=== design 1 ===
design_1/congestion_map.png
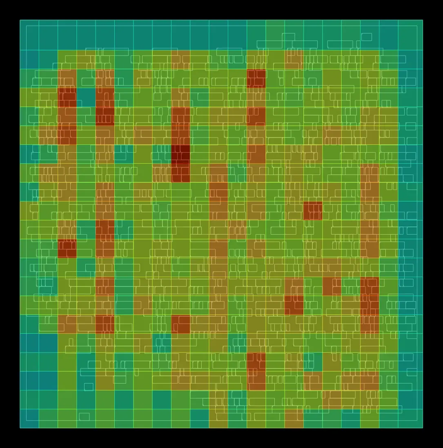

--- src/rtl/dsm_decimator_if.sv ---
// Sample-path bundle between a 1-bit delta-sigma source and the sinc3 decimator.
// The decimator uses the slave modport; the bitstream source uses the master modport.
interface dsm_decimator_if #(
   parameter int LOG2_OSR = 6
);
   localparam int DOUT_W = 2 + 3 * LOG2_OSR;

   logic              pwm_in;
   logic [DOUT_W-1:0] dout;
   logic              dout_valid;

   modport master (
      output pwm_in,
      input  dout,
      input  dout_valid
   );

   modport slave (
      input  pwm_in,
      output dout,
      output dout_valid
   );
endinterface

--- src/rtl/dsm_decimator.sv ---
// Third-order CIC (sinc3) decimator: 1-bit delta-sigma stream in, one DOUT_W-bit sample per 2^LOG2_OSR bits.
// Define DSM_DEC_SETTLE_EN to hide the first three start-up samples from dout_valid.
module dsm_decimator #(
   parameter int LOG2_OSR = 6
) (
   input  logic           clock,
   input  logic           reset,
   dsm_decimator_if.slave dif
);
   localparam int DOUT_W = 2 + 3 * LOG2_OSR;

   function automatic logic signed [DOUT_W-1:0] map_bit(input logic b);
      return b ? {{(DOUT_W-1){1'b0}}, 1'b1} : {DOUT_W{1'b1}};
   endfunction

   logic [LOG2_OSR-1:0]      cnt;
   logic                     dec_p0;
   logic signed [DOUT_W-1:0] i1_p0;
   logic signed [DOUT_W-1:0] i2_p0;
   logic signed [DOUT_W-1:0] i3_p0;
   logic signed [DOUT_W-1:0] d1_p1;
   logic signed [DOUT_W-1:0] d2_p1;
   logic signed [DOUT_W-1:0] d3_p1;
   logic signed [DOUT_W-1:0] c1_p1;
   logic signed [DOUT_W-1:0] c2_p1;
   logic signed [DOUT_W-1:0] c3_p1;
   logic signed [DOUT_W-1:0] dout_p2;
   logic                     vld_p2;
   logic                     show;

   assign dec_p0 = (cnt == {LOG2_OSR{1'b1}});

   always_ff @(posedge clock or posedge reset) begin
      if (reset) begin
         cnt <= '0;
      end else begin
         cnt <= cnt + LOG2_OSR'(1);
      end
   end

   // Stage p0: integrators at the input rate; modulo wrap is what makes the CIC exact.
   always_ff @(posedge clock or posedge reset) begin
      if (reset) begin
         i1_p0 <= '0;
         i2_p0 <= '0;
         i3_p0 <= '0;
      end else begin
         i1_p0 <= i1_p0 + map_bit(dif.pwm_in);
         i2_p0 <= i2_p0 + i1_p0;
         i3_p0 <= i3_p0 + i2_p0;
      end
   end

   // Stage p1: comb section, only advanced at a decimation event.
   always_comb begin
      c1_p1 = i3_p0 - d1_p1;
      c2_p1 = c1_p1 - d2_p1;
      c3_p1 = c2_p1 - d3_p1;
   end

   always_ff @(posedge clock or posedge reset) begin
      if (reset) begin
         d1_p1 <= '0;
         d2_p1 <= '0;
         d3_p1 <= '0;
      end else if (dec_p0) begin
         d1_p1 <= i3_p0;
         d2_p1 <= c1_p1;
         d3_p1 <= c2_p1;
      end
   end

`ifdef DSM_DEC_SETTLE_EN
   logic [1:0] settle;

   always_ff @(posedge clock or posedge reset) begin
      if (reset) begin
         settle <= '0;
      end else if (dec_p0 && (settle != 2'd3)) begin
         settle <= settle + 2'd1;
      end
   end

   assign show = (settle == 2'd3);
`else
   assign show = 1'b1;
`endif

   // Stage p2: output hold register and strobe.
   always_ff @(posedge clock or posedge reset) begin
      if (reset) begin
         dout_p2 <= '0;
         vld_p2  <= 1'b0;
      end else begin
         vld_p2 <= dec_p0 && show;
         if (dec_p0) begin
            dout_p2 <= c3_p1;
         end
      end
   end

   assign dif.dout       = dout_p2;
   assign dif.dout_valid = vld_p2;
endmodule

--- src/flat_wrapper.sv ---
// flat-port wrapper written by rule: the top's interface ports become plain ports
module dsm_decimator_flat 
#(
   parameter int LOG2_OSR = 6
)
  (clock, reset, dif_pwm_in, dif_dout, dif_dout_valid);
  dsm_decimator_if #(.LOG2_OSR(LOG2_OSR)) dif_i ();
  input  logic clock;
  input  logic reset;
  input wire logic [$bits(dif_i.pwm_in)-1:0] dif_pwm_in;
  output wire logic [$bits(dif_i.dout)-1:0] dif_dout;
  output wire logic [$bits(dif_i.dout_valid)-1:0] dif_dout_valid;
  assign dif_i.pwm_in = dif_pwm_in;
  assign dif_dout = dif_i.dout;
  assign dif_dout_valid = dif_i.dout_valid;
  dsm_decimator #(.LOG2_OSR(LOG2_OSR)) u_core (.clock(clock), .reset(reset), .dif(dif_i));
endmodule
--- config.mk ---
export PLATFORM = sky130hd
export DESIGN_NAME = dsm_decimator_flat
export DESIGN_NICKNAME = d
export VERILOG_FILES = /design/src/rtl/dsm_decimator_if.sv /design/src/rtl/dsm_decimator.sv /design/src/flat_wrapper.sv
export SDC_FILE = /design/constraint.sdc
export NUM_CORES = 1
export LEC_CHECK = 0
export CAP_MARGIN = 15
export CORE_AREA = 2 2 145 147
export CTS_BUF_LIST = sky130_fd_sc_hd__clkbuf_8
export DETAILED_ROUTE_END_ITERATION = 10
export DIE_AREA = 0 0 147 149
export MAX_ROUTING_LAYER = met4
export SETUP_SLACK_MARGIN = 0.02
export SYNTH_ARGS = -nofsm -noshare
export SYNTH_HDL_FRONTEND = slang
export SYNTH_SLANG_ARGS = --single-unit
export TNS_END_PERCENT = 30
--- constraint.sdc ---
create_clock -name clock -period 11.8 [get_ports clock]
set_input_delay 2.36 -clock clock [delete_from_list [all_inputs] [get_ports clock]]
set_output_delay 2.36 -clock clock [all_outputs]
set_load 0.05 [all_outputs]
=== design 2 ===
File: src/rtl/reg_dump_printer.sv
// reg_dump_printer: walks a register file through a debug read port and writes
// each register as one text row ("xNN: " label plus uppercase hex, MSB nibble
// first) into a character buffer. Start/busy/done handshake, write
// backpressure via char_ready, and abort.
module reg_dump_printer #(
    parameter int          WORD_SIZE  = 32,
    parameter int          NUM_REGS   = 32,
    parameter int          RIDX_W     = 5,
    parameter int          ADDR_WIDTH = 13,
    parameter int          ROW_STRIDE = 80,
    parameter int          BASE_ADDR  = 0,
    parameter int          LABEL_EN   = 1,
    parameter logic [23:0] ATTR       = 24'hFFFFFF
) (
    input  logic                  clk,
    input  logic                  rst,
    input  logic                  start,
    input  logic                  abort,
    output logic                  busy,
    output logic                  done,
    output logic [RIDX_W-1:0]     reg_sel,
    input  logic [WORD_SIZE-1:0]  reg_val,
    output logic                  char_write_en,
    output logic [ADDR_WIDTH-1:0] char_write_address,
    output logic [31:0]           char_data,
    input  logic                  char_ready
);

    localparam int DIGITS = WORD_SIZE / 4;
    localparam int LBL    = (LABEL_EN != 0) ? 5 : 0;
    localparam int CHARS  = DIGITS + LBL;
    localparam int COL_W  = $clog2(CHARS + 1);

    typedef enum logic [2:0] {
        S_IDLE,
        S_SELECT,
        S_LATCH,
        S_EMIT,
        S_NEXT,
        S_DONE
    } state_t;

    state_t                  state_q, state_d;
    logic [RIDX_W-1:0]       idx_q, idx_d;
    logic [COL_W-1:0]        col_q, col_d;
    logic [WORD_SIZE-1:0]    value_q, value_d;
    logic [RIDX_W-1:0]       reg_sel_q, reg_sel_d;
    logic                    busy_q, busy_d;
    logic                    done_q, done_d;
    logic                    char_write_en_q, char_write_en_d;
    logic [ADDR_WIDTH-1:0]   char_write_address_q, char_write_address_d;
    logic [31:0]             char_data_q, char_data_d;

    function automatic logic [7:0] hex_ascii(input logic [3:0] n);
        if (n < 4'd10) return 8'h30 + {4'h0, n};
        return 8'h37 + {4'h0, n};
    endfunction

    // Character shown at column col of the row for register idx holding val.
    function automatic logic [7:0] char_at(input logic [RIDX_W-1:0]    idx,
                                           input logic [COL_W-1:0]     col,
                                           input logic [WORD_SIZE-1:0] val);
        logic [7:0]           idx8;
        logic [WORD_SIZE-1:0] sh;
        int                   nib;
        idx8 = 8'(idx);
        if (LABEL_EN != 0 && int'(col) < 5) begin
            case (int'(col))
                0:       return 8'h78;
                1:       return 8'h30 + idx8 / 8'd10;
                2:       return 8'h30 + idx8 % 8'd10;
                3:       return 8'h3A;
                default: return 8'h20;
            endcase
        end
        nib = DIGITS - 1 - (int'(col) - LBL);
        sh  = val >> (4 * nib);
        return hex_ascii(sh[3:0]);
    endfunction

    // Row/column to buffer address; anything above ADDR_WIDTH wraps silently.
    function automatic logic [ADDR_WIDTH-1:0] char_addr(input logic [RIDX_W-1:0] idx,
                                                        input logic [COL_W-1:0]  col);
        logic [31:0] a;
        a = 32'(BASE_ADDR) + 32'(idx) * 32'(ROW_STRIDE) + 32'(col);
        return a[ADDR_WIDTH-1:0];
    endfunction

    function automatic logic is_busy(input state_t s);
        return (s == S_SELECT) || (s == S_LATCH) || (s == S_EMIT) || (s == S_NEXT);
    endfunction

    // Next-state sequencing, with outputs precomputed from the next state so they leave a flop.
    always_comb begin
        state_d   = state_q;
        idx_d     = idx_q;
        col_d     = col_q;
        value_d   = value_q;
        reg_sel_d = reg_sel_q;
        case (state_q)
            S_IDLE: begin
                if (start) begin
                    state_d   = S_SELECT;
                    idx_d     = '0;
                    col_d     = '0;
                    reg_sel_d = '0;
                end
            end
            S_SELECT: begin
                col_d   = '0;
                state_d = S_LATCH;
            end
            S_LATCH: begin
                value_d = reg_val;
                state_d = S_EMIT;
            end
            S_EMIT: begin
                if (char_ready) begin
                    if (col_q == COL_W'(CHARS - 1)) state_d = S_NEXT;
                    else                             col_d   = col_q + 1'b1;
                end
            end
            S_NEXT: begin
                if (idx_q == RIDX_W'(NUM_REGS - 1)) begin
                    state_d = S_DONE;
                end else begin
                    idx_d     = idx_q + 1'b1;
                    reg_sel_d = idx_q + 1'b1;
                    col_d     = '0;
                    state_d   = S_SELECT;
                end
            end
            S_DONE:  state_d = S_IDLE;
            default: state_d = S_IDLE;
        endcase
        if (abort && is_busy(state_q)) state_d = S_IDLE;

        busy_d               = is_busy(state_d);
        done_d               = (state_d == S_DONE);
        char_write_en_d      = (state_d == S_EMIT);
        char_write_address_d = char_write_en_d ? char_addr(idx_d, col_d) : '0;
        char_data_d          = char_write_en_d ? {char_at(idx_d, col_d, value_d), ATTR} : 32'h0;
    end

    // State, datapath and output registers; reset clears everything at once.
    always_ff @(posedge clk or negedge rst) begin
        if (!rst) begin
            state_q              <= S_IDLE;
            idx_q                <= '0;
            col_q                <= '0;
            value_q              <= '0;
            reg_sel_q            <= '0;
            busy_q               <= 1'b0;
            done_q               <= 1'b0;
            char_write_en_q      <= 1'b0;
            char_write_address_q <= '0;
            char_data_q          <= '0;
        end else begin
            state_q              <= state_d;
            idx_q                <= idx_d;
            col_q                <= col_d;
            value_q              <= value_d;
            reg_sel_q            <= reg_sel_d;
            busy_q               <= busy_d;
            done_q               <= done_d;
            char_write_en_q      <= char_write_en_d;
            char_write_address_q <= char_write_address_d;
            char_data_q          <= char_data_d;
        end
    end

    // Abort withdraws the pending write in its own cycle so the aborting edge
    // can never complete a transfer, even with char_ready high.
    assign char_write_en      = char_write_en_q & ~abort;
    assign busy               = busy_q;
    assign done               = done_q;
    assign reg_sel            = reg_sel_q;
    assign char_write_address = char_write_address_q;
    assign char_data          = char_data_q;

endmodule

File: config.mk
export PLATFORM = sky130hd
export DESIGN_NAME = reg_dump_printer
export DESIGN_NICKNAME = d
export VERILOG_FILES = /design/src/rtl/reg_dump_printer.sv
export SDC_FILE = /design/constraint.sdc
export NUM_CORES = 1
export LEC_CHECK = 0
export ABC_CLOCK_PERIOD_IN_PS = 5750
export CORE_ASPECT_RATIO = 1.5
export CORE_MARGIN = 1.5
export CORE_UTILIZATION = 25
export DETAILED_ROUTE_END_ITERATION = 8
export HOLD_SLACK_MARGIN = 0.06
export SYNTH_ARGS = -nofsm -noshare
export SYNTH_HDL_FRONTEND = slang
export SYNTH_SLANG_ARGS = --single-unit
File: constraint.sdc
create_clock -name clk -period 5.75 [get_ports clk]
set_input_delay 0.575 -clock clk [delete_from_list [all_inputs] [get_ports clk]]
set_output_delay 0.575 -clock clk [all_outputs]
set_load 0.01 [all_outputs]
=== design 3 ===
`src/rtl/cm0_dbg_ap_mst.sv`:
```
// Debug access-port initiator for the Cortex-M0 debug SLV port.
// Turns byte/halfword/word commands into two-phase SLV transfers, one transfer at a time,
// with a transfer address register (TAR), optional wrapping auto-increment and a sticky error.
module cm0_dbg_ap_mst #(
  parameter int unsigned INCR_WRAP = 10
) (
  input  logic        dclk,
  input  logic        dbg_reset,
  input  logic        cmd_valid_i,
  output logic        cmd_ready_o,
  input  logic        cmd_ld_tar_i,
  input  logic [31:0] cmd_addr_i,
  input  logic        cmd_write_i,
  input  logic [1:0]  cmd_size_i,
  input  logic        cmd_incr_i,
  input  logic [31:0] cmd_wdata_i,
  output logic        rsp_valid_o,
  input  logic        rsp_ready_i,
  output logic [31:0] rsp_rdata_o,
  output logic        rsp_err_o,
  output logic        err_sticky_o,
  input  logic        clr_err_i,
  output logic [31:0] tar_o,
  output logic [31:0] slv_addr_o,
  output logic [1:0]  slv_size_o,
  output logic [1:0]  slv_trans_o,
  output logic        slv_write_o,
  output logic [31:0] slv_wdata_o,
  input  logic [31:0] slv_rdata_i,
  input  logic        slv_ready_i,
  input  logic        slv_resp_i
);

  localparam logic [1:0] TransIdle   = 2'b00;
  localparam logic [1:0] TransNonseq = 2'b10;

  typedef enum logic [1:0] {StIdle, StAddr, StData, StResp} state_e;

  state_e      state_q;
  logic        incr_q;
  logic [31:0] wdata_q;

  logic        accept;
  logic        reject;
  logic [31:0] eff_tar;
  logic [31:0] wdata_rep;
  logic [31:0] rd_shift;
  logic [31:0] rd_sized;
  logic [2:0]  step;
  logic [31:0] tar_inc;

  // Only accept in IDLE, and never while reset is being applied.
  assign cmd_ready_o = (state_q == StIdle) && !dbg_reset;
  assign accept      = cmd_valid_i && cmd_ready_o;

  // The access always uses the TAR value that will be in place after an optional load.
  assign eff_tar = cmd_ld_tar_i ? cmd_addr_i : tar_o;

  // Decide at accept whether the command may reach the SLV port at all.
  always_comb begin
    reject = err_sticky_o;
    unique case (cmd_size_i)
      2'b00:   reject = reject;
      2'b01:   reject = reject || eff_tar[0];
      2'b10:   reject = reject || (eff_tar[1:0] != 2'b00);
      default: reject = 1'b1;
    endcase
  end

  // Replicate write data across byte lanes according to access size.
  always_comb begin
    wdata_rep = cmd_wdata_i;
    case (cmd_size_i)
      2'b00:   wdata_rep = {4{cmd_wdata_i[7:0]}};
      2'b01:   wdata_rep = {2{cmd_wdata_i[15:0]}};
      default: wdata_rep = cmd_wdata_i;
    endcase
  end

  // Right-justify read data from its byte lane and zero-extend to the access size.
  always_comb begin
    rd_shift = slv_rdata_i >> {tar_o[1:0], 3'b000};
    rd_sized = rd_shift;
    case (slv_size_o)
      2'b00:   rd_sized = {24'h0, rd_shift[7:0]};
      2'b01:   rd_sized = {16'h0, rd_shift[15:0]};
      default: rd_sized = rd_shift;
    endcase
  end

  // Wrapping increment: only the low INCR_WRAP bits of TAR move.
  always_comb begin
    step                     = 3'b001 << slv_size_o;
    tar_inc                  = tar_o;
    tar_inc[INCR_WRAP-1:0]   = tar_o[INCR_WRAP-1:0] + INCR_WRAP'(step);
  end

  // Transfer FSM with all outputs registered.
  always_ff @(posedge dclk) begin
    if (dbg_reset) begin
      state_q      <= StIdle;
      incr_q       <= 1'b0;
      wdata_q      <= 32'h0;
      tar_o        <= 32'h0;
      err_sticky_o <= 1'b0;
      rsp_valid_o  <= 1'b0;
      rsp_rdata_o  <= 32'h0;
      rsp_err_o    <= 1'b0;
      slv_addr_o   <= 32'h0;
      slv_size_o   <= 2'b00;
      slv_trans_o  <= TransIdle;
      slv_write_o  <= 1'b0;
      slv_wdata_o  <= 32'h0;
    end else begin
      // A set later in this block overrides the clear.
      if (clr_err_i) begin
        err_sticky_o <= 1'b0;
      end
      case (state_q)
        StIdle: begin
          if (accept) begin
            // The TAR load is part of the command and happens even if the access is rejected.
            if (cmd_ld_tar_i) begin
              tar_o <= cmd_addr_i;
            end
            if (reject) begin
              state_q      <= StResp;
              rsp_valid_o  <= 1'b1;
              rsp_err_o    <= 1'b1;
              rsp_rdata_o  <= 32'h0;
              err_sticky_o <= 1'b1;
            end else begin
              state_q     <= StAddr;
              slv_trans_o <= TransNonseq;
              slv_addr_o  <= eff_tar;
              slv_size_o  <= cmd_size_i;
              slv_write_o <= cmd_write_i;
              incr_q      <= cmd_incr_i;
              wdata_q     <= wdata_rep;
            end
          end
        end
        StAddr: begin
          state_q     <= StData;
          slv_trans_o <= TransIdle;
          if (slv_write_o) begin
            slv_wdata_o <= wdata_q;
          end
        end
        StData: begin
          if (slv_ready_i) begin
            state_q     <= StResp;
            slv_wdata_o <= 32'h0;
            rsp_valid_o <= 1'b1;
            rsp_err_o   <= slv_resp_i;
            rsp_rdata_o <= slv_write_o ? 32'h0 : rd_sized;
            if (slv_resp_i) begin
              err_sticky_o <= 1'b1;
            end else if (incr_q) begin
              tar_o <= tar_inc;
            end
          end
        end
        StResp: begin
          if (rsp_ready_i) begin
            state_q     <= StIdle;
            rsp_valid_o <= 1'b0;
          end
        end
        default: state_q <= StIdle;
      endcase
    end
  end

endmodule

```
`config.mk`:
```
export PLATFORM = sky130hd
export DESIGN_NAME = cm0_dbg_ap_mst
export DESIGN_NICKNAME = d
export VERILOG_FILES = /design/src/rtl/cm0_dbg_ap_mst.sv
export SDC_FILE = /design/constraint.sdc
export NUM_CORES = 1
export LEC_CHECK = 0
export CAP_MARGIN = 20
export CORE_UTILIZATION = 43
export DETAILED_ROUTE_END_ITERATION = 12
export GPL_TIMING_DRIVEN = 1
export PLACE_DENSITY = 0.77
export SLEW_MARGIN = 20
export SYNTH_ARGS = -nofsm -noshare
export SYNTH_HDL_FRONTEND = slang
export SYNTH_SLANG_ARGS = --single-unit
```
`constraint.sdc`:
```
create_clock -name dclk -period 1.9 [get_ports dclk]
set_input_delay 0.285 -clock dclk [delete_from_list [all_inputs] [get_ports dclk]]
set_output_delay 0.285 -clock dclk [all_outputs]
set_load 0.005 [all_outputs]
```
=== design 4 ===
`src/rtl/fp_addsub_unit.sv`:
```
// Multi-cycle IEEE-754 single-precision add/subtract with flush-to-zero and a valid/ready handshake.
// Define FPU_ROUND_NEAREST_EN for round-to-nearest-even; otherwise results are truncated toward zero.
module fp_addsub_unit #(
  parameter int unsigned WIDTH = 32
) (
  input  logic             clk,
  input  logic             rst_n,
  input  logic             in_valid,
  output logic             in_ready,
  input  logic [1:0]       operation,
  input  logic [WIDTH-1:0] opa,
  input  logic [WIDTH-1:0] opb,
  output logic             out_valid,
  input  logic             out_ready,
  output logic [WIDTH-1:0] out,
  output logic             errors
);

  localparam int unsigned MANT_W = 24;
  localparam int unsigned EXT_W  = 27;
  localparam int unsigned SUM_W  = 28;

  localparam logic [2:0] S_IDLE   = 3'd0;
  localparam logic [2:0] S_UNPACK = 3'd1;
  localparam logic [2:0] S_ALIGN  = 3'd2;
  localparam logic [2:0] S_ADD    = 3'd3;
  localparam logic [2:0] S_NORM   = 3'd4;
  localparam logic [2:0] S_ROUND  = 3'd5;
  localparam logic [2:0] S_DONE   = 3'd6;

  localparam logic [31:0] QNAN = 32'h7FC0_0000;

`ifdef FPU_ROUND_NEAREST_EN
  localparam bit ROUND_NEAREST = 1'b1;
`else
  localparam bit ROUND_NEAREST = 1'b0;
`endif

  logic [2:0]  r_state, w_state_nxt;
  logic        r_in_ready, r_out_valid, r_err;
  logic [WIDTH-1:0] r_out;

  logic [1:0]  r_op;
  logic [31:0] r_opa, r_opb;

  logic              r_sa, r_sb;
  logic [7:0]        r_ea, r_eb;
  logic [MANT_W-1:0] r_ma, r_mb;
  logic              r_spec, r_spec_err;
  logic [31:0]       r_spec_val;

  logic [EXT_W-1:0]  r_mbig, r_msmall;
  logic [7:0]        r_exp;
  logic              r_sign, r_sub;
  logic [SUM_W-1:0]  r_sum;
  logic [EXT_W-1:0]  r_nmant;
  logic signed [9:0] r_nexp;
  logic              r_zero;

  // Leading-zero count of a non-zero 27-bit magnitude.
  function automatic logic [4:0] lzc27(input logic [EXT_W-1:0] v);
    logic [4:0] n;
    n = 5'd0;
    for (int i = 0; i < int'(EXT_W); i++) begin
      if (v[i]) n = 5'(26 - i);
    end
    return n;
  endfunction

  // Next-state logic.
  always_comb begin
    w_state_nxt = r_state;
    case (r_state)
      S_IDLE:   if (in_valid) w_state_nxt = S_UNPACK;
      S_UNPACK: w_state_nxt = S_ALIGN;
      S_ALIGN:  w_state_nxt = S_ADD;
      S_ADD:    w_state_nxt = S_NORM;
      S_NORM:   w_state_nxt = S_ROUND;
      S_ROUND:  w_state_nxt = S_DONE;
      S_DONE:   if (out_ready) w_state_nxt = S_IDLE;
      default:  w_state_nxt = S_IDLE;
    endcase
  end

  always_ff @(posedge clk or negedge rst_n) begin
    if (!rst_n) begin
      r_state     <= S_IDLE;
      r_in_ready  <= 1'b1;
      r_out_valid <= 1'b0;
    end else begin
      r_state     <= w_state_nxt;
      r_in_ready  <= (w_state_nxt == S_IDLE);
      r_out_valid <= (w_state_nxt == S_DONE);
    end
  end

  // UNPACK: classify operands, flush subnormals, restore hidden bit.
  logic              w_sa, w_sb, w_a_nan, w_b_nan, w_a_inf, w_b_inf;
  logic [7:0]        w_ea, w_eb;
  logic              w_spec, w_spec_err;
  logic [31:0]       w_spec_val;

  assign w_sa    = r_opa[31];
  assign w_sb    = r_opb[31] ^ r_op[0];
  assign w_ea    = r_opa[30:23];
  assign w_eb    = r_opb[30:23];
  assign w_a_nan = (w_ea == 8'hFF) && (r_opa[22:0] != 23'd0);
  assign w_b_nan = (w_eb == 8'hFF) && (r_opb[22:0] != 23'd0);
  assign w_a_inf = (w_ea == 8'hFF) && (r_opa[22:0] == 23'd0);
  assign w_b_inf = (w_eb == 8'hFF) && (r_opb[22:0] == 23'd0);

  always_comb begin
    w_spec     = 1'b0;
    w_spec_err = 1'b0;
    w_spec_val = 32'd0;
    if (r_op[1] || w_a_nan || w_b_nan || (w_a_inf && w_b_inf && (w_sa != w_sb))) begin
      w_spec     = 1'b1;
      w_spec_err = 1'b1;
      w_spec_val = QNAN;
    end else if (w_a_inf) begin
      w_spec     = 1'b1;
      w_spec_val = {w_sa, 8'hFF, 23'd0};
    end else if (w_b_inf) begin
      w_spec     = 1'b1;
      w_spec_val = {w_sb, 8'hFF, 23'd0};
    end
  end

  // ALIGN: order by magnitude and shift the smaller significand with sticky collection.
  logic              w_a_ge;
  logic [7:0]        w_diff, w_ebig;
  logic [MANT_W-1:0] w_mbig_u, w_msmall_u;
  logic [EXT_W-1:0]  w_small_ext, w_shifted, w_small_al;
  logic              w_lost;

  assign w_a_ge      = {r_ea, r_ma} >= {r_eb, r_mb};
  assign w_ebig      = w_a_ge ? r_ea : r_eb;
  assign w_diff      = w_a_ge ? (r_ea - r_eb) : (r_eb - r_ea);
  assign w_mbig_u    = w_a_ge ? r_ma : r_mb;
  assign w_msmall_u  = w_a_ge ? r_mb : r_ma;
  assign w_small_ext = {w_msmall_u, 3'b000};
  assign w_shifted   = w_small_ext >> w_diff;
  assign w_lost      = |(w_small_ext & ~(27'h7FF_FFFF << w_diff));

  always_comb begin
    w_small_al = {w_shifted[EXT_W-1:1], w_shifted[0] | w_lost};
    if (w_diff >= 8'd27) w_small_al = {26'd0, |w_msmall_u};
  end

  // NORM: carry-out right shift or leading-zero left shift.
  logic [4:0]        w_lz;
  logic [EXT_W-1:0]  w_nmant;
  logic signed [9:0] w_nexp;

  assign w_lz = lzc27(r_sum[EXT_W-1:0]);

  always_comb begin
    w_nmant = r_sum[EXT_W-1:0] << w_lz;
    w_nexp  = signed'({2'b00, r_exp}) - signed'({5'b00000, w_lz});
    if (r_sum[SUM_W-1]) begin
      w_nmant = {r_sum[SUM_W-1:2], r_sum[1] | r_sum[0]};
      w_nexp  = signed'({2'b00, r_exp}) + 10'sd1;
    end
  end

  // ROUND: optional nearest-even increment, then range checks and result packing.
  logic              w_rnd_up;
  logic [MANT_W:0]   w_mant_r;
  logic [22:0]       w_frac;
  logic signed [9:0] w_exp_f;
  logic [31:0]       w_result;
  logic              w_result_err;

  assign w_rnd_up = ROUND_NEAREST & r_nmant[2] & (r_nmant[1] | r_nmant[0] | r_nmant[3]);
  assign w_mant_r = {1'b0, r_nmant[EXT_W-1:3]} + 25'(w_rnd_up);
  assign w_frac   = w_mant_r[MANT_W] ? w_mant_r[23:1] : w_mant_r[22:0];
  assign w_exp_f  = r_nexp + signed'({9'd0, w_mant_r[MANT_W]});

  always_comb begin
    w_result     = {r_sign, w_exp_f[7:0], w_frac};
    w_result_err = 1'b0;
    if (r_spec) begin
      w_result     = r_spec_val;
      w_result_err = r_spec_err;
    end else if (r_zero) begin
      w_result = {r_sign & ~r_sub, 31'd0};
    end else if (w_exp_f <= 10'sd0) begin
      w_result = {r_sign, 31'd0};
    end else if (w_exp_f >= 10'sd255) begin
      w_result     = {r_sign, 8'hFF, 23'd0};
      w_result_err = 1'b1;
    end
  end

  // Datapath registers, each stage loaded only in its own state.
  always_ff @(posedge clk or negedge rst_n) begin
    if (!rst_n) begin
      r_op       <= 2'd0;
      r_opa      <= 32'd0;
      r_opb      <= 32'd0;
      r_sa       <= 1'b0;
      r_sb       <= 1'b0;
      r_ea       <= 8'd0;
      r_eb       <= 8'd0;
      r_ma       <= '0;
      r_mb       <= '0;
      r_spec     <= 1'b0;
      r_spec_err <= 1'b0;
      r_spec_val <= 32'd0;
      r_mbig     <= '0;
      r_msmall   <= '0;
      r_exp      <= 8'd0;
      r_sign     <= 1'b0;
      r_sub      <= 1'b0;
      r_sum      <= '0;
      r_nmant    <= '0;
      r_nexp     <= 10'sd0;
      r_zero     <= 1'b0;
      r_out      <= '0;
      r_err      <= 1'b0;
    end else begin
      case (r_state)
        S_IDLE: if (in_valid) begin
          r_op  <= operation;
          r_opa <= 32'(opa);
          r_opb <= 32'(opb);
        end
        S_UNPACK: begin
          r_sa       <= w_sa;
          r_sb       <= w_sb;
          r_ea       <= (w_ea == 8'd0) ? 8'd0 : w_ea;
          r_eb       <= (w_eb == 8'd0) ? 8'd0 : w_eb;
          r_ma       <= (w_ea == 8'd0) ? 24'd0 : {1'b1, r_opa[22:0]};
          r_mb       <= (w_eb == 8'd0) ? 24'd0 : {1'b1, r_opb[22:0]};
          r_spec     <= w_spec;
          r_spec_err <= w_spec_err;
          r_spec_val <= w_spec_val;
        end
        S_ALIGN: begin
          r_mbig   <= {w_mbig_u, 3'b000};
          r_msmall <= w_small_al;
          r_exp    <= w_ebig;
          r_sign   <= w_a_ge ? r_sa : r_sb;
          r_sub    <= r_sa ^ r_sb;
        end
        S_ADD: begin
          r_sum <= r_sub ? ({1'b0, r_mbig} - {1'b0, r_msmall})
                         : ({1'b0, r_mbig} + {1'b0, r_msmall});
        end
        S_NORM: begin
          r_nmant <= w_nmant;
          r_nexp  <= w_nexp;
          r_zero  <= (r_sum == '0);
        end
        S_ROUND: begin
          r_out <= WIDTH'(w_result);
          r_err <= w_result_err;
        end
        default: ;
      endcase
    end
  end

  assign in_ready  = r_in_ready;
  assign out_valid = r_out_valid;
  assign out       = r_out;
  assign errors    = r_err;

endmodule

```
`config.mk`:
```
export PLATFORM = sky130hd
export DESIGN_NAME = fp_addsub_unit
export DESIGN_NICKNAME = d
export VERILOG_FILES = /design/src/rtl/fp_addsub_unit.sv
export SDC_FILE = /design/constraint.sdc
export NUM_CORES = 1
export LEC_CHECK = 0
export CAP_MARGIN = 20
export CORE_UTILIZATION = 35
export DETAILED_ROUTE_END_ITERATION = 16
export HOLD_SLACK_MARGIN = 0.15
export PLACE_DENSITY = 0.5
export SETUP_SLACK_MARGIN = 0.2
export SLEW_MARGIN = 25
export SYNTH_ARGS = -nofsm -noshare
export SYNTH_HDL_FRONTEND = slang
export SYNTH_SLANG_ARGS = --single-unit
```
`constraint.sdc`:
```
create_clock -name clk -period 5.33 [get_ports clk]
set_input_delay 1.066 -clock clk [delete_from_list [all_inputs] [get_ports clk]]
set_output_delay 1.066 -clock clk [all_outputs]
set_load 0.01 [all_outputs]
```
design_2/m2.png
Drawn at 3 px/um.
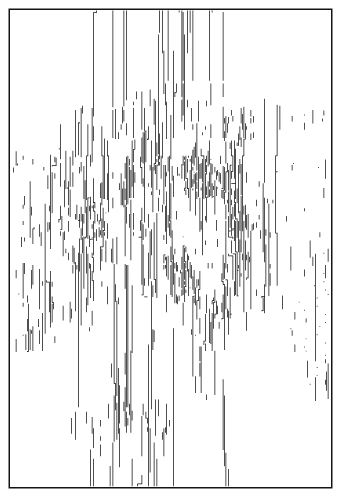
- nets with wire on the layer: 412
- longest straight run: 52.5 um
- main direction: vertical
- wire length on this layer: 4850 um
- share of all routed wire: 53%

==> metrics.log, design 2 <==
[flow] summary of implementation run
[metrics] result of the run: completed
[metrics] total via count after detailed routing: 2941
[metrics] most used standard cell by instance count after synthesis: sky130_fd_sc_hd__dfrtp_1
[metrics] register-to-register setup slack: 1.22 ns
[metrics] capture point of the worst reg-to-reg path: char_data[25]
[metrics] area grow syn2layout: 27.8%
[metrics] first element of the critical path: idx_q[0]
[metrics] # nets final: just under 500
[metrics] end point of the critical path: char_data[25]
[metrics] Non-clock buffering overhead: 0.172
[metrics] Synth async-reset ratio: 1.00
[metrics] biggest area cells: sky130_fd_sc_hd__dfrtp_1 44%, sky130_fd_sc_hd__mux2_2 11%, sky130_fd_sc_hd__ha_1 5.9%, sky130_fd_sc_hd__buf_4 4.6%, sky130_fd_sc_hd__nor2_1 2.3%
[metrics] setup repair after global routing missed its margin: no
[metrics] share of final-layout standard cells stronger than drive strength 1: 0.168
[metrics] Finished Core Util: 0.329
[metrics] category of cells accounting for the largest share of critical-path delay: AND-OR/OR-AND gates
[metrics] share of the final layout cell area in multi-input gates: 0.365
## design 2: cell families after synthesis
logic type | after synthesis | synth area share
compound gates | 66 | 0.124
xor+xnor | 7 | 0.0197
fa+ha+maj | 20 | 0.0635
buf+inv | 58 | 0.0904
flops | 72 | 0.444
mux | 51 | 0.153
other cells | 1 | 0.000924
simple gates | 86 | 0.105
## design 2: through the flow
stage	cell area (um2)	instances
2_1_floorplan	4060	361
3_3_place_gp	4920	616
3_5_place_dp	4920	616
4_1_cts	5180	632
5_1_grt	5180	632
6_report	5180	632
## design 2: metal layers
metal	track usage	vias up	share of wire
met5	0	-	0
met4	0.0339	0	0.015
met3	0.0315	12	0.059
met2	0.203	111	0.53
met1	0.127	1432	0.40
li1	-	1386	-
## design 2: sequential cells by signal, summed over array words and instances (netlist names)
register,cells
done,1
char_data,9
char_write_address,12
reg_sel,5
idx_q,5
col_q,4
value_q,32
busy,1
state_q,3
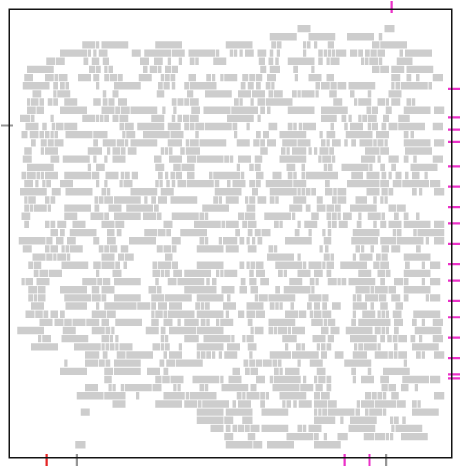
design_1/pinout.png
Drawn at 3 px/um. Pins as bars across the die edge, other pins in grey.
- red: clock (pins 1; direction input; edge bottom)
- magenta: dif_dout (pins 20; direction output; edge 17 right, 2 bottom, 1 top)
- all pins by edge: 17 right, 5 bottom, 1 top, 1 left

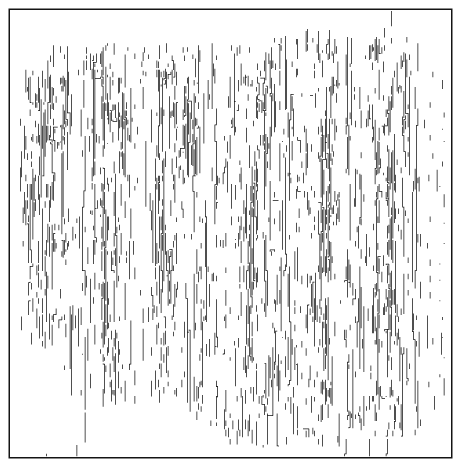
design_1/m2.png
Drawn at 3 px/um.
- main direction: vertical
- share of all routed wire: 47%
- nets with wire on the layer: 970

## Picture notes: design_1/congestion_map.png
met2 Track Usage GR: 0.290
busiest layer in global routing: met2
wire per inst: 12.1 um

==> metrics.log, design 1 <==
[flow] summary of implementation run
[metrics] most numerous logic cells after layout: 147 x sky130_fd_sc_hd__dfrtp_1, 114 x sky130_fd_sc_hd__ha_1, 111 x sky130_fd_sc_hd__inv_1
[metrics] final setup fails: 0
[metrics] Largest stage delay, worst path: approximately 0.43 ns
[metrics] number of antenna violations at the first check in global routing: 0
[metrics] hold slack: about 0.48 ns
[metrics] part of the Yosys area used for sequential elements: 0.376
[metrics] required time worst endpoint: 12.13 ns
[metrics] crit path capture type: flip-flop
[metrics] horizontal die size: 147 um
[metrics] number of synthesized flops with an enable pin: 0
[metrics] port bufs: 23
[metrics] dpl hpwl: between 10 and 15 mm
[metrics] result of the run: completed
[metrics] XOR Share, Synth: 0.0904
[metrics] count of endpoints failing hold in the final timing report: 0
-- design 1: flip-flops by register name, indices dropped and copies added (netlist names) --
| register | count |
|---|---|
| u_core.i2_p0 | 20 |
| u_core.d2_p1 | 20 |
| u_core.d1_p1 | 20 |
| u_core.dif.dout_valid | 1 |
| u_core.i3_p0 | 20 |
| u_core.cnt | 6 |
| u_core.dif.dout | 20 |
| u_core.i1_p0 | 20 |
| u_core.d3_p1 | 20 |
-- design 1: area by class of cell --
cell class | instances | area, um2 | share of cell area
timing repair buffer | 26 | 253 | 0.0235
sequential | 147 | 3680 | 0.341
clock inverter | 12 | 189 | 0.0175
tap | 275 | 344 | 0.0319
inverter | 110 | 418 | 0.0388
multi-input combinational | 802 | 5630 | 0.523
clock buffer | 19 | 262 | 0.0243
-- design 1: tightest hold or removal path: stages (launching register included) --
cell,delay (ns)
sky130_fd_sc_hd__dfrtp_1,0.35
sky130_fd_sc_hd__nand2_1,0.05
sky130_fd_sc_hd__o31ai_1,0.05
-- design 1: metal layers --
metal / part of all wire / global-route usage
met1: 0.50 / 0.206
met2: 0.47 / 0.290
met5: 0 / -
met4: 0.0098 / 0.0447
met3: 0.020 / 0.0330
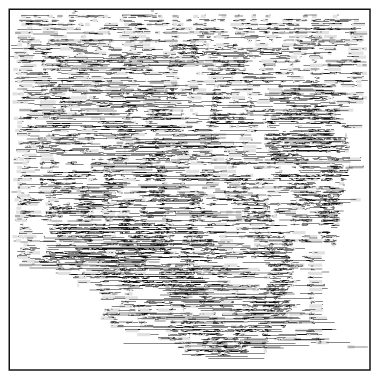
design_4/m1.png
Drawn at 1.5 px/um.
- nets with wire on the layer: 2219
- longest straight run: 78.2 um

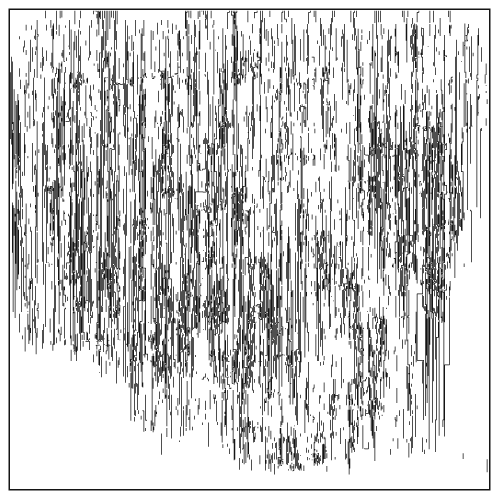
design_4/m2.png
Drawn at 2 px/um.
- nets with wire on the layer: 1963
- longest straight run: 84.0 um
- wire length on this layer: 33.3 mm
- share of all routed wire: 50%
- main direction: vertical

==> metrics.log, design 4 <==
[flow] summary of implementation run
[metrics] capture point of the worst reg-to-reg path: r_msmall[0]
[metrics] Final Non-Filler Cells: just under 3000
[metrics] Met3 Wirelength: about 2.5 mm
[metrics] # nets final: approximately 2400
[metrics] number of antenna violations at the first check in global routing: 0
[metrics] length of routed met2 wiring: ~33 mm
[metrics] number of pins with negative max-slew slack in the final report: 0
[metrics] dpl hpwl: a little over 50 mm
[metrics] most instantiated flip-flop cell in the synthesis netlist: sky130_fd_sc_hd__dfrtp_1
[metrics] required time worst endpoint: 5.75 ns
[metrics] Max clock buf depth: 3
[metrics] crit path capture type: flip-flop
[metrics] Post-Syn Nets: approximately 2300
[metrics] final instance area: approximately 0.023 mm2
[metrics] global-route wire length before repair: around 100 mm
[metrics] number of synthesized flops with an enable pin: 0
[metrics] result of the run: completed
[metrics] biggest area cells: sky130_fd_sc_hd__dfrtp_1 37%, sky130_fd_sc_hd__ha_1 6.0%, sky130_fd_sc_hd__mux2i_1 5.7%, sky130_fd_sc_hd__nand2_1 4.8%, sky130_fd_sc_hd__mux2_2 4.7%
[metrics] CTS H-tree lvls: 2
[metrics] port bufs: 104
[metrics] final setup fails: 0
[design 4: critical path, stage by stage, from the launching register on]
cell and delay, ns:
sky130_fd_sc_hd__dfrtp_1 0.35, sky130_fd_sc_hd__inv_1 0.07, sky130_fd_sc_hd__ha_1 0.49, sky130_fd_sc_hd__a21oi_1 0.35
sky130_fd_sc_hd__nand2_1 0.09, sky130_fd_sc_hd__o31ai_1 0.35, sky130_fd_sc_hd__nand2_2 0.15, sky130_fd_sc_hd__a31oi_4 0.50
sky130_fd_sc_hd__buf_12 0.37, sky130_fd_sc_hd__mux2i_1 0.51, sky130_fd_sc_hd__o21ai_1 0.19, sky130_fd_sc_hd__a211oi_1 0.26
sky130_fd_sc_hd__o211ai_1 0.12, sky130_fd_sc_hd__a2111oi_0 0.45, sky130_fd_sc_hd__a32oi_1 0.18
[design 4: final cells by class]
class                   instances  area [um2]
clock inverters                22         314
flip-flops and latches        296        7410
fillers                      5505       32600
repair buffers                153        1450
clock buffers                  43         957
well taps                     748         936
inverters                     107         402
multi-input cells            1615       11300
[design 4: metal layers]
layer | up-vias | global-route usage
met5 | - | 0
li1 | 7990 | -
met2 | 513 | 0.399
met4 | 0 | 0.0812
met3 | 125 | 0.0239
met1 | 8456 | 0.306
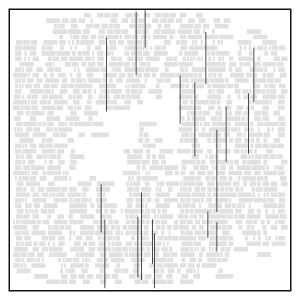
design_3/m4.png
Drawn at 2 px/um.
- share of all routed wire: 2.0%
- longest straight run: 43.5 um

==> metrics.log, design 3 <==
[flow] summary of implementation run
[metrics] Detailed Routing Iterations Pass 1: 5
[metrics] buffers and inverters on the worst path: 2
[metrics] most numerous logic cells after layout: 238 x sky130_fd_sc_hd__clkdlybuf4s50_1, 166 x sky130_fd_sc_hd__dfxtp_1, 144 x sky130_fd_sc_hd__mux2i_1
[metrics] Clock Pin Slew Worst Setup and Hold Paths: ~0.070 ns
[metrics] class of the tightest hold or removal check: primary input to flip-flop
[metrics] final worst slack: -0.00991 ns
[metrics] antenna diode count: 0
[metrics] Post-Syn Nets: around 1000
[metrics] result of the run: finished, violations left
[metrics] hold path startpoint: cmd_ld_tar_i
[metrics] minimum clock period after layout: roughly 1.9 ns
[metrics] length of routed met2 wiring: about 12 mm
[metrics] overall track demand over capacity in global routing: 0.245
[metrics] Register-to-Register Path Depth: 7
[metrics] final setup fails: 3
[metrics] port bufs: 243
[metrics] end point of the critical path: rsp_rdata_o[16]
[metrics] vias per cell: around 5.4
[metrics] Synth Warn #: 0
[metrics] area figure in the yosys stat output: about 0.0082 mm2
[metrics] synth cell count leaders: 170 x sky130_fd_sc_hd__dfxtp_1, 144 x sky130_fd_sc_hd__mux2i_1, 119 x sky130_fd_sc_hd__nand2_1
[metrics] first element of the critical path: state_q[1]
[metrics] slowest cell on the critical path: sky130_fd_sc_hd__or3b_4
[metrics] part of the cycle the worst path needs: 1.01
[metrics] # nets final: between 1000 and 1500
[metrics] number of top-level design ports: about 250
[metrics] Unique masters post-synth: between 50 and 60
[metrics] crit path capture type: flip-flop
[metrics] failing checks: setup timing
## design 3: cells by family after synthesis
group	synth area share
buffers and inverters	0.0471
AND/OR/NAND/NOR	0.190
multiplexers	0.207
adder cells (fa/ha/maj)	0.0208
other	0.000458
XOR/XNOR	0.00107
AND-OR/OR-AND	0.118
flip-flops	0.416
## design 3: what timing repair did
item / 4_1_cts / 5_1_grt
resized: 25 / 16
setup endpoints to repair: 106 / 95
buffers inserted: 1 / 6
cloned: 1 / 3
hold buffers: 0 / 0
pin swaps: 0 / 6
## design 3: stage by stage
stage	cells	setup slack [ns]	area, um2	utilization	setup TNS [ns]
detailed placement	1360	-0.537	11200	0.598	-50.94
CTS	1394	-0.0332	11900	0.637	-0.120
floorplan	891	-0.0241	8220	-	-0.0241
finish	1403	-0.00991	12100	0.645	-0.0142
global placement	1360	-0.478	11200	0.598	-47.46
global route	1403	-0.0616	12100	0.645	-1.51
## design 3: area by class of cell
class | instances | area share
clock inverters | 15 | 0.0146
flip-flops and latches | 170 | 0.282
inverters | 17 | 0.00539
multi-input cells | 630 | 0.376
well taps | 234 | 0.0243
clock buffers | 17 | 0.0352
repair buffers | 320 | 0.262

=== design 5 ===
==> config.mk <==
export PLATFORM = sky130hd
export DESIGN_NAME = pipe_hazard_ctrl_flat
export DESIGN_NICKNAME = d
export VERILOG_FILES = /design/src/rtl/pipe_hazard_ctrl_pkg.sv /design/src/rtl/pipe_hazard_ctrl_if.sv /design/src/rtl/pipe_hazard_ctrl_fwd.sv /design/src/rtl/pipe_hazard_ctrl.sv /design/src/flat_wrapper.sv
export SDC_FILE = /design/constraint.sdc
export NUM_CORES = 1
export LEC_CHECK = 0
export ABC_AREA = 1
export CAP_MARGIN = 20
export CORE_AREA = 3 3 97 62
export DETAILED_ROUTE_END_ITERATION = 6
export DIE_AREA = 0 0 100 65
export PLACE_DENSITY = 0.75
export SLEW_MARGIN = 0
export SYNTH_ARGS = -nofsm -noshare
export SYNTH_HDL_FRONTEND = slang
export SYNTH_HIERARCHICAL = 1
export SYNTH_SLANG_ARGS = --single-unit
export TNS_END_PERCENT = 5
==> constraint.sdc <==
create_clock -name clk -period 1.81 [get_ports clk]
set_clock_uncertainty 0.15 [all_clocks]
set_input_delay 0.362 -clock clk [delete_from_list [all_inputs] [get_ports clk]]
set_output_delay 0.362 -clock clk [all_outputs]
set_load 0.05 [all_outputs]
==> src/rtl/pipe_hazard_ctrl_pkg.sv <==
// Shared types for the pipeline hazard controller: sequencer states, forwarding selects, x0 index.
package pipe_ctrl_pkg;

    typedef enum logic [1:0] {
        RUN      = 2'd0,
        MEM_WAIT = 2'd1,
        ERROR    = 2'd2
    } state_e;

    typedef enum logic [1:0] {
        FWD_RF = 2'b00,
        FWD_W  = 2'b01,
        FWD_M  = 2'b10
    } fwd_sel_e;

    localparam int unsigned REG_X0 = 0;

endpackage

==> src/rtl/pipe_hazard_ctrl_if.sv <==
// Pipeline-side bundle: hazard sources from D/E/M/W and the stage stall/flush/forward controls.
interface pipe_hazard_ctrl_if #(
    parameter int REG_ADDR_W = 5
);
    logic [REG_ADDR_W-1:0] rs1_D, rs2_D, rs1_E, rs2_E;
    logic [REG_ADDR_W-1:0] rd_E, rd_M, rd_W;
    logic                  use_rs1_D, use_rs2_D;
    logic                  load_E, regwe_M, regwe_W;
    logic                  redirect_E, mem_req_M, mem_ack_M;
    logic                  stall_F, stall_D, stall_E, stall_M;
    logic                  flush_D, flush_E;
    logic [1:0]            fwd_a_E, fwd_b_E;

    modport master (
        output rs1_D, rs2_D, rs1_E, rs2_E, rd_E, rd_M, rd_W,
        output use_rs1_D, use_rs2_D, load_E, regwe_M, regwe_W,
        output redirect_E, mem_req_M, mem_ack_M,
        input  stall_F, stall_D, stall_E, stall_M, flush_D, flush_E,
        input  fwd_a_E, fwd_b_E
    );

    modport slave (
        input  rs1_D, rs2_D, rs1_E, rs2_E, rd_E, rd_M, rd_W,
        input  use_rs1_D, use_rs2_D, load_E, regwe_M, regwe_W,
        input  redirect_E, mem_req_M, mem_ack_M,
        output stall_F, stall_D, stall_E, stall_M, flush_D, flush_E,
        output fwd_a_E, fwd_b_E
    );
endinterface

==> src/rtl/pipe_hazard_ctrl_fwd.sv <==
// Per-operand Execute forwarding select; purely combinational, Memory result wins over Writeback.
module fwd_unit
    import pipe_ctrl_pkg::*;
#(
    parameter int REG_ADDR_W = 5
) (
    input  logic [REG_ADDR_W-1:0] rs_E,
    input  logic [REG_ADDR_W-1:0] rd_M,
    input  logic [REG_ADDR_W-1:0] rd_W,
    input  logic                  regwe_M,
    input  logic                  regwe_W,
    output logic [1:0]            sel
);
    localparam logic [REG_ADDR_W-1:0] X0 = REG_ADDR_W'(REG_X0);

    always_comb begin
        sel = FWD_RF;
        if (regwe_M && rd_M != X0 && rd_M == rs_E) begin
            sel = FWD_M;
        end else if (regwe_W && rd_W != X0 && rd_W == rs_E) begin
            sel = FWD_W;
        end
    end
endmodule

==> src/rtl/pipe_hazard_ctrl.sv <==
// 5-stage pipeline sequencer: Mealy stall/flush/forward controls, memory-wait timeout, sticky error.
// Optional saturating stall/flush counters built only when PIPE_HAZARD_PERF_EN is defined.
module pipe_hazard_ctrl
    import pipe_ctrl_pkg::*;
#(
    parameter int REG_ADDR_W  = 5,
    parameter int MEM_TIMEOUT = 16,
    parameter int PERF_CNT_W  = 32
) (
    input  logic                  clk,
    input  logic                  rstn,
    pipe_hazard_ctrl_if.slave     hz,
    output logic                  mem_err,
    output logic [PERF_CNT_W-1:0] perf_stall_cnt,
    output logic [PERF_CNT_W-1:0] perf_flush_cnt
);
    localparam int CNT_W = (MEM_TIMEOUT > 2) ? $clog2(MEM_TIMEOUT) : 1;
    localparam logic [CNT_W-1:0]      CNT_LAST = CNT_W'(MEM_TIMEOUT - 2);
    localparam logic [REG_ADDR_W-1:0] X0       = REG_ADDR_W'(REG_X0);

    state_e           state_q, state_d;
    logic [CNT_W-1:0] cnt_q, cnt_d;
    logic             lu, run_rules, stall_all, stall_fd, flush_d, flush_e;
    logic [1:0]       fwd_a, fwd_b;

    assign lu = hz.load_E && hz.rd_E != X0 &&
                ((hz.use_rs1_D && hz.rs1_D == hz.rd_E) ||
                 (hz.use_rs2_D && hz.rs2_D == hz.rd_E));

    always_comb begin
        state_d   = state_q;
        cnt_d     = cnt_q;
        run_rules = 1'b0;
        stall_all = 1'b0;
        stall_fd  = 1'b0;
        flush_d   = 1'b0;
        flush_e   = 1'b0;
        case (state_q)
            RUN: run_rules = 1'b1;
            MEM_WAIT: begin
                if (!hz.mem_ack_M) begin
                    stall_all = 1'b1;
                    cnt_d     = cnt_q + CNT_W'(1);
                    if (cnt_q == CNT_LAST) state_d = ERROR;
                end else begin
                    state_d   = RUN;
                    run_rules = 1'b1;
                end
            end
            ERROR:   stall_all = 1'b1;
            default: state_d   = RUN;
        endcase
        // The ack cycle of a wait falls through to the normal RUN priority chain.
        if (run_rules) begin
            if (hz.mem_req_M && !hz.mem_ack_M) begin
                stall_all = 1'b1;
                state_d   = MEM_WAIT;
                cnt_d     = '0;
            end else if (hz.redirect_E) begin
                flush_d = 1'b1;
                flush_e = 1'b1;
            end else if (lu) begin
                stall_fd = 1'b1;
                flush_e  = 1'b1;
            end
        end
    end

    always_ff @(posedge clk) begin
        if (!rstn) begin
            state_q <= RUN;
            cnt_q   <= '0;
        end else begin
            state_q <= state_d;
            cnt_q   <= cnt_d;
        end
    end

    assign hz.stall_F = stall_all | stall_fd;
    assign hz.stall_D = stall_all | stall_fd;
    assign hz.stall_E = stall_all;
    assign hz.stall_M = stall_all;
    assign hz.flush_D = flush_d;
    assign hz.flush_E = flush_e;
    assign mem_err    = (state_q == ERROR);

    fwd_unit #(.REG_ADDR_W(REG_ADDR_W)) u_fwd_a (
        .rs_E(hz.rs1_E), .rd_M(hz.rd_M), .rd_W(hz.rd_W),
        .regwe_M(hz.regwe_M), .regwe_W(hz.regwe_W), .sel(fwd_a)
    );
    fwd_unit #(.REG_ADDR_W(REG_ADDR_W)) u_fwd_b (
        .rs_E(hz.rs2_E), .rd_M(hz.rd_M), .rd_W(hz.rd_W),
        .regwe_M(hz.regwe_M), .regwe_W(hz.regwe_W), .sel(fwd_b)
    );
    assign hz.fwd_a_E = fwd_a;
    assign hz.fwd_b_E = fwd_b;

`ifdef PIPE_HAZARD_PERF_EN
    logic [PERF_CNT_W-1:0] stall_cnt_q, flush_cnt_q;

    always_ff @(posedge clk) begin
        if (!rstn) begin
            stall_cnt_q <= '0;
            flush_cnt_q <= '0;
        end else begin
            if (hz.stall_F && stall_cnt_q != '1) stall_cnt_q <= stall_cnt_q + PERF_CNT_W'(1);
            if (flush_e && flush_cnt_q != '1)    flush_cnt_q <= flush_cnt_q + PERF_CNT_W'(1);
        end
    end

    assign perf_stall_cnt = stall_cnt_q;
    assign perf_flush_cnt = flush_cnt_q;
`else
    assign perf_stall_cnt = '0;
    assign perf_flush_cnt = '0;
`endif
endmodule

==> src/flat_wrapper.sv <==
// flat-port wrapper written by rule: the top's interface ports become plain ports
module pipe_hazard_ctrl_flat import pipe_ctrl_pkg::*;
#(
    parameter int REG_ADDR_W  = 5,
    parameter int MEM_TIMEOUT = 16,
    parameter int PERF_CNT_W  = 32
)
  (clk, rstn, mem_err, perf_stall_cnt, perf_flush_cnt, hz_rs1_D, hz_rs2_D, hz_rs1_E, hz_rs2_E, hz_rd_E, hz_rd_M, hz_rd_W, hz_use_rs1_D, hz_use_rs2_D, hz_load_E, hz_regwe_M, hz_regwe_W, hz_redirect_E, hz_mem_req_M, hz_mem_ack_M, hz_stall_F, hz_stall_D, hz_stall_E, hz_stall_M, hz_flush_D, hz_flush_E, hz_fwd_a_E, hz_fwd_b_E);
  pipe_hazard_ctrl_if #(.REG_ADDR_W(REG_ADDR_W)) hz_i ();
  input  logic clk;
  input  logic rstn;
  output logic mem_err;
  output logic [PERF_CNT_W-1:0] perf_stall_cnt;
  output logic [PERF_CNT_W-1:0] perf_flush_cnt;
  input wire logic [$bits(hz_i.rs1_D)-1:0] hz_rs1_D;
  input wire logic [$bits(hz_i.rs2_D)-1:0] hz_rs2_D;
  input wire logic [$bits(hz_i.rs1_E)-1:0] hz_rs1_E;
  input wire logic [$bits(hz_i.rs2_E)-1:0] hz_rs2_E;
  input wire logic [$bits(hz_i.rd_E)-1:0] hz_rd_E;
  input wire logic [$bits(hz_i.rd_M)-1:0] hz_rd_M;
  input wire logic [$bits(hz_i.rd_W)-1:0] hz_rd_W;
  input wire logic [$bits(hz_i.use_rs1_D)-1:0] hz_use_rs1_D;
  input wire logic [$bits(hz_i.use_rs2_D)-1:0] hz_use_rs2_D;
  input wire logic [$bits(hz_i.load_E)-1:0] hz_load_E;
  input wire logic [$bits(hz_i.regwe_M)-1:0] hz_regwe_M;
  input wire logic [$bits(hz_i.regwe_W)-1:0] hz_regwe_W;
  input wire logic [$bits(hz_i.redirect_E)-1:0] hz_redirect_E;
  input wire logic [$bits(hz_i.mem_req_M)-1:0] hz_mem_req_M;
  input wire logic [$bits(hz_i.mem_ack_M)-1:0] hz_mem_ack_M;
  output wire logic [$bits(hz_i.stall_F)-1:0] hz_stall_F;
  output wire logic [$bits(hz_i.stall_D)-1:0] hz_stall_D;
  output wire logic [$bits(hz_i.stall_E)-1:0] hz_stall_E;
  output wire logic [$bits(hz_i.stall_M)-1:0] hz_stall_M;
  output wire logic [$bits(hz_i.flush_D)-1:0] hz_flush_D;
  output wire logic [$bits(hz_i.flush_E)-1:0] hz_flush_E;
  output wire logic [$bits(hz_i.fwd_a_E)-1:0] hz_fwd_a_E;
  output wire logic [$bits(hz_i.fwd_b_E)-1:0] hz_fwd_b_E;
  assign hz_i.rs1_D = hz_rs1_D;
  assign hz_i.rs2_D = hz_rs2_D;
  assign hz_i.rs1_E = hz_rs1_E;
  assign hz_i.rs2_E = hz_rs2_E;
  assign hz_i.rd_E = hz_rd_E;
  assign hz_i.rd_M = hz_rd_M;
  assign hz_i.rd_W = hz_rd_W;
  assign hz_i.use_rs1_D = hz_use_rs1_D;
  assign hz_i.use_rs2_D = hz_use_rs2_D;
  assign hz_i.load_E = hz_load_E;
  assign hz_i.regwe_M = hz_regwe_M;
  assign hz_i.regwe_W = hz_regwe_W;
  assign hz_i.redirect_E = hz_redirect_E;
  assign hz_i.mem_req_M = hz_mem_req_M;
  assign hz_i.mem_ack_M = hz_mem_ack_M;
  assign hz_stall_F = hz_i.stall_F;
  assign hz_stall_D = hz_i.stall_D;
  assign hz_stall_E = hz_i.stall_E;
  assign hz_stall_M = hz_i.stall_M;
  assign hz_flush_D = hz_i.flush_D;
  assign hz_flush_E = hz_i.flush_E;
  assign hz_fwd_a_E = hz_i.fwd_a_E;
  assign hz_fwd_b_E = hz_i.fwd_b_E;
  pipe_hazard_ctrl #(.REG_ADDR_W(REG_ADDR_W), .MEM_TIMEOUT(MEM_TIMEOUT), .PERF_CNT_W(PERF_CNT_W)) u_core (.clk(clk), .rstn(rstn), .hz(hz_i), .mem_err(mem_err), .perf_stall_cnt(perf_stall_cnt), .perf_flush_cnt(perf_flush_cnt));
endmodule
=== design 6 ===
File: config.mk
export PLATFORM = sky130hd
export DESIGN_NAME = seg_scan_ctrl
export DESIGN_NICKNAME = d
export VERILOG_FILES = /design/src/rtl/seg_pkg.sv /design/src/rtl/seg_slot_timer.sv /design/src/rtl/seg_scan_ctrl.sv
export SDC_FILE = /design/constraint.sdc
export NUM_CORES = 1
export LEC_CHECK = 0
export ABC_CLOCK_PERIOD_IN_PS = 2300
export CAP_MARGIN = 20
export CORE_MARGIN = 3
export CORE_UTILIZATION = 45
export DETAILED_ROUTE_END_ITERATION = 8
export GPL_TIMING_DRIVEN = 0
export PLACE_DENSITY = 0.79
export SKIP_CTS_REPAIR_TIMING = 1
export SLEW_MARGIN = 20
export SYNTH_ARGS = -nofsm -noshare
export SYNTH_HDL_FRONTEND = slang
export SYNTH_HIERARCHICAL = 1
export SYNTH_SLANG_ARGS = --single-unit
File: constraint.sdc
create_clock -name i_clk -period 2.3 [get_ports i_clk]
set_clock_uncertainty 0.15 [all_clocks]
set_input_delay 0.69 -clock i_clk [delete_from_list [all_inputs] [get_ports i_clk]]
set_output_delay 0.69 -clock i_clk [all_outputs]
set_load 0.005 [all_outputs]
File: src/rtl/seg_pkg.sv
// Shared types and helpers for the multiplexed seven-segment scan controller.
// Holds the scan state encoding and the BCD validity check.
package seg_pkg;

   localparam int unsigned BCD_MAX  = 9;
   localparam int unsigned NIBBLE_W = 4;

   typedef enum logic [0:0] {
      ST_BLANK,
      ST_DRIVE
   } seg_state_e;

   function automatic logic is_bcd(input logic [NIBBLE_W-1:0] nibble);
      return (nibble <= NIBBLE_W'(BCD_MAX));
   endfunction

endpackage

File: src/rtl/seg_slot_timer.sv
// Slot counter and digit index for the scan controller.
// Emits end-of-blank, end-of-slot and end-of-frame strobes for the current state.
module seg_slot_timer
   import seg_pkg::*;
#(
   parameter int unsigned DIGITS       = 4,
   parameter int unsigned PRESCALE     = 50000,
   parameter int unsigned BLANK_CYCLES = 500,
   parameter int unsigned IDX_W        = (DIGITS > 1) ? $clog2(DIGITS) : 1
) (
   input  logic             i_clk,
   input  logic             i_rst_n,
   input  logic             i_enable,
   input  seg_state_e       i_state,
   output logic [IDX_W-1:0] o_idx,
   output logic             o_end_blank,
   output logic             o_end_slot,
   output logic             o_end_frame
);

   localparam int unsigned CNT_W = (PRESCALE > 1) ? $clog2(PRESCALE) : 1;

   logic [CNT_W-1:0] r_cnt;
   logic [IDX_W-1:0] r_idx;

   assign o_end_blank = i_enable && (i_state == ST_BLANK) &&
                        (r_cnt == CNT_W'(BLANK_CYCLES - 1));
   assign o_end_slot  = i_enable && (i_state == ST_DRIVE) &&
                        (r_cnt == CNT_W'(PRESCALE - 1));
   assign o_end_frame = o_end_slot && (r_idx == IDX_W'(DIGITS - 1));
   assign o_idx       = r_idx;

   // The count runs through blank and drive, so one slot is always PRESCALE cycles.
   always_ff @(posedge i_clk) begin
      if (!i_rst_n || !i_enable) begin
         r_cnt <= '0;
         r_idx <= '0;
      end else if (o_end_slot) begin
         r_cnt <= '0;
         r_idx <= o_end_frame ? '0 : r_idx + 1'b1;
      end else begin
         r_cnt <= r_cnt + 1'b1;
      end
   end

endmodule

File: src/rtl/seg_scan_ctrl.sv
// Time-multiplexed scan of DIGITS common-anode digits through one shared decoder.
// New display words are staged in a one-entry buffer and swapped in at frame boundaries.
module seg_scan_ctrl
   import seg_pkg::*;
#(
   parameter int unsigned DIGITS       = 4,
   parameter int unsigned PRESCALE     = 50000,
   parameter int unsigned BLANK_CYCLES = 500
) (
   input  logic                       i_clk,
   input  logic                       i_rst_n,
   input  logic                       i_enable,
   input  logic                       i_load_valid,
   output logic                       o_load_ready,
   input  logic [NIBBLE_W*DIGITS-1:0] i_load_value,
   input  logic [DIGITS-1:0]          i_load_dp,
   output logic [NIBBLE_W-1:0]        o_digit_code,
   output logic [DIGITS-1:0]          o_an_n,
   output logic                       o_dp_n,
   output logic                       o_upd_pulse,
   output logic                       o_frame_pulse
);

   localparam int unsigned IDX_W = (DIGITS > 1) ? $clog2(DIGITS) : 1;

   seg_state_e                 r_state;
   seg_state_e                 w_state_d;
   logic [IDX_W-1:0]           w_idx;
   logic                       w_end_blank;
   logic                       w_end_slot;
   logic                       w_end_frame;
   logic                       w_accept;
   logic [NIBBLE_W-1:0]        w_nibble;
   logic [DIGITS-1:0]          w_an_n_d;
   logic                       w_dp_n_d;

   logic [NIBBLE_W*DIGITS-1:0] r_act_word;
   logic [DIGITS-1:0]          r_act_dp;
   logic [NIBBLE_W*DIGITS-1:0] r_pend_word;
   logic [DIGITS-1:0]          r_pend_dp;
   logic                       r_pend_full;
   logic [DIGITS-1:0]          r_an_n;
   logic                       r_dp_n;
   logic                       r_upd_pulse;
   logic                       r_frame_pulse;

   seg_slot_timer #(
      .DIGITS       (DIGITS),
      .PRESCALE     (PRESCALE),
      .BLANK_CYCLES (BLANK_CYCLES),
      .IDX_W        (IDX_W)
   ) u_timer (
      .i_clk       (i_clk),
      .i_rst_n     (i_rst_n),
      .i_enable    (i_enable),
      .i_state     (r_state),
      .o_idx       (w_idx),
      .o_end_blank (w_end_blank),
      .o_end_slot  (w_end_slot),
      .o_end_frame (w_end_frame)
   );

   always_ff @(posedge i_clk) begin
      if (!i_rst_n) begin
         r_state <= ST_BLANK;
      end else begin
         r_state <= w_state_d;
      end
   end

   always_comb begin
      w_state_d = r_state;
      if (!i_enable) begin
         w_state_d = ST_BLANK;
      end else begin
         unique case (r_state)
            ST_BLANK: if (w_end_blank) w_state_d = ST_DRIVE;
            ST_DRIVE: if (w_end_slot)  w_state_d = ST_BLANK;
            default:  w_state_d = ST_BLANK;
         endcase
      end
   end

   // Non-BCD nibbles keep their anode dark for the whole slot.
   assign w_nibble = r_act_word[NIBBLE_W*w_idx +: NIBBLE_W];

   always_comb begin
      w_an_n_d = '1;
      w_dp_n_d = 1'b1;
      if (i_enable && (r_state == ST_DRIVE) && is_bcd(w_nibble)) begin
         w_an_n_d[w_idx] = 1'b0;
         w_dp_n_d        = ~r_act_dp[w_idx];
      end
   end

   always_ff @(posedge i_clk) begin
      if (!i_rst_n) begin
         r_an_n        <= '1;
         r_dp_n        <= 1'b1;
         r_frame_pulse <= 1'b0;
         r_upd_pulse   <= 1'b0;
      end else begin
         r_an_n        <= w_an_n_d;
         r_dp_n        <= w_dp_n_d;
         r_frame_pulse <= w_end_frame;
         r_upd_pulse   <= w_end_frame && r_pend_full;
      end
   end

   assign w_accept = i_load_valid && !r_pend_full;

   // Pending can only be full or accepting in a given cycle, never both.
   always_ff @(posedge i_clk) begin
      if (!i_rst_n) begin
         r_act_word  <= '0;
         r_act_dp    <= '0;
         r_pend_word <= '0;
         r_pend_dp   <= '0;
         r_pend_full <= 1'b0;
      end else if (w_end_frame && r_pend_full) begin
         r_act_word  <= r_pend_word;
         r_act_dp    <= r_pend_dp;
         r_pend_full <= 1'b0;
      end else if (w_accept) begin
         r_pend_word <= i_load_value;
         r_pend_dp   <= i_load_dp;
         r_pend_full <= 1'b1;
      end
   end

   assign o_load_ready  = !r_pend_full;
   assign o_digit_code  = w_nibble;
   assign o_an_n        = r_an_n;
   assign o_dp_n        = r_dp_n;
   assign o_upd_pulse   = r_upd_pulse;
   assign o_frame_pulse = r_frame_pulse;

endmodule
=== design 7 ===
File: src/rtl/fit_stream_arbiter.sv
// Round-robin, event-granular arbiter feeding one fit DSP chain from NCH hit-word requesters.
// Optional build macro WATCHDOG_EN adds a stall watchdog that aborts a stuck event.
module fit_stream_arbiter #(
    parameter int NCH       = 4,
    parameter int CHW       = 2,
    parameter int DW        = 32,
    parameter int WCW       = 8,
    parameter int DRAIN_CYC = 3,
    parameter int TMO       = 255
) (
    input  logic              CLOCK,
    input  logic              RESET,
    input  logic [NCH-1:0]    REQ_DV,
    input  logic [NCH-1:0]    REQ_EV,
    input  logic [NCH*DW-1:0] REQ_DATA,
    output logic [NCH-1:0]    REQ_ACK,
    input  logic              DSP_BUSY,
    output logic              DSP_DV,
    output logic              DSP_EV,
    output logic [DW-1:0]     DSP_DATA,
    output logic [CHW-1:0]    GRANT_ID,
    output logic              GRANT_VLD,
    output logic [WCW-1:0]    WORD_CNT,
    output logic              ABORT
);

    localparam int DCW = (DRAIN_CYC > 1) ? $clog2(DRAIN_CYC) : 1;

    if (NCH < 2 || NCH > 8 || CHW != $clog2(NCH) || DRAIN_CYC < 1 || TMO < 1) begin : g_param_check
        $error("fit_stream_arbiter: illegal parameter set");
    end

    typedef enum logic [1:0] {
        ST_IDLE,
        ST_STREAM,
        ST_DRAIN
    } state_t;

    state_t         state;
    state_t         state_nx;
    logic [CHW-1:0] rr_ptr;
    logic [CHW-1:0] win;
    logic [CHW-1:0] ptr_nx;
    logic [CHW:0]   idx;
    logic           found;
    logic           grant_now;
    logic           sel_dv;
    logic           sel_ev;
    logic [DW-1:0]  sel_data;
    logic           xfer;
    logic           abort_now;
    logic [DCW-1:0] drain_cnt;

    // Handshake: a word moves on a rising edge where REQ_DV[i] & REQ_ACK[i]; the
    // requester holds DV/EV/DATA stable until then. ACK is only ever given to the
    // granted channel in STREAM, and it simply mirrors that channel's DV.
    always_comb begin
        sel_dv   = 1'b0;
        sel_ev   = 1'b0;
        sel_data = '0;
        REQ_ACK  = '0;
        for (int i = 0; i < NCH; i++) begin
            if (GRANT_ID == CHW'(i)) begin
                sel_dv   = REQ_DV[i];
                sel_ev   = REQ_EV[i];
                sel_data = REQ_DATA[i*DW +: DW];
            end
            REQ_ACK[i] = (state == ST_STREAM) && (GRANT_ID == CHW'(i)) && REQ_DV[i];
        end
    end

    assign xfer      = (state == ST_STREAM) && sel_dv;
    assign GRANT_VLD = (state == ST_STREAM);

    // Scan from the round-robin pointer, wrapping at NCH (which need not be a power of two).
    always_comb begin
        win   = '0;
        found = 1'b0;
        idx   = '0;
        for (int i = 0; i < NCH; i++) begin
            idx = {1'b0, rr_ptr} + (CHW+1)'(i);
            if (idx >= (CHW+1)'(NCH)) begin
                idx = idx - (CHW+1)'(NCH);
            end
            if (!found && REQ_DV[idx[CHW-1:0]]) begin
                found = 1'b1;
                win   = idx[CHW-1:0];
            end
        end
    end

    assign ptr_nx    = (win == CHW'(NCH-1)) ? '0 : win + CHW'(1);
    assign grant_now = (state == ST_IDLE) && found && !DSP_BUSY;

    always_ff @(posedge CLOCK) begin
        if (RESET) begin
            state <= ST_IDLE;
        end else begin
            state <= state_nx;
        end
    end

    always_comb begin
        state_nx = state;
        case (state)
            ST_IDLE: begin
                if (grant_now) begin
                    state_nx = ST_STREAM;
                end
            end
            ST_STREAM: begin
                if ((xfer && sel_ev) || abort_now) begin
                    state_nx = ST_DRAIN;
                end
            end
            ST_DRAIN: begin
                if (drain_cnt == DCW'(DRAIN_CYC-1)) begin
                    state_nx = ST_IDLE;
                end
            end
            default: state_nx = ST_IDLE;
        endcase
    end

    always_ff @(posedge CLOCK) begin
        if (RESET) begin
            DSP_DV    <= 1'b0;
            DSP_EV    <= 1'b0;
            DSP_DATA  <= '0;
            GRANT_ID  <= '0;
            WORD_CNT  <= '0;
            rr_ptr    <= '0;
            drain_cnt <= '0;
        end else begin
            DSP_DV <= xfer | abort_now;
            DSP_EV <= (xfer & sel_ev) | abort_now;
            if (abort_now) begin
                DSP_DATA <= '0;
            end else if (xfer) begin
                DSP_DATA <= sel_data;
            end
            if (grant_now) begin
                GRANT_ID <= win;
                rr_ptr   <= ptr_nx;
                WORD_CNT <= '0;
            end else if (xfer && (WORD_CNT != '1)) begin
                WORD_CNT <= WORD_CNT + 1'b1;
            end
            if (state == ST_DRAIN) begin
                drain_cnt <= drain_cnt + 1'b1;
            end else begin
                drain_cnt <= '0;
            end
        end
    end

`ifdef WATCHDOG_EN
    localparam int SCW = (TMO > 1) ? $clog2(TMO) : 1;

    logic [SCW-1:0] stall_cnt;

    // The TMO-th consecutive idle STREAM cycle closes the event with a zero EV word.
    assign abort_now = (state == ST_STREAM) && !xfer && (stall_cnt == SCW'(TMO-1));

    always_ff @(posedge CLOCK) begin
        if (RESET) begin
            stall_cnt <= '0;
            ABORT     <= 1'b0;
        end else begin
            ABORT <= abort_now;
            if ((state == ST_STREAM) && !xfer) begin
                stall_cnt <= stall_cnt + 1'b1;
            end else begin
                stall_cnt <= '0;
            end
        end
    end
`else
    assign abort_now = 1'b0;
    assign ABORT     = 1'b0;
`endif

endmodule
File: config.mk
export PLATFORM = sky130hd
export DESIGN_NAME = fit_stream_arbiter
export DESIGN_NICKNAME = d
export VERILOG_FILES = /design/src/rtl/fit_stream_arbiter.sv
export SDC_FILE = /design/constraint.sdc
export NUM_CORES = 1
export LEC_CHECK = 0
export CORE_MARGIN = 8
export CORE_UTILIZATION = 33
export CTS_CLUSTER_DIAMETER = 60
export DETAILED_ROUTE_END_ITERATION = 10
export GPL_TIMING_DRIVEN = 0
export PLACE_DENSITY = 0.77
export RECOVER_POWER = 50
export SLEW_MARGIN = 10
export SYNTH_ARGS = -nofsm -noshare
export SYNTH_HDL_FRONTEND = slang
export SYNTH_SLANG_ARGS = --single-unit
File: constraint.sdc
create_clock -name CLOCK -period 1.85 [get_ports CLOCK]
set_clock_uncertainty 0.1 [all_clocks]
set_input_delay 0.37 -clock CLOCK [delete_from_list [all_inputs] [get_ports CLOCK]]
set_output_delay 0.37 -clock CLOCK [all_outputs]
set_load 0.05 [all_outputs]
=== design 8 ===
`src/rtl/fifo_rd_stream_if.sv`:
```
// Read-side bundle between the dual-clock FIFO read port and the downstream stream.
// The master side is the fifo_rd_stream stage; the slave side is its environment.
interface fifo_rd_stream_if #(
  parameter int WIDTH = 8
);
  logic             fifo_empty;
  logic [WIDTH-1:0] fifo_data;
  logic             fifo_pop;
  logic [WIDTH-1:0] out_data;
  logic             out_valid;
  logic             out_ready;

  modport master (
    input  fifo_empty,
    input  fifo_data,
    input  out_ready,
    output fifo_pop,
    output out_data,
    output out_valid
  );

  modport slave (
    output fifo_empty,
    output fifo_data,
    output out_ready,
    input  fifo_pop,
    input  out_data,
    input  out_valid
  );
endinterface

```
`src/rtl/fifo_rd_stream.sv`:
```
// FIFO read port to valid/ready stream adapter with a 2-entry skid buffer and flush.
// Optional word/stall counters are enabled by defining FIFO_RD_STREAM_STATS_EN.
module fifo_rd_stream #(
  parameter int WIDTH = 8
) (
  input  logic              rdclk,
  input  logic              rd_rst,
  input  logic              flush,
  fifo_rd_stream_if.master  bus,
  output logic [1:0]        level
`ifdef FIFO_RD_STREAM_STATS_EN
  ,
  output logic [31:0]       word_cnt,
  output logic [31:0]       stall_cnt
`endif
);

  logic [1:0]       occ;
  logic             inflight;
  logic             rd_ptr;
  logic             wr_ptr;
  logic [WIDTH-1:0] mem [2];

  logic             valid;
  logic             acc;
  logic             pop;
  logic [2:0]       credit;

  // A pop is allowed only if the word it returns is guaranteed a free slot.
  always_comb begin
    valid  = (occ != 2'd0);
    acc    = valid && bus.out_ready;
    credit = {1'b0, occ} + {2'b00, inflight} - {2'b00, acc};
    pop    = !bus.fifo_empty && !flush && !rd_rst && (credit < 3'd2);
  end

  assign bus.fifo_pop  = pop;
  assign bus.out_valid = valid;
  assign bus.out_data  = mem[rd_ptr];
  assign level         = occ;

  always_ff @(posedge rdclk) begin
    if (rd_rst) begin
      occ      <= 2'd0;
      inflight <= 1'b0;
      rd_ptr   <= 1'b0;
      wr_ptr   <= 1'b0;
      mem[0]   <= '0;
      mem[1]   <= '0;
    end else if (flush) begin
      occ      <= 2'd0;
      inflight <= 1'b0;
      rd_ptr   <= 1'b0;
      wr_ptr   <= 1'b0;
    end else begin
      inflight <= pop;
      if (inflight) begin
        mem[wr_ptr] <= bus.fifo_data;
        wr_ptr      <= ~wr_ptr;
      end
      if (acc) begin
        rd_ptr <= ~rd_ptr;
      end
      occ <= occ + {1'b0, inflight} - {1'b0, acc};
    end
  end

  // The credit rule must never let a returning word land on a full buffer.
  no_capture_when_full: assert property (
    @(posedge rdclk) disable iff (rd_rst) !(inflight && occ == 2'd2)
  );

`ifdef FIFO_RD_STREAM_STATS_EN
  always_ff @(posedge rdclk) begin
    if (rd_rst) begin
      word_cnt  <= 32'd0;
      stall_cnt <= 32'd0;
    end else begin
      if (acc) begin
        word_cnt <= word_cnt + 32'd1;
      end
      if (valid && !bus.out_ready) begin
        stall_cnt <= stall_cnt + 32'd1;
      end
    end
  end
`endif

endmodule

```
`src/flat_wrapper.sv`:
```
// flat-port wrapper written by rule: the top's interface ports become plain ports
module fifo_rd_stream_flat 
#(
  parameter int WIDTH = 8
)
  (rdclk, rd_rst, flush, level, bus_fifo_empty, bus_fifo_data, bus_out_ready, bus_fifo_pop, bus_out_data, bus_out_valid);
  fifo_rd_stream_if #(.WIDTH(WIDTH)) bus_i ();
  input  logic rdclk;
  input  logic rd_rst;
  input  logic flush;
  output logic [1:0] level;
  input wire logic [$bits(bus_i.fifo_empty)-1:0] bus_fifo_empty;
  input wire logic [$bits(bus_i.fifo_data)-1:0] bus_fifo_data;
  input wire logic [$bits(bus_i.out_ready)-1:0] bus_out_ready;
  output wire logic [$bits(bus_i.fifo_pop)-1:0] bus_fifo_pop;
  output wire logic [$bits(bus_i.out_data)-1:0] bus_out_data;
  output wire logic [$bits(bus_i.out_valid)-1:0] bus_out_valid;
  assign bus_i.fifo_empty = bus_fifo_empty;
  assign bus_i.fifo_data = bus_fifo_data;
  assign bus_i.out_ready = bus_out_ready;
  assign bus_fifo_pop = bus_i.fifo_pop;
  assign bus_out_data = bus_i.out_data;
  assign bus_out_valid = bus_i.out_valid;
  fifo_rd_stream #(.WIDTH(WIDTH)) u_core (.rdclk(rdclk), .rd_rst(rd_rst), .flush(flush), .bus(bus_i), .level(level));
endmodule
```
`config.mk`:
```
export PLATFORM = sky130hd
export DESIGN_NAME = fifo_rd_stream_flat
export DESIGN_NICKNAME = d
export VERILOG_FILES = /design/src/rtl/fifo_rd_stream_if.sv /design/src/rtl/fifo_rd_stream.sv /design/src/flat_wrapper.sv
export SDC_FILE = /design/constraint.sdc
export NUM_CORES = 1
export LEC_CHECK = 0
export CAP_MARGIN = 0
export CORE_MARGIN = 2
export CORE_UTILIZATION = 40
export DETAILED_ROUTE_END_ITERATION = 6
export GPL_TIMING_DRIVEN = 0
export PLACE_DENSITY = 0.67
export REMOVE_ABC_BUFFERS = 1
export SKIP_LAST_GASP = 1
export SLEW_MARGIN = 0
export SYNTH_ARGS = -nofsm -noshare
export SYNTH_HDL_FRONTEND = slang
export SYNTH_SLANG_ARGS = --single-unit
```
`constraint.sdc`:
```
create_clock -name rdclk -period 6.8 [get_ports rdclk]
set_clock_uncertainty 0.15 [all_clocks]
set_input_delay 1.36 -clock rdclk [delete_from_list [all_inputs] [get_ports rdclk]]
set_output_delay 1.36 -clock rdclk [all_outputs]
set_load 0.02 [all_outputs]
```
design_6/pinout.png
Drawn at 6 px/um. Pins as bars across the die edge, other pins in grey.
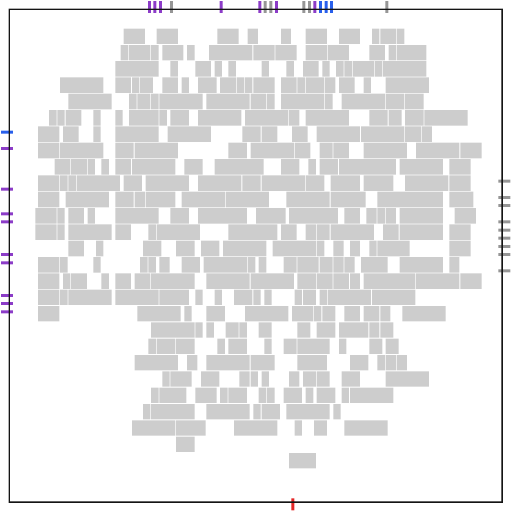
- blue: i_load_dp (pins 4; direction input; edge 3 top, 1 left)
- red: i_enable (pins 1; direction input; edge bottom)
- purple: i_load_value (pins 16; direction input; edge 9 left, 7 top)

==> metrics.log, design 6 <==
[flow] summary of implementation run
[metrics] result of the run: finished, violations left
[metrics] failing checks: setup timing
[metrics] final setup fails: 4
[metrics] IR Drop Worst-Case VDD: around 0.63 mV
[metrics] wire per inst: 13.1 um
[metrics] Core Region: about 0.0055 mm2
[metrics] final worst slack: -0.0658 ns
[metrics] end point of the critical path: o_digit_code[2]
[metrics] number of synthesized flops with an enable pin: 0
[metrics] area fraction in and, or, nand and nor cells: 0.198
[metrics] area grow syn2layout: 26.5%
[metrics] Comb gate area: between 0.001 and 0.0015 mm2
[metrics] Routed WL: ~5.1 mm
[metrics] clock root buffer: sky130_fd_sc_hd__clkbuf_8
[metrics] Worst R2R Start: u_timer/r_cnt[0]
[metrics] class of the tightest hold or removal check: flip-flop to flip-flop
[metrics] clock insertion delay at the later pin of the skew report: around 0.34 ns
[metrics] crit path capture type: output pin
[metrics] Unique masters post-synth: 38
[metrics] overall die height: 81.9 um
[metrics] setup repair after global routing missed its margin: yes
[metrics] number of antenna violations at the first check in global routing: 0
[metrics] synth cell count leaders: 67 x sky130_fd_sc_hd__dfxtp_1, 48 x sky130_fd_sc_hd__nand2_1, 23 x sky130_fd_sc_hd__nor2_1
[metrics] XOR Share, Synth: 0.0405
[metrics] number of top-level design ports: 36
[metrics] Main logic family: simple AND/OR/NAND/NOR gates
[metrics] Met3 Wirelength: ~180 um
[metrics] Max Cap Violations: 0
[metrics] compound-cell area share of the yosys netlist: 0.156
[metrics] leakage power: 1.21 nW
[metrics] antenna diode count: 0
==> design 6: kinds of logic after synthesis <==
logic type	count (synthesis)
AND-OR/OR-AND	52
buffers and inverters	17
flip-flops	67
multiplexers	6
XOR/XNOR	12
AND/OR/NAND/NOR	107
adder cells (fa/ha/maj)	2
==> design 6: through the flow <==
step                hold slack (ns)  TNS [ns]  setup slack (ns)  utilization
detailed placement            0.303    -16.24            -0.643        0.547
floorplan                     0.279         0             0.207            -
finish                        0.312    -0.145           -0.0658        0.592
global route                  0.338    -0.366            -0.110        0.592
CTS                           0.317     -7.62            -0.501        0.582
global placement              0.290    -15.31            -0.597        0.547
==> design 6: report_power, final <==
part           switching [mW]  leakage, nW  internal, mW  total (mW)
combinational          0.0500        0.567        0.0606       0.111
clock                   0.441       0.0966         0.502       0.943
sequential             0.0146        0.544          1.18        1.20
==> design 6: worst max-delay path, delay by kind of cell (launching register included) <==
kind | cells | cell delay (ns)
buffers and inverters | 2 | 0.27
flip-flops | 1 | 0.36
multiplexers | 1 | 0.56
==> design 6: metal layers <==
metal,global-route usage,vias up
met5,0,-
met1,0.211,970
li1,-,1030
met2,0.250,48
met4,0.0748,0
met3,0.0493,6
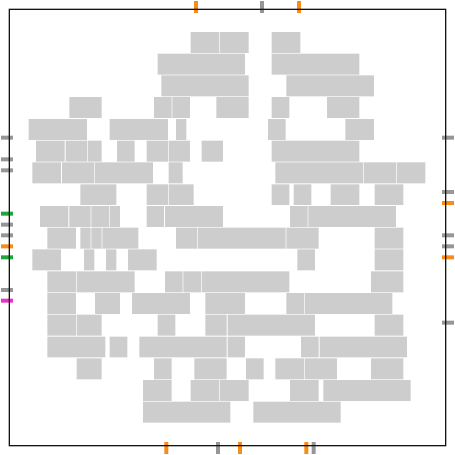
design_8/pinout.png
Drawn at 8 px/um. Pins as bars across the die edge, other pins in grey.
- magenta: bus_fifo_pop (pins 1; direction output; edge left)
- green: level (pins 2; direction output; edge left)
- orange: bus_fifo_data (pins 8; direction input; edge 3 bottom, 2 top, 2 right, 1 left)
- all pins by edge: 10 left, 7 right, 5 bottom, 3 top
horizontal die size: 54.4 um
overall die height: 54.4 um
port bufs: 24

==> metrics.log, design 8 <==
[flow] summary of implementation run
[metrics] Register-to-Register Path Depth: 7
[metrics] Synth Warn #: 0
[metrics] count of inverters other than clock inverters in the layout: 5
[metrics] Routed WL: around 1.7 mm
[metrics] cells along the critical path: clkdlybuf4s50_1 > o21a_1 > ha_1 > inv_1 > ha_1 > fa_1 > xnor2_1 > nor4b_1 > clkdlybuf4s50_1
[metrics] Max clock buf depth: 2
[metrics] number of cell rows: 18
[metrics] part of the cycle the worst path needs: 0.786
[metrics] crit path capture type: output pin
[metrics] dpl hpwl: around 1.2 mm
[metrics] overall track demand over capacity in global routing: 0.141
[metrics] Detailed Routing Iterations Pass 1: 4
[metrics] share of final-layout standard cells stronger than drive strength 1: 0.150
[metrics] first element of the critical path: bus_out_ready
[metrics] pin count of the biggest net entering global routing: 21
[metrics] wire per inst: ~13 um
[metrics] fraction of power consumed by sequential logic: 0.595
[metrics] total setup buffers inserted after CTS: 0
[metrics] category of cells accounting for the largest share of critical-path delay: buffers and inverters
[metrics] result of the run: completed
[metrics] class of the tightest hold or removal check: flip-flop to flip-flop
[metrics] Die Footprint: approximately 0.0030 mm2
[metrics] Layout clock buffers: 4
-- design 8: cells in the mapped netlist --
master,count,area (um2)
sky130_fd_sc_hd__clkbuf_2,1,5.00
sky130_fd_sc_hd__fa_1,1,20.0
sky130_fd_sc_hd__a21o_1,2,15.0
sky130_fd_sc_hd__and3_1,16,100
sky130_fd_sc_hd__nor2_2,1,6.26
sky130_fd_sc_hd__dfxtp_1,6,120
sky130_fd_sc_hd__ha_1,2,25.0
sky130_fd_sc_hd__nor3b_1,1,7.51
sky130_fd_sc_hd__and2b_1,1,7.51
sky130_fd_sc_hd__xnor2_1,2,17.5
sky130_fd_sc_hd__o21a_1,1,7.51
sky130_fd_sc_hd__mux2_2,10,113
sky130_fd_sc_hd__nor3_1,2,10.0
sky130_fd_sc_hd__nor4b_1,2,17.5
sky130_fd_sc_hd__buf_6,1,11.3
sky130_fd_sc_hd__edfxtp_1,16,480
sky130_fd_sc_hd__buf_2,2,10.0
sky130_fd_sc_hd__and2_1,3,18.8
sky130_fd_sc_hd__nand2_1,1,3.75
sky130_fd_sc_hd__inv_1,5,18.8
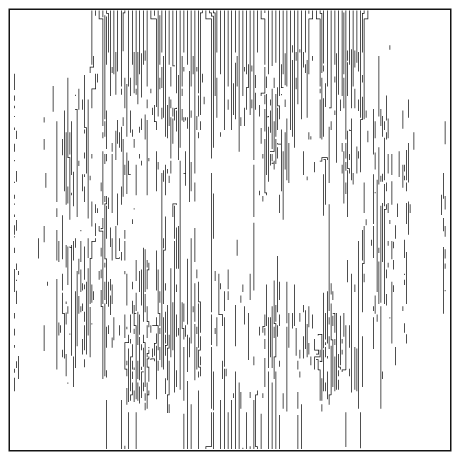
design_7/m2.png
Drawn at 4 px/um.
- main direction: vertical
- wire length on this layer: 5910 um
- longest straight run: 57.1 um
met2 Track Usage GR: 0.315
Routed WL: 11.0 mm
total via count after detailed routing: 3086

==> metrics.log, design 7 <==
[flow] summary of implementation run
[metrics] leading registers by flop count: DSP_DATA: 32 flops, WORD_CNT: 8 flops
[metrics] number of top-level design ports: 189
[metrics] dpl hpwl: roughly 9 mm
[metrics] final setup fails: 1
[metrics] pin count of the biggest net entering global routing: 15
[metrics] final worst slack: -0.00112 ns
[metrics] part of the Yosys area used for sequential elements: 0.343
[metrics] number of inserted filler cells in the final layout: 772
[metrics] slowest cell on the critical path: sky130_fd_sc_hd__dfxtp_4
[metrics] register bank with the most flops: DSP_DATA
[metrics] clock tree from TritonCTS: yes
[metrics] result of the run: finished, violations left
[metrics] end point of the critical path: REQ_ACK[2]
[metrics] failing checks: setup timing
[metrics] instance tally after logic synthesis: between 200 and 300
[metrics] minimum clock period after layout: around 1.9 ns
[metrics] count of endpoints failing hold in the final timing report: 0
[metrics] net switching share of the total power: 0.316
[metrics] fraction of power consumed by combinational cells: 0.401
[metrics] biggest area cells: sky130_fd_sc_hd__dfxtp_1 34%, sky130_fd_sc_hd__mux4_2 26%, sky130_fd_sc_hd__nand2_1 9.5%, sky130_fd_sc_hd__a21oi_1 6.9%, sky130_fd_sc_hd__nor2_1 2.4%
-- design 7: layer usage --
layer,global-route usage,vias to the layer above,routed length (um)
li1,-,1488,-
met2,0.315,116,5910
met3,0.0488,10,783
met5,0,-,0
met4,0.0559,0,122
met1,0.188,1472,4190
-- design 7: metrics by stage --
step | power [mW] | TNS [ns]
floorplan | 1.88 | 0
global placement | 2.37 | -20.22
detailed placement | 2.39 | -21.38
CTS | 3.05 | -0.0767
global route | 3.18 | -0.313
finish | 3.05 | -0.00112
-- design 7: logic make-up (layout without fill, tap and decap cells) --
kind of cell               count (synthesis)  in the layout  share of synthesized area
AOI/OAI and AO/OA                         52             52                      0.107
other                                      1              1                    0.00129
adders and majority gates                  2              2                    0.00858
muxes                                     39             39                      0.280
xor gates and xnor gates                   5              5                     0.0150
buffers and inverters                     28            235                     0.0596
and+or+nand+nor                          122            123                      0.185
DFF                                       50             50                      0.343
-- design 7: cell type report --
type / instances / share of cell area
clock buffer: 7 / 0.0166
buffer: 23 / 0.0423
inverter: 4 / 0.00385
sequential: 50 / 0.194
tap: 108 / 0.0260
clock inverter: 1 / 0.000962
multi-input combinational: 222 / 0.349
timing repair buffer: 200 / 0.367
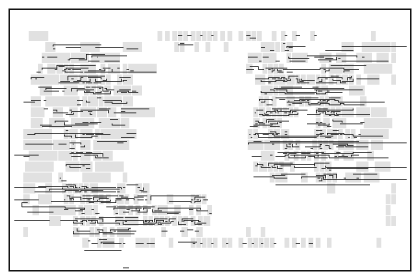
design_5/m1.png
Drawn at 4 px/um.
- main direction: horizontal
- nets with wire on the layer: 309
- longest straight run: 39.6 um
total via count after detailed routing: 1576
Routed WL: 4.00 mm
M1 GR Usage: 0.142

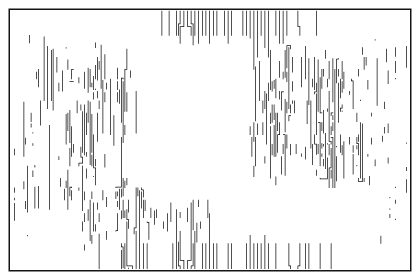
design_5/m2.png
Drawn at 4 px/um.
- share of all routed wire: 47%
- main direction: vertical
- nets with wire on the layer: 321
- wire length on this layer: 1890 um
- longest straight run: 29.6 um

==> metrics.log, design 5 <==
[flow] summary of implementation run
[metrics] final worst slack: -0.144 ns
[metrics] failing checks: setup timing
[metrics] net switching share of the total power: 0.546
[metrics] Detailed Routing Iterations Pass 1: 4
[metrics] number of global-route vias before repair: 1411
[metrics] number of synthesized flops with an enable pin: 0
[metrics] area fraction in and, or, nand and nor cells: 0.341
[metrics] sequential logic power: 0.140 mW
[metrics] result of the run: finished, violations left
[metrics] end point of the critical path: hz_stall_D
[metrics] leakage power: between 1 and 1.5 nW
[metrics] overall track demand over capacity in global routing: 0.112
[metrics] hold path startpoint: u_core/cnt_q[0]
[metrics] # nets final: 398
[metrics] ratio of total power to cell area: 452 mW/mm2
[metrics] busiest layer in global routing: met2
[metrics] Final Non-Filler Cells: 412
[metrics] overall die height: 65 um
[metrics] group drawing the most power: combinational cells
[metrics] DRC violation count after routing: 0
[metrics] number of top-level design ports: around 120
[metrics] data arrival time at the worst-slack endpoint: between 1 and 1.5 ns
[metrics] final setup fails: 8
[metrics] required time worst endpoint: 1.30 ns
[metrics] floorplan core density: 0.306
[metrics] Crit Path Category: flip-flop to output pin
[metrics] Core Region: between 0.005 and 0.006 mm2
[metrics] internal cell power: 0.467 mW
[metrics] synth cell count leaders: 72 x sky130_fd_sc_hd__nand2_1, 66 x sky130_fd_sc_hd__buf_4, 42 x sky130_fd_sc_hd__inv_1
[metrics] Max clock buf depth: 2
[metrics] final instance area: ~0.0023 mm2
[metrics] IR Drop Worst-Case VDD: approximately 0.51 mV
[metrics] met3 capacity usage during global routing: 0.0366
[metrics] highest metal layer with signal wires: met4
design 5: layout make-up:
| type | instances | share of cell area |
|---|---|---|
| Inverter | 47 | 0.0810 |
| Clock buffer | 4 | 0.0198 |
| Sequential cell | 6 | 0.0562 |
| Timing Repair Buffer | 70 | 0.302 |
| Multi-Input combinational cell | 219 | 0.504 |
| Tap cell | 66 | 0.0364 |
design 5: sequential cells by signal, summed over array words and instances, names as in the netlist:
signal,count
u_core/state_q,2
u_core/cnt_q,4
design 5: repair_timing:
| action | CTS | global route |
|---|---|---|
| setup buffers | 5 | 1 |
| pin swaps | 34 | 21 |
| endpoints found under the setup margin | 10 | 10 |
| gates resized | 107 | 28 |
design 5: critical path, stage by stage (launching register included):
cell                       delay [ns]
sky130_fd_sc_hd__dfxtp_4         0.34
sky130_fd_sc_hd__buf_4           0.14
sky130_fd_sc_hd__ha_4            0.16
sky130_fd_sc_hd__o21ai_4         0.16
sky130_fd_sc_hd__nand2_4         0.06
sky130_fd_sc_hd__o21bai_4        0.19
sky130_fd_sc_hd__buf_12          0.16

=== design 9 ===
--- src/rtl/wb_stage_reg_pkg.sv ---
// wb_stage_reg_pkg
//   Shared constants and types for the MEM->WB writeback stage register.
//   WB_LANES_MAX : upper bound on writeback lanes carried per beat
//   REG_ZERO     : architectural x0 register index; writes to it are squashed
//   wb_params_t  : single-lane view of one writeback (rd_addr, rd_data, rd_we)
package wb_stage_reg_pkg;

  localparam int WB_DATA_W    = 32;
  localparam int WB_ADDR_W    = 5;
  localparam int WB_LANES_MAX = 4;

  localparam logic [WB_ADDR_W-1:0] REG_ZERO = '0;

  typedef struct packed {
    logic [WB_ADDR_W-1:0] rd_addr;
    logic [WB_DATA_W-1:0] rd_data;
    logic                 rd_we;
  } wb_params_t;

endpackage

--- src/rtl/wb_stage_reg_slot.sv ---
// wb_slot
//   One storage slot of the writeback stage: a valid flop plus payload register.
//   clk, rst : clock and synchronous active-high reset (valid and payload to 0)
//   load     : capture d and set valid
//   clear    : drop valid; payload is left as-is (stale payload is harmless)
//   d        : payload to capture
//   valid, q : slot state
//   Neither load nor clear asserted holds the slot. clear wins over load.
module wb_slot #(
  parameter int W = 8
) (
  input  logic         clk,
  input  logic         rst,
  input  logic         load,
  input  logic         clear,
  input  logic [W-1:0] d,
  output logic         valid,
  output logic [W-1:0] q
);

  always_ff @(posedge clk) begin
    if (rst) begin
      valid <= 1'b0;
      q     <= '0;
    end else if (clear) begin
      valid <= 1'b0;
    end else if (load) begin
      valid <= 1'b1;
      q     <= d;
    end
  end

endmodule

--- src/rtl/wb_stage_reg.sv ---
// wb_stage_reg
//   Parametrised MEM->WB pipeline register carrying LANES writeback lanes per beat
//   with a valid/ready handshake, flush and occupancy reporting.
//   clk, rst        : clock, synchronous active-high reset
//   flush           : drop every held beat and any beat arriving this cycle
//   in_valid/ready  : upstream handshake (MEM side)
//   in_rd_*         : incoming beat, lane i at [i*W +: W]
//   out_valid/ready : downstream handshake (WB side)
//   out_rd_*        : beat in the MAIN slot; rd_we already has x0 writes removed
//   occupancy       : number of beats held (0..2, or 0..1 without skid)
//   SKID=1 keeps a second slot so in_ready can come straight from a flop;
//   SKID=0 uses a single slot with a combinational in_ready.
module wb_stage_reg
  import wb_stage_reg_pkg::*;
#(
  parameter int DATA_W = 32,
  parameter int ADDR_W = 5,
  parameter int LANES  = 1,
  parameter int SKID   = 1
) (
  input  logic                    clk,
  input  logic                    rst,
  input  logic                    flush,
  input  logic                    in_valid,
  output logic                    in_ready,
  input  logic [LANES*ADDR_W-1:0] in_rd_addr,
  input  logic [LANES*DATA_W-1:0] in_rd_data,
  input  logic [LANES-1:0]        in_rd_we,
  output logic                    out_valid,
  input  logic                    out_ready,
  output logic [LANES*ADDR_W-1:0] out_rd_addr,
  output logic [LANES*DATA_W-1:0] out_rd_data,
  output logic [LANES-1:0]        out_rd_we,
  output logic [1:0]              occupancy
);

  localparam int ADDR_BUS_W = LANES * ADDR_W;
  localparam int DATA_BUS_W = LANES * DATA_W;
  localparam int BEAT_W     = ADDR_BUS_W + DATA_BUS_W + LANES;
  localparam int DATA_LSB   = ADDR_BUS_W;
  localparam int WE_LSB     = ADDR_BUS_W + DATA_BUS_W;

  logic [LANES-1:0]  in_we_filt;
  logic [BEAT_W-1:0] in_beat;
  logic [BEAT_W-1:0] main_d;
  logic [BEAT_W-1:0] main_q;
  logic              main_valid;
  logic              main_load;
  logic              main_clear;
  logic              main_nxt;
  logic              skid_valid;
  logic              skid_nxt;
  logic              accept;
  logic              emit;
  logic [1:0]        occ_q;

  // Writes targeting x0 are squashed once, on entry, so both slots hold clean beats.
  always_comb begin
    in_we_filt = '0;
    for (int i = 0; i < LANES; i++) begin
      in_we_filt[i] = in_rd_we[i] & (in_rd_addr[i*ADDR_W +: ADDR_W] != ADDR_W'(REG_ZERO));
    end
  end

  assign in_beat = {in_we_filt, in_rd_data, in_rd_addr};
  assign accept  = in_valid & in_ready;
  assign emit    = main_valid & out_ready;

  wb_slot #(.W(BEAT_W)) u_main (
    .clk   (clk),
    .rst   (rst),
    .load  (main_load),
    .clear (main_clear),
    .d     (main_d),
    .valid (main_valid),
    .q     (main_q)
  );

  generate
    if (SKID != 0) begin : g_skid
      logic              skid_load;
      logic              skid_clear;
      logic [BEAT_W-1:0] skid_q;

      wb_slot #(.W(BEAT_W)) u_skid (
        .clk   (clk),
        .rst   (rst),
        .load  (skid_load),
        .clear (skid_clear),
        .d     (in_beat),
        .valid (skid_valid),
        .q     (skid_q)
      );

      // A full skid slot blocks input, so accept never coincides with a skid->main move.
      assign in_ready   = ~skid_valid;
      assign skid_load  = ~flush & accept & main_valid & ~emit;
      assign skid_clear = flush | (emit & skid_valid);
      assign main_load  = ~flush & ((emit & skid_valid) | (accept & (~main_valid | emit)));
      assign main_clear = flush | (emit & ~skid_valid & ~accept);
      assign main_d     = skid_valid ? skid_q : in_beat;
      assign skid_nxt   = ~skid_clear & (skid_load | skid_valid);
    end else begin : g_single
      assign skid_valid = 1'b0;
      assign skid_nxt   = 1'b0;
      assign in_ready   = ~main_valid | out_ready;
      assign main_load  = ~flush & accept;
      assign main_clear = flush | (emit & ~accept);
      assign main_d     = in_beat;
    end
  endgenerate

  // Mirrors the slot update priority (clear over load) to get next-cycle valids.
  assign main_nxt = ~main_clear & (main_load | main_valid);

  always_ff @(posedge clk) begin
    if (rst) begin
      occ_q <= 2'd0;
    end else begin
      occ_q <= {1'b0, main_nxt} + {1'b0, skid_nxt};
    end
  end

  assign occupancy   = occ_q;
  assign out_valid   = main_valid;
  assign out_rd_addr = main_q[0 +: ADDR_BUS_W];
  assign out_rd_data = main_q[DATA_LSB +: DATA_BUS_W];
  assign out_rd_we   = main_q[WE_LSB +: LANES];

endmodule

--- config.mk ---
export PLATFORM = sky130hd
export DESIGN_NAME = wb_stage_reg
export DESIGN_NICKNAME = d
export VERILOG_FILES = /design/src/rtl/wb_stage_reg_pkg.sv /design/src/rtl/wb_stage_reg_slot.sv /design/src/rtl/wb_stage_reg.sv
export SDC_FILE = /design/constraint.sdc
export NUM_CORES = 1
export LEC_CHECK = 0
export CAP_MARGIN = 20
export CORE_MARGIN = 2
export CORE_UTILIZATION = 37
export DETAILED_ROUTE_END_ITERATION = 12
export MAX_ROUTING_LAYER = met4
export PLACE_DENSITY_LB_ADDON = 0.15
export SLEW_MARGIN = 10
export SYNTH_ARGS = -nofsm -noshare
export SYNTH_HDL_FRONTEND = slang
export SYNTH_SLANG_ARGS = --single-unit
export TNS_END_PERCENT = 5
--- constraint.sdc ---
create_clock -name clk -period 4 [get_ports clk]
set_input_delay 0.8 -clock clk [delete_from_list [all_inputs] [get_ports clk]]
set_output_delay 0.8 -clock clk [all_outputs]
set_load 0.05 [all_outputs]
=== design 10 ===
===== config.mk =====
export PLATFORM = sky130hd
export DESIGN_NAME = uart_rx_fifo
export DESIGN_NICKNAME = d
export VERILOG_FILES = /design/src/rtl/uart_rx_fifo.sv
export SDC_FILE = /design/constraint.sdc
export NUM_CORES = 1
export LEC_CHECK = 0
export CELL_PAD_IN_SITES_DETAIL_PLACEMENT = 0
export CELL_PAD_IN_SITES_GLOBAL_PLACEMENT = 2
export CORE_ASPECT_RATIO = 1.2
export CORE_MARGIN = 4
export CORE_UTILIZATION = 40
export CTS_CLUSTER_SIZE = 30
export DETAILED_ROUTE_END_ITERATION = 7
export PLACE_DENSITY = 0.68
export SYNTH_ARGS = -nofsm -noshare
export SYNTH_HDL_FRONTEND = slang
export SYNTH_SLANG_ARGS = --single-unit

===== constraint.sdc =====
create_clock -name i_clk -period 5.85 [get_ports i_clk]
set_input_delay 1.4625 -clock i_clk [delete_from_list [all_inputs] [get_ports i_clk]]
set_output_delay 1.4625 -clock i_clk [all_outputs]
set_load 0.01 [all_outputs]

===== src/rtl/uart_rx_fifo.sv =====
// First-word-fall-through receive buffer for 9-bit UART words plus their parity tags, with a sticky overflow flag.
// Optional `UART_RX_FIFO_THRESHOLD_EN adds a registered fill-level interrupt (i_thresh / o_irq).
module uart_rx_fifo #(
  parameter int DEPTH_LOG2 = 4
) (
  input  logic                  i_clk,
  input  logic                  i_rst,
  input  logic                  i_wr,
  input  logic [8:0]            i_data,
  input  logic                  i_perr,
  input  logic                  i_rd,
  input  logic                  i_flush,
  input  logic                  i_rst_err,
`ifdef UART_RX_FIFO_THRESHOLD_EN
  input  logic [DEPTH_LOG2:0]   i_thresh,
  output logic                  o_irq,
`endif
  output logic [8:0]            o_data,
  output logic                  o_perr,
  output logic                  o_empty,
  output logic                  o_full,
  output logic [DEPTH_LOG2:0]   o_count,
  output logic                  o_overflow
);

  localparam int DEPTH = 1 << DEPTH_LOG2;
  localparam logic [DEPTH_LOG2:0] DEPTH_CNT = (DEPTH_LOG2+1)'(DEPTH);

  logic [9:0]            mem [DEPTH];
  logic [DEPTH_LOG2-1:0] wr_ptr;
  logic [DEPTH_LOG2-1:0] rd_ptr;
  logic [DEPTH_LOG2:0]   count;
  logic                  overflow;
  logic                  empty;
  logic                  full;
  logic                  wr_ok;
  logic                  rd_ok;
  logic                  ovf_set;

  assign empty = (count == '0);
  assign full  = (count == DEPTH_CNT);

  // A read in the same cycle frees the slot, so a full FIFO still accepts the write.
  assign wr_ok   = i_wr & (~full | i_rd);
  assign rd_ok   = i_rd & ~empty;
  assign ovf_set = i_wr & full & ~i_rd & ~i_flush;

  always_ff @(posedge i_clk) begin
    if (wr_ok && !i_flush) begin
      mem[wr_ptr] <= {i_perr, i_data};
    end
  end

  always_ff @(posedge i_clk) begin
    if (i_rst || i_flush) begin
      wr_ptr <= '0;
      rd_ptr <= '0;
      count  <= '0;
    end else begin
      if (wr_ok) wr_ptr <= wr_ptr + 1'b1;
      if (rd_ok) rd_ptr <= rd_ptr + 1'b1;
      case ({wr_ok, rd_ok})
        2'b10:   count <= count + 1'b1;
        2'b01:   count <= count - 1'b1;
        default: count <= count;
      endcase
    end
  end

  // Flush leaves the error flag alone; a fresh overflow beats a simultaneous clear.
  always_ff @(posedge i_clk) begin
    if (i_rst) begin
      overflow <= 1'b0;
    end else if (ovf_set) begin
      overflow <= 1'b1;
    end else if (i_rst_err) begin
      overflow <= 1'b0;
    end
  end

`ifdef UART_RX_FIFO_THRESHOLD_EN
  always_ff @(posedge i_clk) begin
    if (i_rst) begin
      o_irq <= 1'b0;
    end else begin
      o_irq <= (count >= i_thresh) && (i_thresh != '0);
    end
  end
`endif

  assign o_data     = empty ? 9'd0 : mem[rd_ptr][8:0];
  assign o_perr     = empty ? 1'b0 : mem[rd_ptr][9];
  assign o_empty    = empty;
  assign o_full     = full;
  assign o_count    = count;
  assign o_overflow = overflow;

endmodule


=== design 11 ===
--- config.mk ---
export PLATFORM = sky130hd
export DESIGN_NAME = fir_channel_scheduler
export DESIGN_NICKNAME = d
export VERILOG_FILES = /design/src/rtl/fir_channel_scheduler.sv
export SDC_FILE = /design/constraint.sdc
export NUM_CORES = 1
export LEC_CHECK = 0
export CORE_AREA = 3 3 146 148
export CTS_CLUSTER_DIAMETER = 120
export DETAILED_ROUTE_END_ITERATION = 16
export DIE_AREA = 0 0 149 151
export GPL_TIMING_DRIVEN = 0
export PLACE_DENSITY = 0.87
export SLEW_MARGIN = 20
export SYNTH_ARGS = -nofsm -noshare
export SYNTH_HDL_FRONTEND = slang
export SYNTH_SLANG_ARGS = --single-unit
--- constraint.sdc ---
create_clock -name clk -period 4.95 [get_ports clk]
set_input_delay 0.7425 -clock clk [delete_from_list [all_inputs] [get_ports clk]]
set_output_delay 0.7425 -clock clk [all_outputs]
set_load 0.02 [all_outputs]
--- src/rtl/fir_channel_scheduler.sv ---
// Round-robin scheduler sharing one FIR core across NUM_CH channels.
// A tag FIFO pairs each filter output with the channel that produced its input.
module fir_channel_scheduler #(
  parameter int NUM_CH    = 4,
  parameter int CH_W      = 2,
  parameter int DIN_W     = 32,
  parameter int DOUT_W    = 96,
  parameter int TAG_DEPTH = 8
) (
  input  logic                      clk,
  input  logic                      rst,
  input  logic                      enable,
  input  logic [NUM_CH-1:0]         ch_req,
  input  logic [NUM_CH*DIN_W-1:0]   ch_data,
  output logic [NUM_CH-1:0]         ch_ack,
  output logic [DIN_W-1:0]          filt_sink_data,
  output logic                      filt_sink_valid,
  output logic [1:0]                filt_sink_error,
  input  logic [DOUT_W-1:0]         filt_source_data,
  input  logic                      filt_source_valid,
  input  logic [1:0]                filt_source_error,
  output logic [DOUT_W-1:0]         out_data,
  output logic [CH_W-1:0]           out_ch,
  output logic                      out_valid,
  output logic                      busy,
  output logic [1:0]                err
);

  localparam int AW = $clog2(TAG_DEPTH);
  localparam logic [AW:0]         FULL_CNT = (AW+1)'(TAG_DEPTH);
  localparam logic [CH_W:0]       NUM_CH_W = (CH_W+1)'(NUM_CH);
  localparam logic [NUM_CH-1:0]   ONE_HOT0 = {{(NUM_CH-1){1'b0}}, 1'b1};

  typedef enum logic [1:0] {
    IDLE  = 2'd0,
    RUN   = 2'd1,
    DRAIN = 2'd2
  } state_t;

  state_t              state_q, state_d;
  logic [CH_W-1:0]     rr_q, rr_d;
  logic                last_vld_q, last_vld_d;
  logic [CH_W-1:0]     last_gnt_q, last_gnt_d;
  logic [CH_W-1:0]     tag_mem_q [TAG_DEPTH];
  logic [CH_W-1:0]     tag_mem_d [TAG_DEPTH];
  logic [AW-1:0]       wr_ptr_q, wr_ptr_d;
  logic [AW-1:0]       rd_ptr_q, rd_ptr_d;
  logic [AW:0]         cnt_q, cnt_d;
  logic [NUM_CH-1:0]   ch_ack_q, ch_ack_d;
  logic [DIN_W-1:0]    sink_data_q, sink_data_d;
  logic                sink_valid_q, sink_valid_d;
  logic [DOUT_W-1:0]   out_data_q, out_data_d;
  logic [CH_W-1:0]     out_ch_q, out_ch_d;
  logic                out_valid_q, out_valid_d;
  logic                busy_q, busy_d;
  logic [1:0]          err_q, err_d;

  logic [NUM_CH-1:0]   req_m;
  logic                gnt_found;
  logic [CH_W-1:0]     gnt_idx;
  logic [CH_W:0]       cand;
  logic [CH_W:0]       rr_nxt;
  logic                fifo_empty, fifo_full;
  logic                issue, pop;

  always_comb begin
    state_d      = state_q;
    rr_d         = rr_q;
    last_vld_d   = 1'b0;
    last_gnt_d   = last_gnt_q;
    tag_mem_d    = tag_mem_q;
    wr_ptr_d     = wr_ptr_q;
    rd_ptr_d     = rd_ptr_q;
    cnt_d        = cnt_q;
    ch_ack_d     = '0;
    sink_data_d  = sink_data_q;
    sink_valid_d = 1'b0;
    out_data_d   = out_data_q;
    out_ch_d     = out_ch_q;
    out_valid_d  = 1'b0;
    err_d        = err_q;
    gnt_found    = 1'b0;
    gnt_idx      = '0;
    cand         = '0;
    rr_nxt       = '0;

    fifo_empty = (cnt_q == '0);
    fifo_full  = (cnt_q == FULL_CNT);

    // The channel granted last edge may still show its old request.
    req_m = ch_req & ~(last_vld_q ? (ONE_HOT0 << last_gnt_q) : '0);

    for (int k = 0; k < NUM_CH; k++) begin
      cand = {1'b0, rr_q} + (CH_W+1)'(k);
      if (cand >= NUM_CH_W) begin
        cand = cand - NUM_CH_W;
      end else begin
        cand = cand;
      end
      if (!gnt_found && req_m[cand[CH_W-1:0]]) begin
        gnt_found = 1'b1;
        gnt_idx   = cand[CH_W-1:0];
      end else begin
        gnt_found = gnt_found;
      end
    end

    issue = (state_q == RUN) && enable && gnt_found && !fifo_full;
    pop   = filt_source_valid && !fifo_empty;

    if (issue) begin
      rr_nxt                = {1'b0, gnt_idx} + (CH_W+1)'(1);
      rr_d                  = (rr_nxt == NUM_CH_W) ? '0 : rr_nxt[CH_W-1:0];
      last_vld_d            = 1'b1;
      last_gnt_d            = gnt_idx;
      ch_ack_d              = ONE_HOT0 << gnt_idx;
      sink_data_d           = ch_data[gnt_idx*DIN_W +: DIN_W];
      sink_valid_d          = 1'b1;
      tag_mem_d[wr_ptr_q]   = gnt_idx;
      wr_ptr_d              = wr_ptr_q + AW'(1);
    end else begin
      rr_d = rr_q;
    end

    if (pop) begin
      out_valid_d = 1'b1;
      out_data_d  = filt_source_data;
      out_ch_d    = tag_mem_q[rd_ptr_q];
      rd_ptr_d    = rd_ptr_q + AW'(1);
    end else begin
      out_valid_d = 1'b0;
    end

    cnt_d = cnt_q + (AW+1)'(issue) - (AW+1)'(pop);

    if (filt_source_valid && fifo_empty) begin
      err_d[0] = 1'b1;
    end else begin
      err_d[0] = err_q[0];
    end
    if (filt_source_valid && (filt_source_error != 2'b00)) begin
      err_d[1] = 1'b1;
    end else begin
      err_d[1] = err_q[1];
    end

    case (state_q)
      IDLE: begin
        if (enable) state_d = RUN;
        else        state_d = IDLE;
      end
      RUN: begin
        if (!enable) state_d = DRAIN;
        else         state_d = RUN;
      end
      DRAIN: begin
        if (enable)                             state_d = RUN;
        else if (fifo_empty && !out_valid_q)    state_d = IDLE;
        else                                    state_d = DRAIN;
      end
      default: state_d = IDLE;
    endcase

    busy_d = (state_d != IDLE) || (cnt_d != '0);
  end

  always_ff @(posedge clk or negedge rst) begin
    if (!rst) begin
      state_q      <= IDLE;
      rr_q         <= '0;
      last_vld_q   <= 1'b0;
      last_gnt_q   <= '0;
      for (int i = 0; i < TAG_DEPTH; i++) tag_mem_q[i] <= '0;
      wr_ptr_q     <= '0;
      rd_ptr_q     <= '0;
      cnt_q        <= '0;
      ch_ack_q     <= '0;
      sink_data_q  <= '0;
      sink_valid_q <= 1'b0;
      out_data_q   <= '0;
      out_ch_q     <= '0;
      out_valid_q  <= 1'b0;
      busy_q       <= 1'b0;
      err_q        <= 2'b00;
    end else begin
      state_q      <= state_d;
      rr_q         <= rr_d;
      last_vld_q   <= last_vld_d;
      last_gnt_q   <= last_gnt_d;
      tag_mem_q    <= tag_mem_d;
      wr_ptr_q     <= wr_ptr_d;
      rd_ptr_q     <= rd_ptr_d;
      cnt_q        <= cnt_d;
      ch_ack_q     <= ch_ack_d;
      sink_data_q  <= sink_data_d;
      sink_valid_q <= sink_valid_d;
      out_data_q   <= out_data_d;
      out_ch_q     <= out_ch_d;
      out_valid_q  <= out_valid_d;
      busy_q       <= busy_d;
      err_q        <= err_d;
    end
  end

  assign ch_ack          = ch_ack_q;
  assign filt_sink_data  = sink_data_q;
  assign filt_sink_valid = sink_valid_q;
  assign filt_sink_error = 2'b00;
  assign out_data        = out_data_q;
  assign out_ch          = out_ch_q;
  assign out_valid       = out_valid_q;
  assign busy            = busy_q;
  assign err             = err_q;

endmodule
design_9/m2.png
Drawn at 4 px/um.
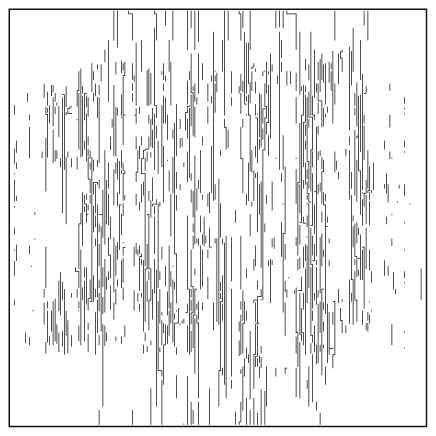
- longest straight run: 42.2 um
- nets with wire on the layer: 415
- main direction: vertical
- share of all routed wire: 47%
- wire length on this layer: 4850 um
total via count after detailed routing: 3476
met2 Track Usage GR: 0.300
Routed WL: 10.3 mm

==> metrics.log, design 9 <==
[flow] summary of implementation run
[metrics] CTS H-tree lvls: 3
[metrics] leakage power: approximately 1.5 nW
[metrics] total overflow reported by the global router: 0
[metrics] result of the run: completed
[metrics] highest fanout seen on the critical path: 10
[metrics] clock insertion delay at the later pin of the skew report: between 0.3 and 0.4 ns
[metrics] total setup buffers inserted after CTS: 0
[metrics] part of the Yosys area used for sequential elements: 0.433
[metrics] Finished Core Util: 0.484
[metrics] met1 layer wirelength in the final routing: approximately 4.8 mm
[metrics] clock root buffer: sky130_fd_sc_hd__clkbuf_8
[metrics] final worst slack: about 1.4 ns
[metrics] area grow syn2layout: 27.3%
[metrics] Crit Path Category: flip-flop to output pin
[metrics] pre-CTS setup slack: around 1.3 ns
[metrics] Fin Setup TNS: 0 ns
[metrics] setup clock skew after layout: just over 0.009 ns
[metrics] met3 capacity usage during global routing: 0.0382
[metrics] endpoint with the worst hold slack: g_skid.u_skid.q[19]
[metrics] iteration-0 DRC count of the detailed router: roughly 190
[metrics] ratio of total power to cell area: between 300 and 400 mW/mm2
[metrics] Gates resized, CTS repair: 0
[metrics] data arrival time at the worst-slack endpoint: between 1.5 and 2 ns
[metrics] Worst R2R Start: g_skid.u_skid.valid
[metrics] switching power: around 0.54 mW
[metrics] Die Footprint: 0.0108 mm2
[metrics] number of top-level design ports: roughly 85
[metrics] Commonest Layout Cell: sky130_fd_sc_hd__clkdlybuf4s50_1
[metrics] total tool warning count: 26
[metrics] DRC violation count after routing: 0
[metrics] internal cell power: about 1.2 mW
[metrics] total combinational power: ~0.36 mW
[metrics] Max Cap Violations: 0
[metrics] dpl hpwl: ~6 mm
[metrics] mapped cell area: 0.00370 mm2
[metrics] area share of the largest cell type after synthesis: 0.433
[metrics] port bufs: approximately 84
## design 9: kinds of logic after synthesis
kind of cell / Yosys count / share of synthesized area
muxes: 39 / 0.119
and+or+nand+nor: 123 / 0.185
adders and majority gates: 1 / 0.00338
DFF: 80 / 0.433
buffers and inverters: 58 / 0.0761
AOI/OAI and AO/OA: 122 / 0.183
## design 9: final cells by class
cell class	count	area, um2
fill	974	5020
multi-input combinational	285	1840
sequential	80	1600
timing repair buffer	93	911
tap	133	166
clock buffer	11	141
clock inverter	5	32.5
inverter	3	11.3
## design 9: worst max-delay path by stage
stage / startpoint / end / slack, ns / cells past startpoint
3_3_place_gp: out_ready / u_main.q[37] / 1.38 / 4
5_1_grt: u_main.valid / out_valid / 1.33 / 1
3_5_place_dp: in_valid / u_main.q[34] / 1.35 / 5
6_report: u_main.valid / out_valid / 1.40 / 1
4_1_cts: u_main.valid / out_valid / 1.38 / 1
2_1_floorplan: flush / occupancy[0] / 2.15 / 5
## design 9: flip-flops by register name, indices dropped and copies added, names as in the netlist
name / count
u_main.valid: 1
u_main.q: 38
g_skid.u_skid.valid: 1
g_skid.u_skid.q: 38
occupancy: 2
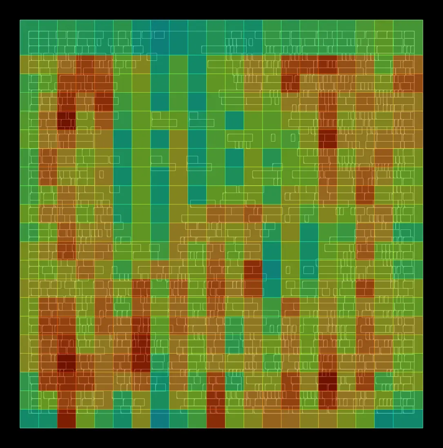
design_11/congestion_map.png
wire per inst: 17.6 um
met3 capacity usage during global routing: 0.0566

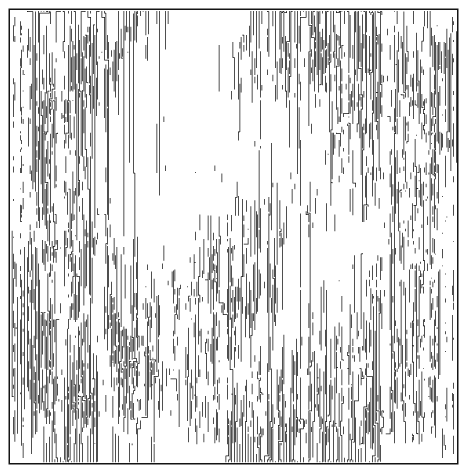
design_11/m2.png
Drawn at 3 px/um.
- main direction: vertical
- share of all routed wire: 53%
- longest straight run: 75.0 um
- nets with wire on the layer: 1186
- wire length on this layer: 13900 um

==> metrics.log, design 11 <==
[flow] summary of implementation run
[metrics] Main logic family: simple AND/OR/NAND/NOR gates
[metrics] result of the run: completed
[metrics] biggest area cells: sky130_fd_sc_hd__dfrtp_1 55%, sky130_fd_sc_hd__nand2_1 17%, sky130_fd_sc_hd__mux2i_1 4.5%, sky130_fd_sc_hd__o211ai_1 3.5%, sky130_fd_sc_hd__a22oi_1 3.0%
[metrics] Max clock buf depth: 2
[metrics] met2 Track Usage GR: 0.425
[metrics] IR Drop Worst-Case VDD: around 0.26 mV
[metrics] global-route wire length before repair: 39.5 mm
[metrics] worst slew pin tran: 0.856 ns
[metrics] number of top-level design ports: 375
[metrics] placed cell areas: approximately 0.012 mm2
[metrics] final instance area: ~0.012 mm2
[metrics] Worst R2R Start: last_gnt_q[0]
[metrics] setup clock skew after layout: about 0.0094 ns
[metrics] Design Power: approximately 6.2 mW
[metrics] # nets final: between 1000 and 1500
[metrics] final worst slack: between 0.9 and 1 ns
[metrics] area share of the largest cell type after synthesis: 0.551
[metrics] pin count of the biggest net entering global routing: around 67
[metrics] Synth Warn #: 0
[metrics] Finished Core Util: 0.617
==> design 11: how the worst max path moves through the flow <==
stage	end	cells after the start
2_1_floorplan	busy	14
3_5_place_dp	busy	15
3_3_place_gp	filt_sink_data[28]	1
6_report	busy	15
4_1_cts	busy	15
5_1_grt	busy	15
==> design 11: worst reg2reg max path, delay by kind of cell, from the launching register on <==
| family | cells | cell delay (ns) |
|---|---|---|
| DFF | 1 | 0.36 |
| and+or+nand+nor | 3 | 0.78 |
| adders and majority gates | 3 | 0.88 |
| buffers and inverters | 6 | 0.73 |
| muxes | 1 | 0.33 |
| AOI/OAI and AO/OA | 2 | 0.47 |
==> design 11: registers in the layout, summed over array words and instances, names as in the netlist <==
name / flops
tag_mem_q: 16
busy: 1
out_ch: 2
filt_sink_data: 32
rd_ptr_q: 3
out_data: 96
cnt_q: 4
wr_ptr_q: 3
last_gnt_q: 2
state_q: 2
ch_ack: 4
rr_q: 2
err: 2
out_valid: 1
filt_sink_valid: 1
==> design 11: report_power, final <==
part	internal (mW)	total (mW)	switching, mW
clock network	0.651	1.23	0.581
logic	1.35	2.89	1.54
registers	1.83	2.10	0.269
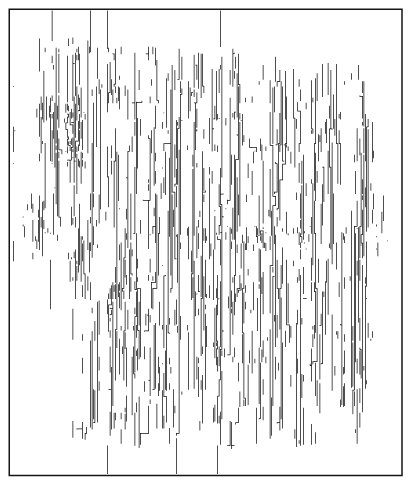
design_10/m2.png
Drawn at 3 px/um.
- longest straight run: 94.5 um
- main direction: vertical
- wire length on this layer: 7660 um
- share of all routed wire: 53%
- nets with wire on the layer: 397

==> metrics.log, design 10 <==
[flow] summary of implementation run
[metrics] result of the run: completed
[metrics] XOR Share, Synth: 0.00852
[metrics] Unique masters post-synth: 45
[metrics] P_clk: between 1 and 1.5 mW
[metrics] leakage power: 2.59 nW
[metrics] pin count of the biggest net entering global routing: 31
[metrics] clock insertion delay at the later pin of the skew report: roughly 0.42 ns
[metrics] final setup fails: 0
[metrics] total via count after detailed routing: 3608
[metrics] area figure in the yosys stat output: 0.00719 mm2
[metrics] total combinational power: ~0.13 mW
[metrics] dpl hpwl: between 9 and 10 mm
[metrics] final RePlAce weighted congestion: just over 0.7
[metrics] minimum clock period after layout: 4.69 ns
[metrics] area share of the largest cell type after synthesis: 0.668
[metrics] Synthesized registers: between 150 and 200
[metrics] capture point of the worst reg-to-reg path: o_count[4]
[metrics] setup repair after global routing missed its margin: no
[metrics] data arrival time at the worst-slack endpoint: about 3.2 ns
[metrics] total tool warning count: 30
[metrics] overall track demand over capacity in global routing: 0.154
[metrics] Crit Path Category: flip-flop to output pin
[metrics] biggest area cells: sky130_fd_sc_hd__edfxtp_1 67%, sky130_fd_sc_hd__mux4_2 13%, sky130_fd_sc_hd__dfxtp_1 5.0%, sky130_fd_sc_hd__a211oi_1 2.2%, sky130_fd_sc_hd__mux2i_1 1.8%
-- design 10: sequential cells by signal, summed over array words and instances (netlist names), named ones only --
register and cells:
rd_ptr 4, wr_ptr 4, mem 160, o_count 5
o_overflow 1
-- design 10: routing by layer --
layer / up-vias / GRT usage
li1: 1645 / -
met1: 1838 / 0.196
met2: 111 / 0.258
met3: 14 / 0.0337
met4: 0 / 0.0578
met5: - / 0
-- design 10: per-stage QoR --
stage	instances	util	worst slack, ns
3_5_place_dp	629	0.442	1.56
2_1_floorplan	388	-	2.40
6_report	661	0.475	1.16
3_3_place_gp	629	0.442	1.58
4_1_cts	661	0.475	1.09
5_1_grt	661	0.475	0.957
-- design 10: layout make-up --
class | count | area, um2
timing repair buffer | 44 | 413
multi-input combinational | 180 | 1890
sequential | 178 | 5170
clock buffer | 17 | 425
tap | 220 | 275
clock inverter | 15 | 148
inverter | 7 | 26.3
fill | 1456 | 9230
-- design 10: tightest hold or removal path, cell delays in order (launching register included) --
cell and delay (ns):
sky130_fd_sc_hd__dfxtp_1 0.31, sky130_fd_sc_hd__o211ai_1 0.08, sky130_fd_sc_hd__nand2_1 0.06

==> notes/layouts.md <==
Pictures saved along the way, in no particular order.

Met3 routing.
(a)
Drawn at 3 px/um.
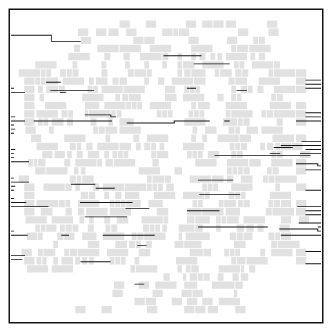
(b)
Drawn at 2 px/um.
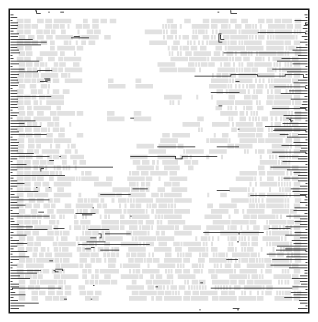
(c)
Drawn at 2 px/um.
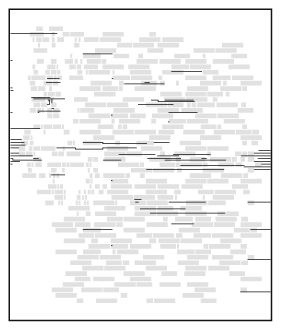
For design 9, see (a).
For design 10, see (c).
For design 11, see (b).
- smallest die: (a)



==> screenshots <==
Met2 routing.
panel A
Drawn at 8 px/um.
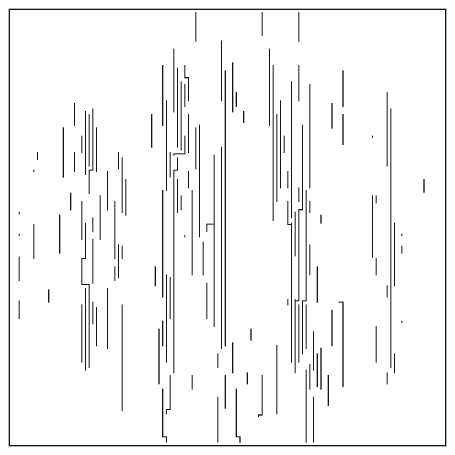
panel B
Drawn at 3 px/um.
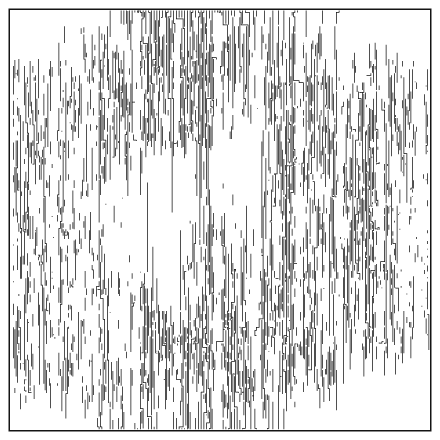
panel C
Drawn at 6 px/um.
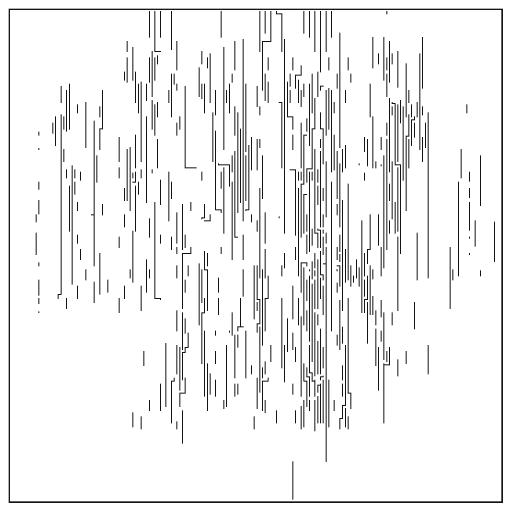
design 8 -> panel A
design 3 -> panel B
design 6 -> panel C

Key to panel B:
- main direction: vertical
- longest straight run: 75.1 um


## Gallery

M1 wires.
shot_01.png
Drawn at 3 px/um.
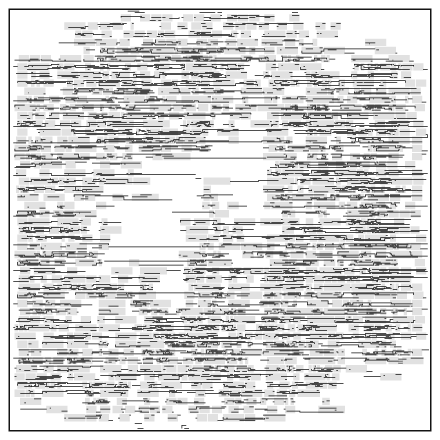
shot_02.png
Drawn at 3 px/um.
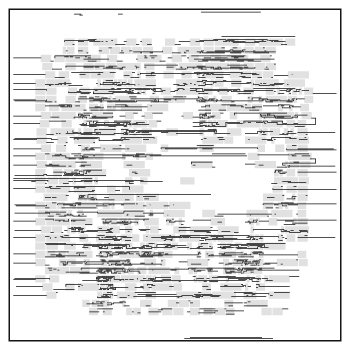
shot_03.png
Drawn at 6 px/um.
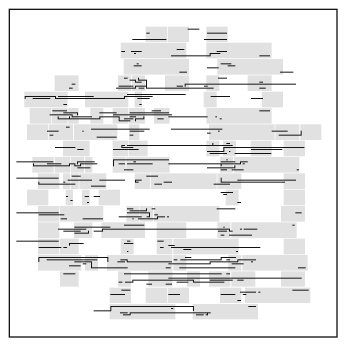
shot_04.png
Drawn at 4 px/um.
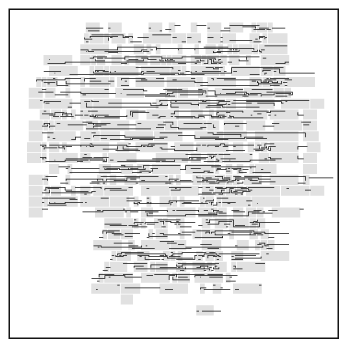
shot_05.png
Drawn at 2 px/um.
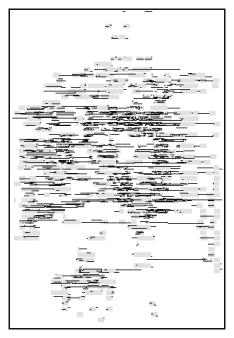
shot_06.png
Drawn at 2 px/um.
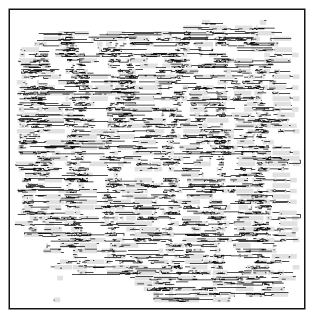
shot_02.png -> design 7
shot_06.png -> design 1
shot_03.png -> design 8
shot_04.png -> design 6
shot_01.png -> design 3
shot_05.png -> design 2
The one with the smallest die is shot_03.png.

No activity file was given, so power comes from the tool's default toggle rates.
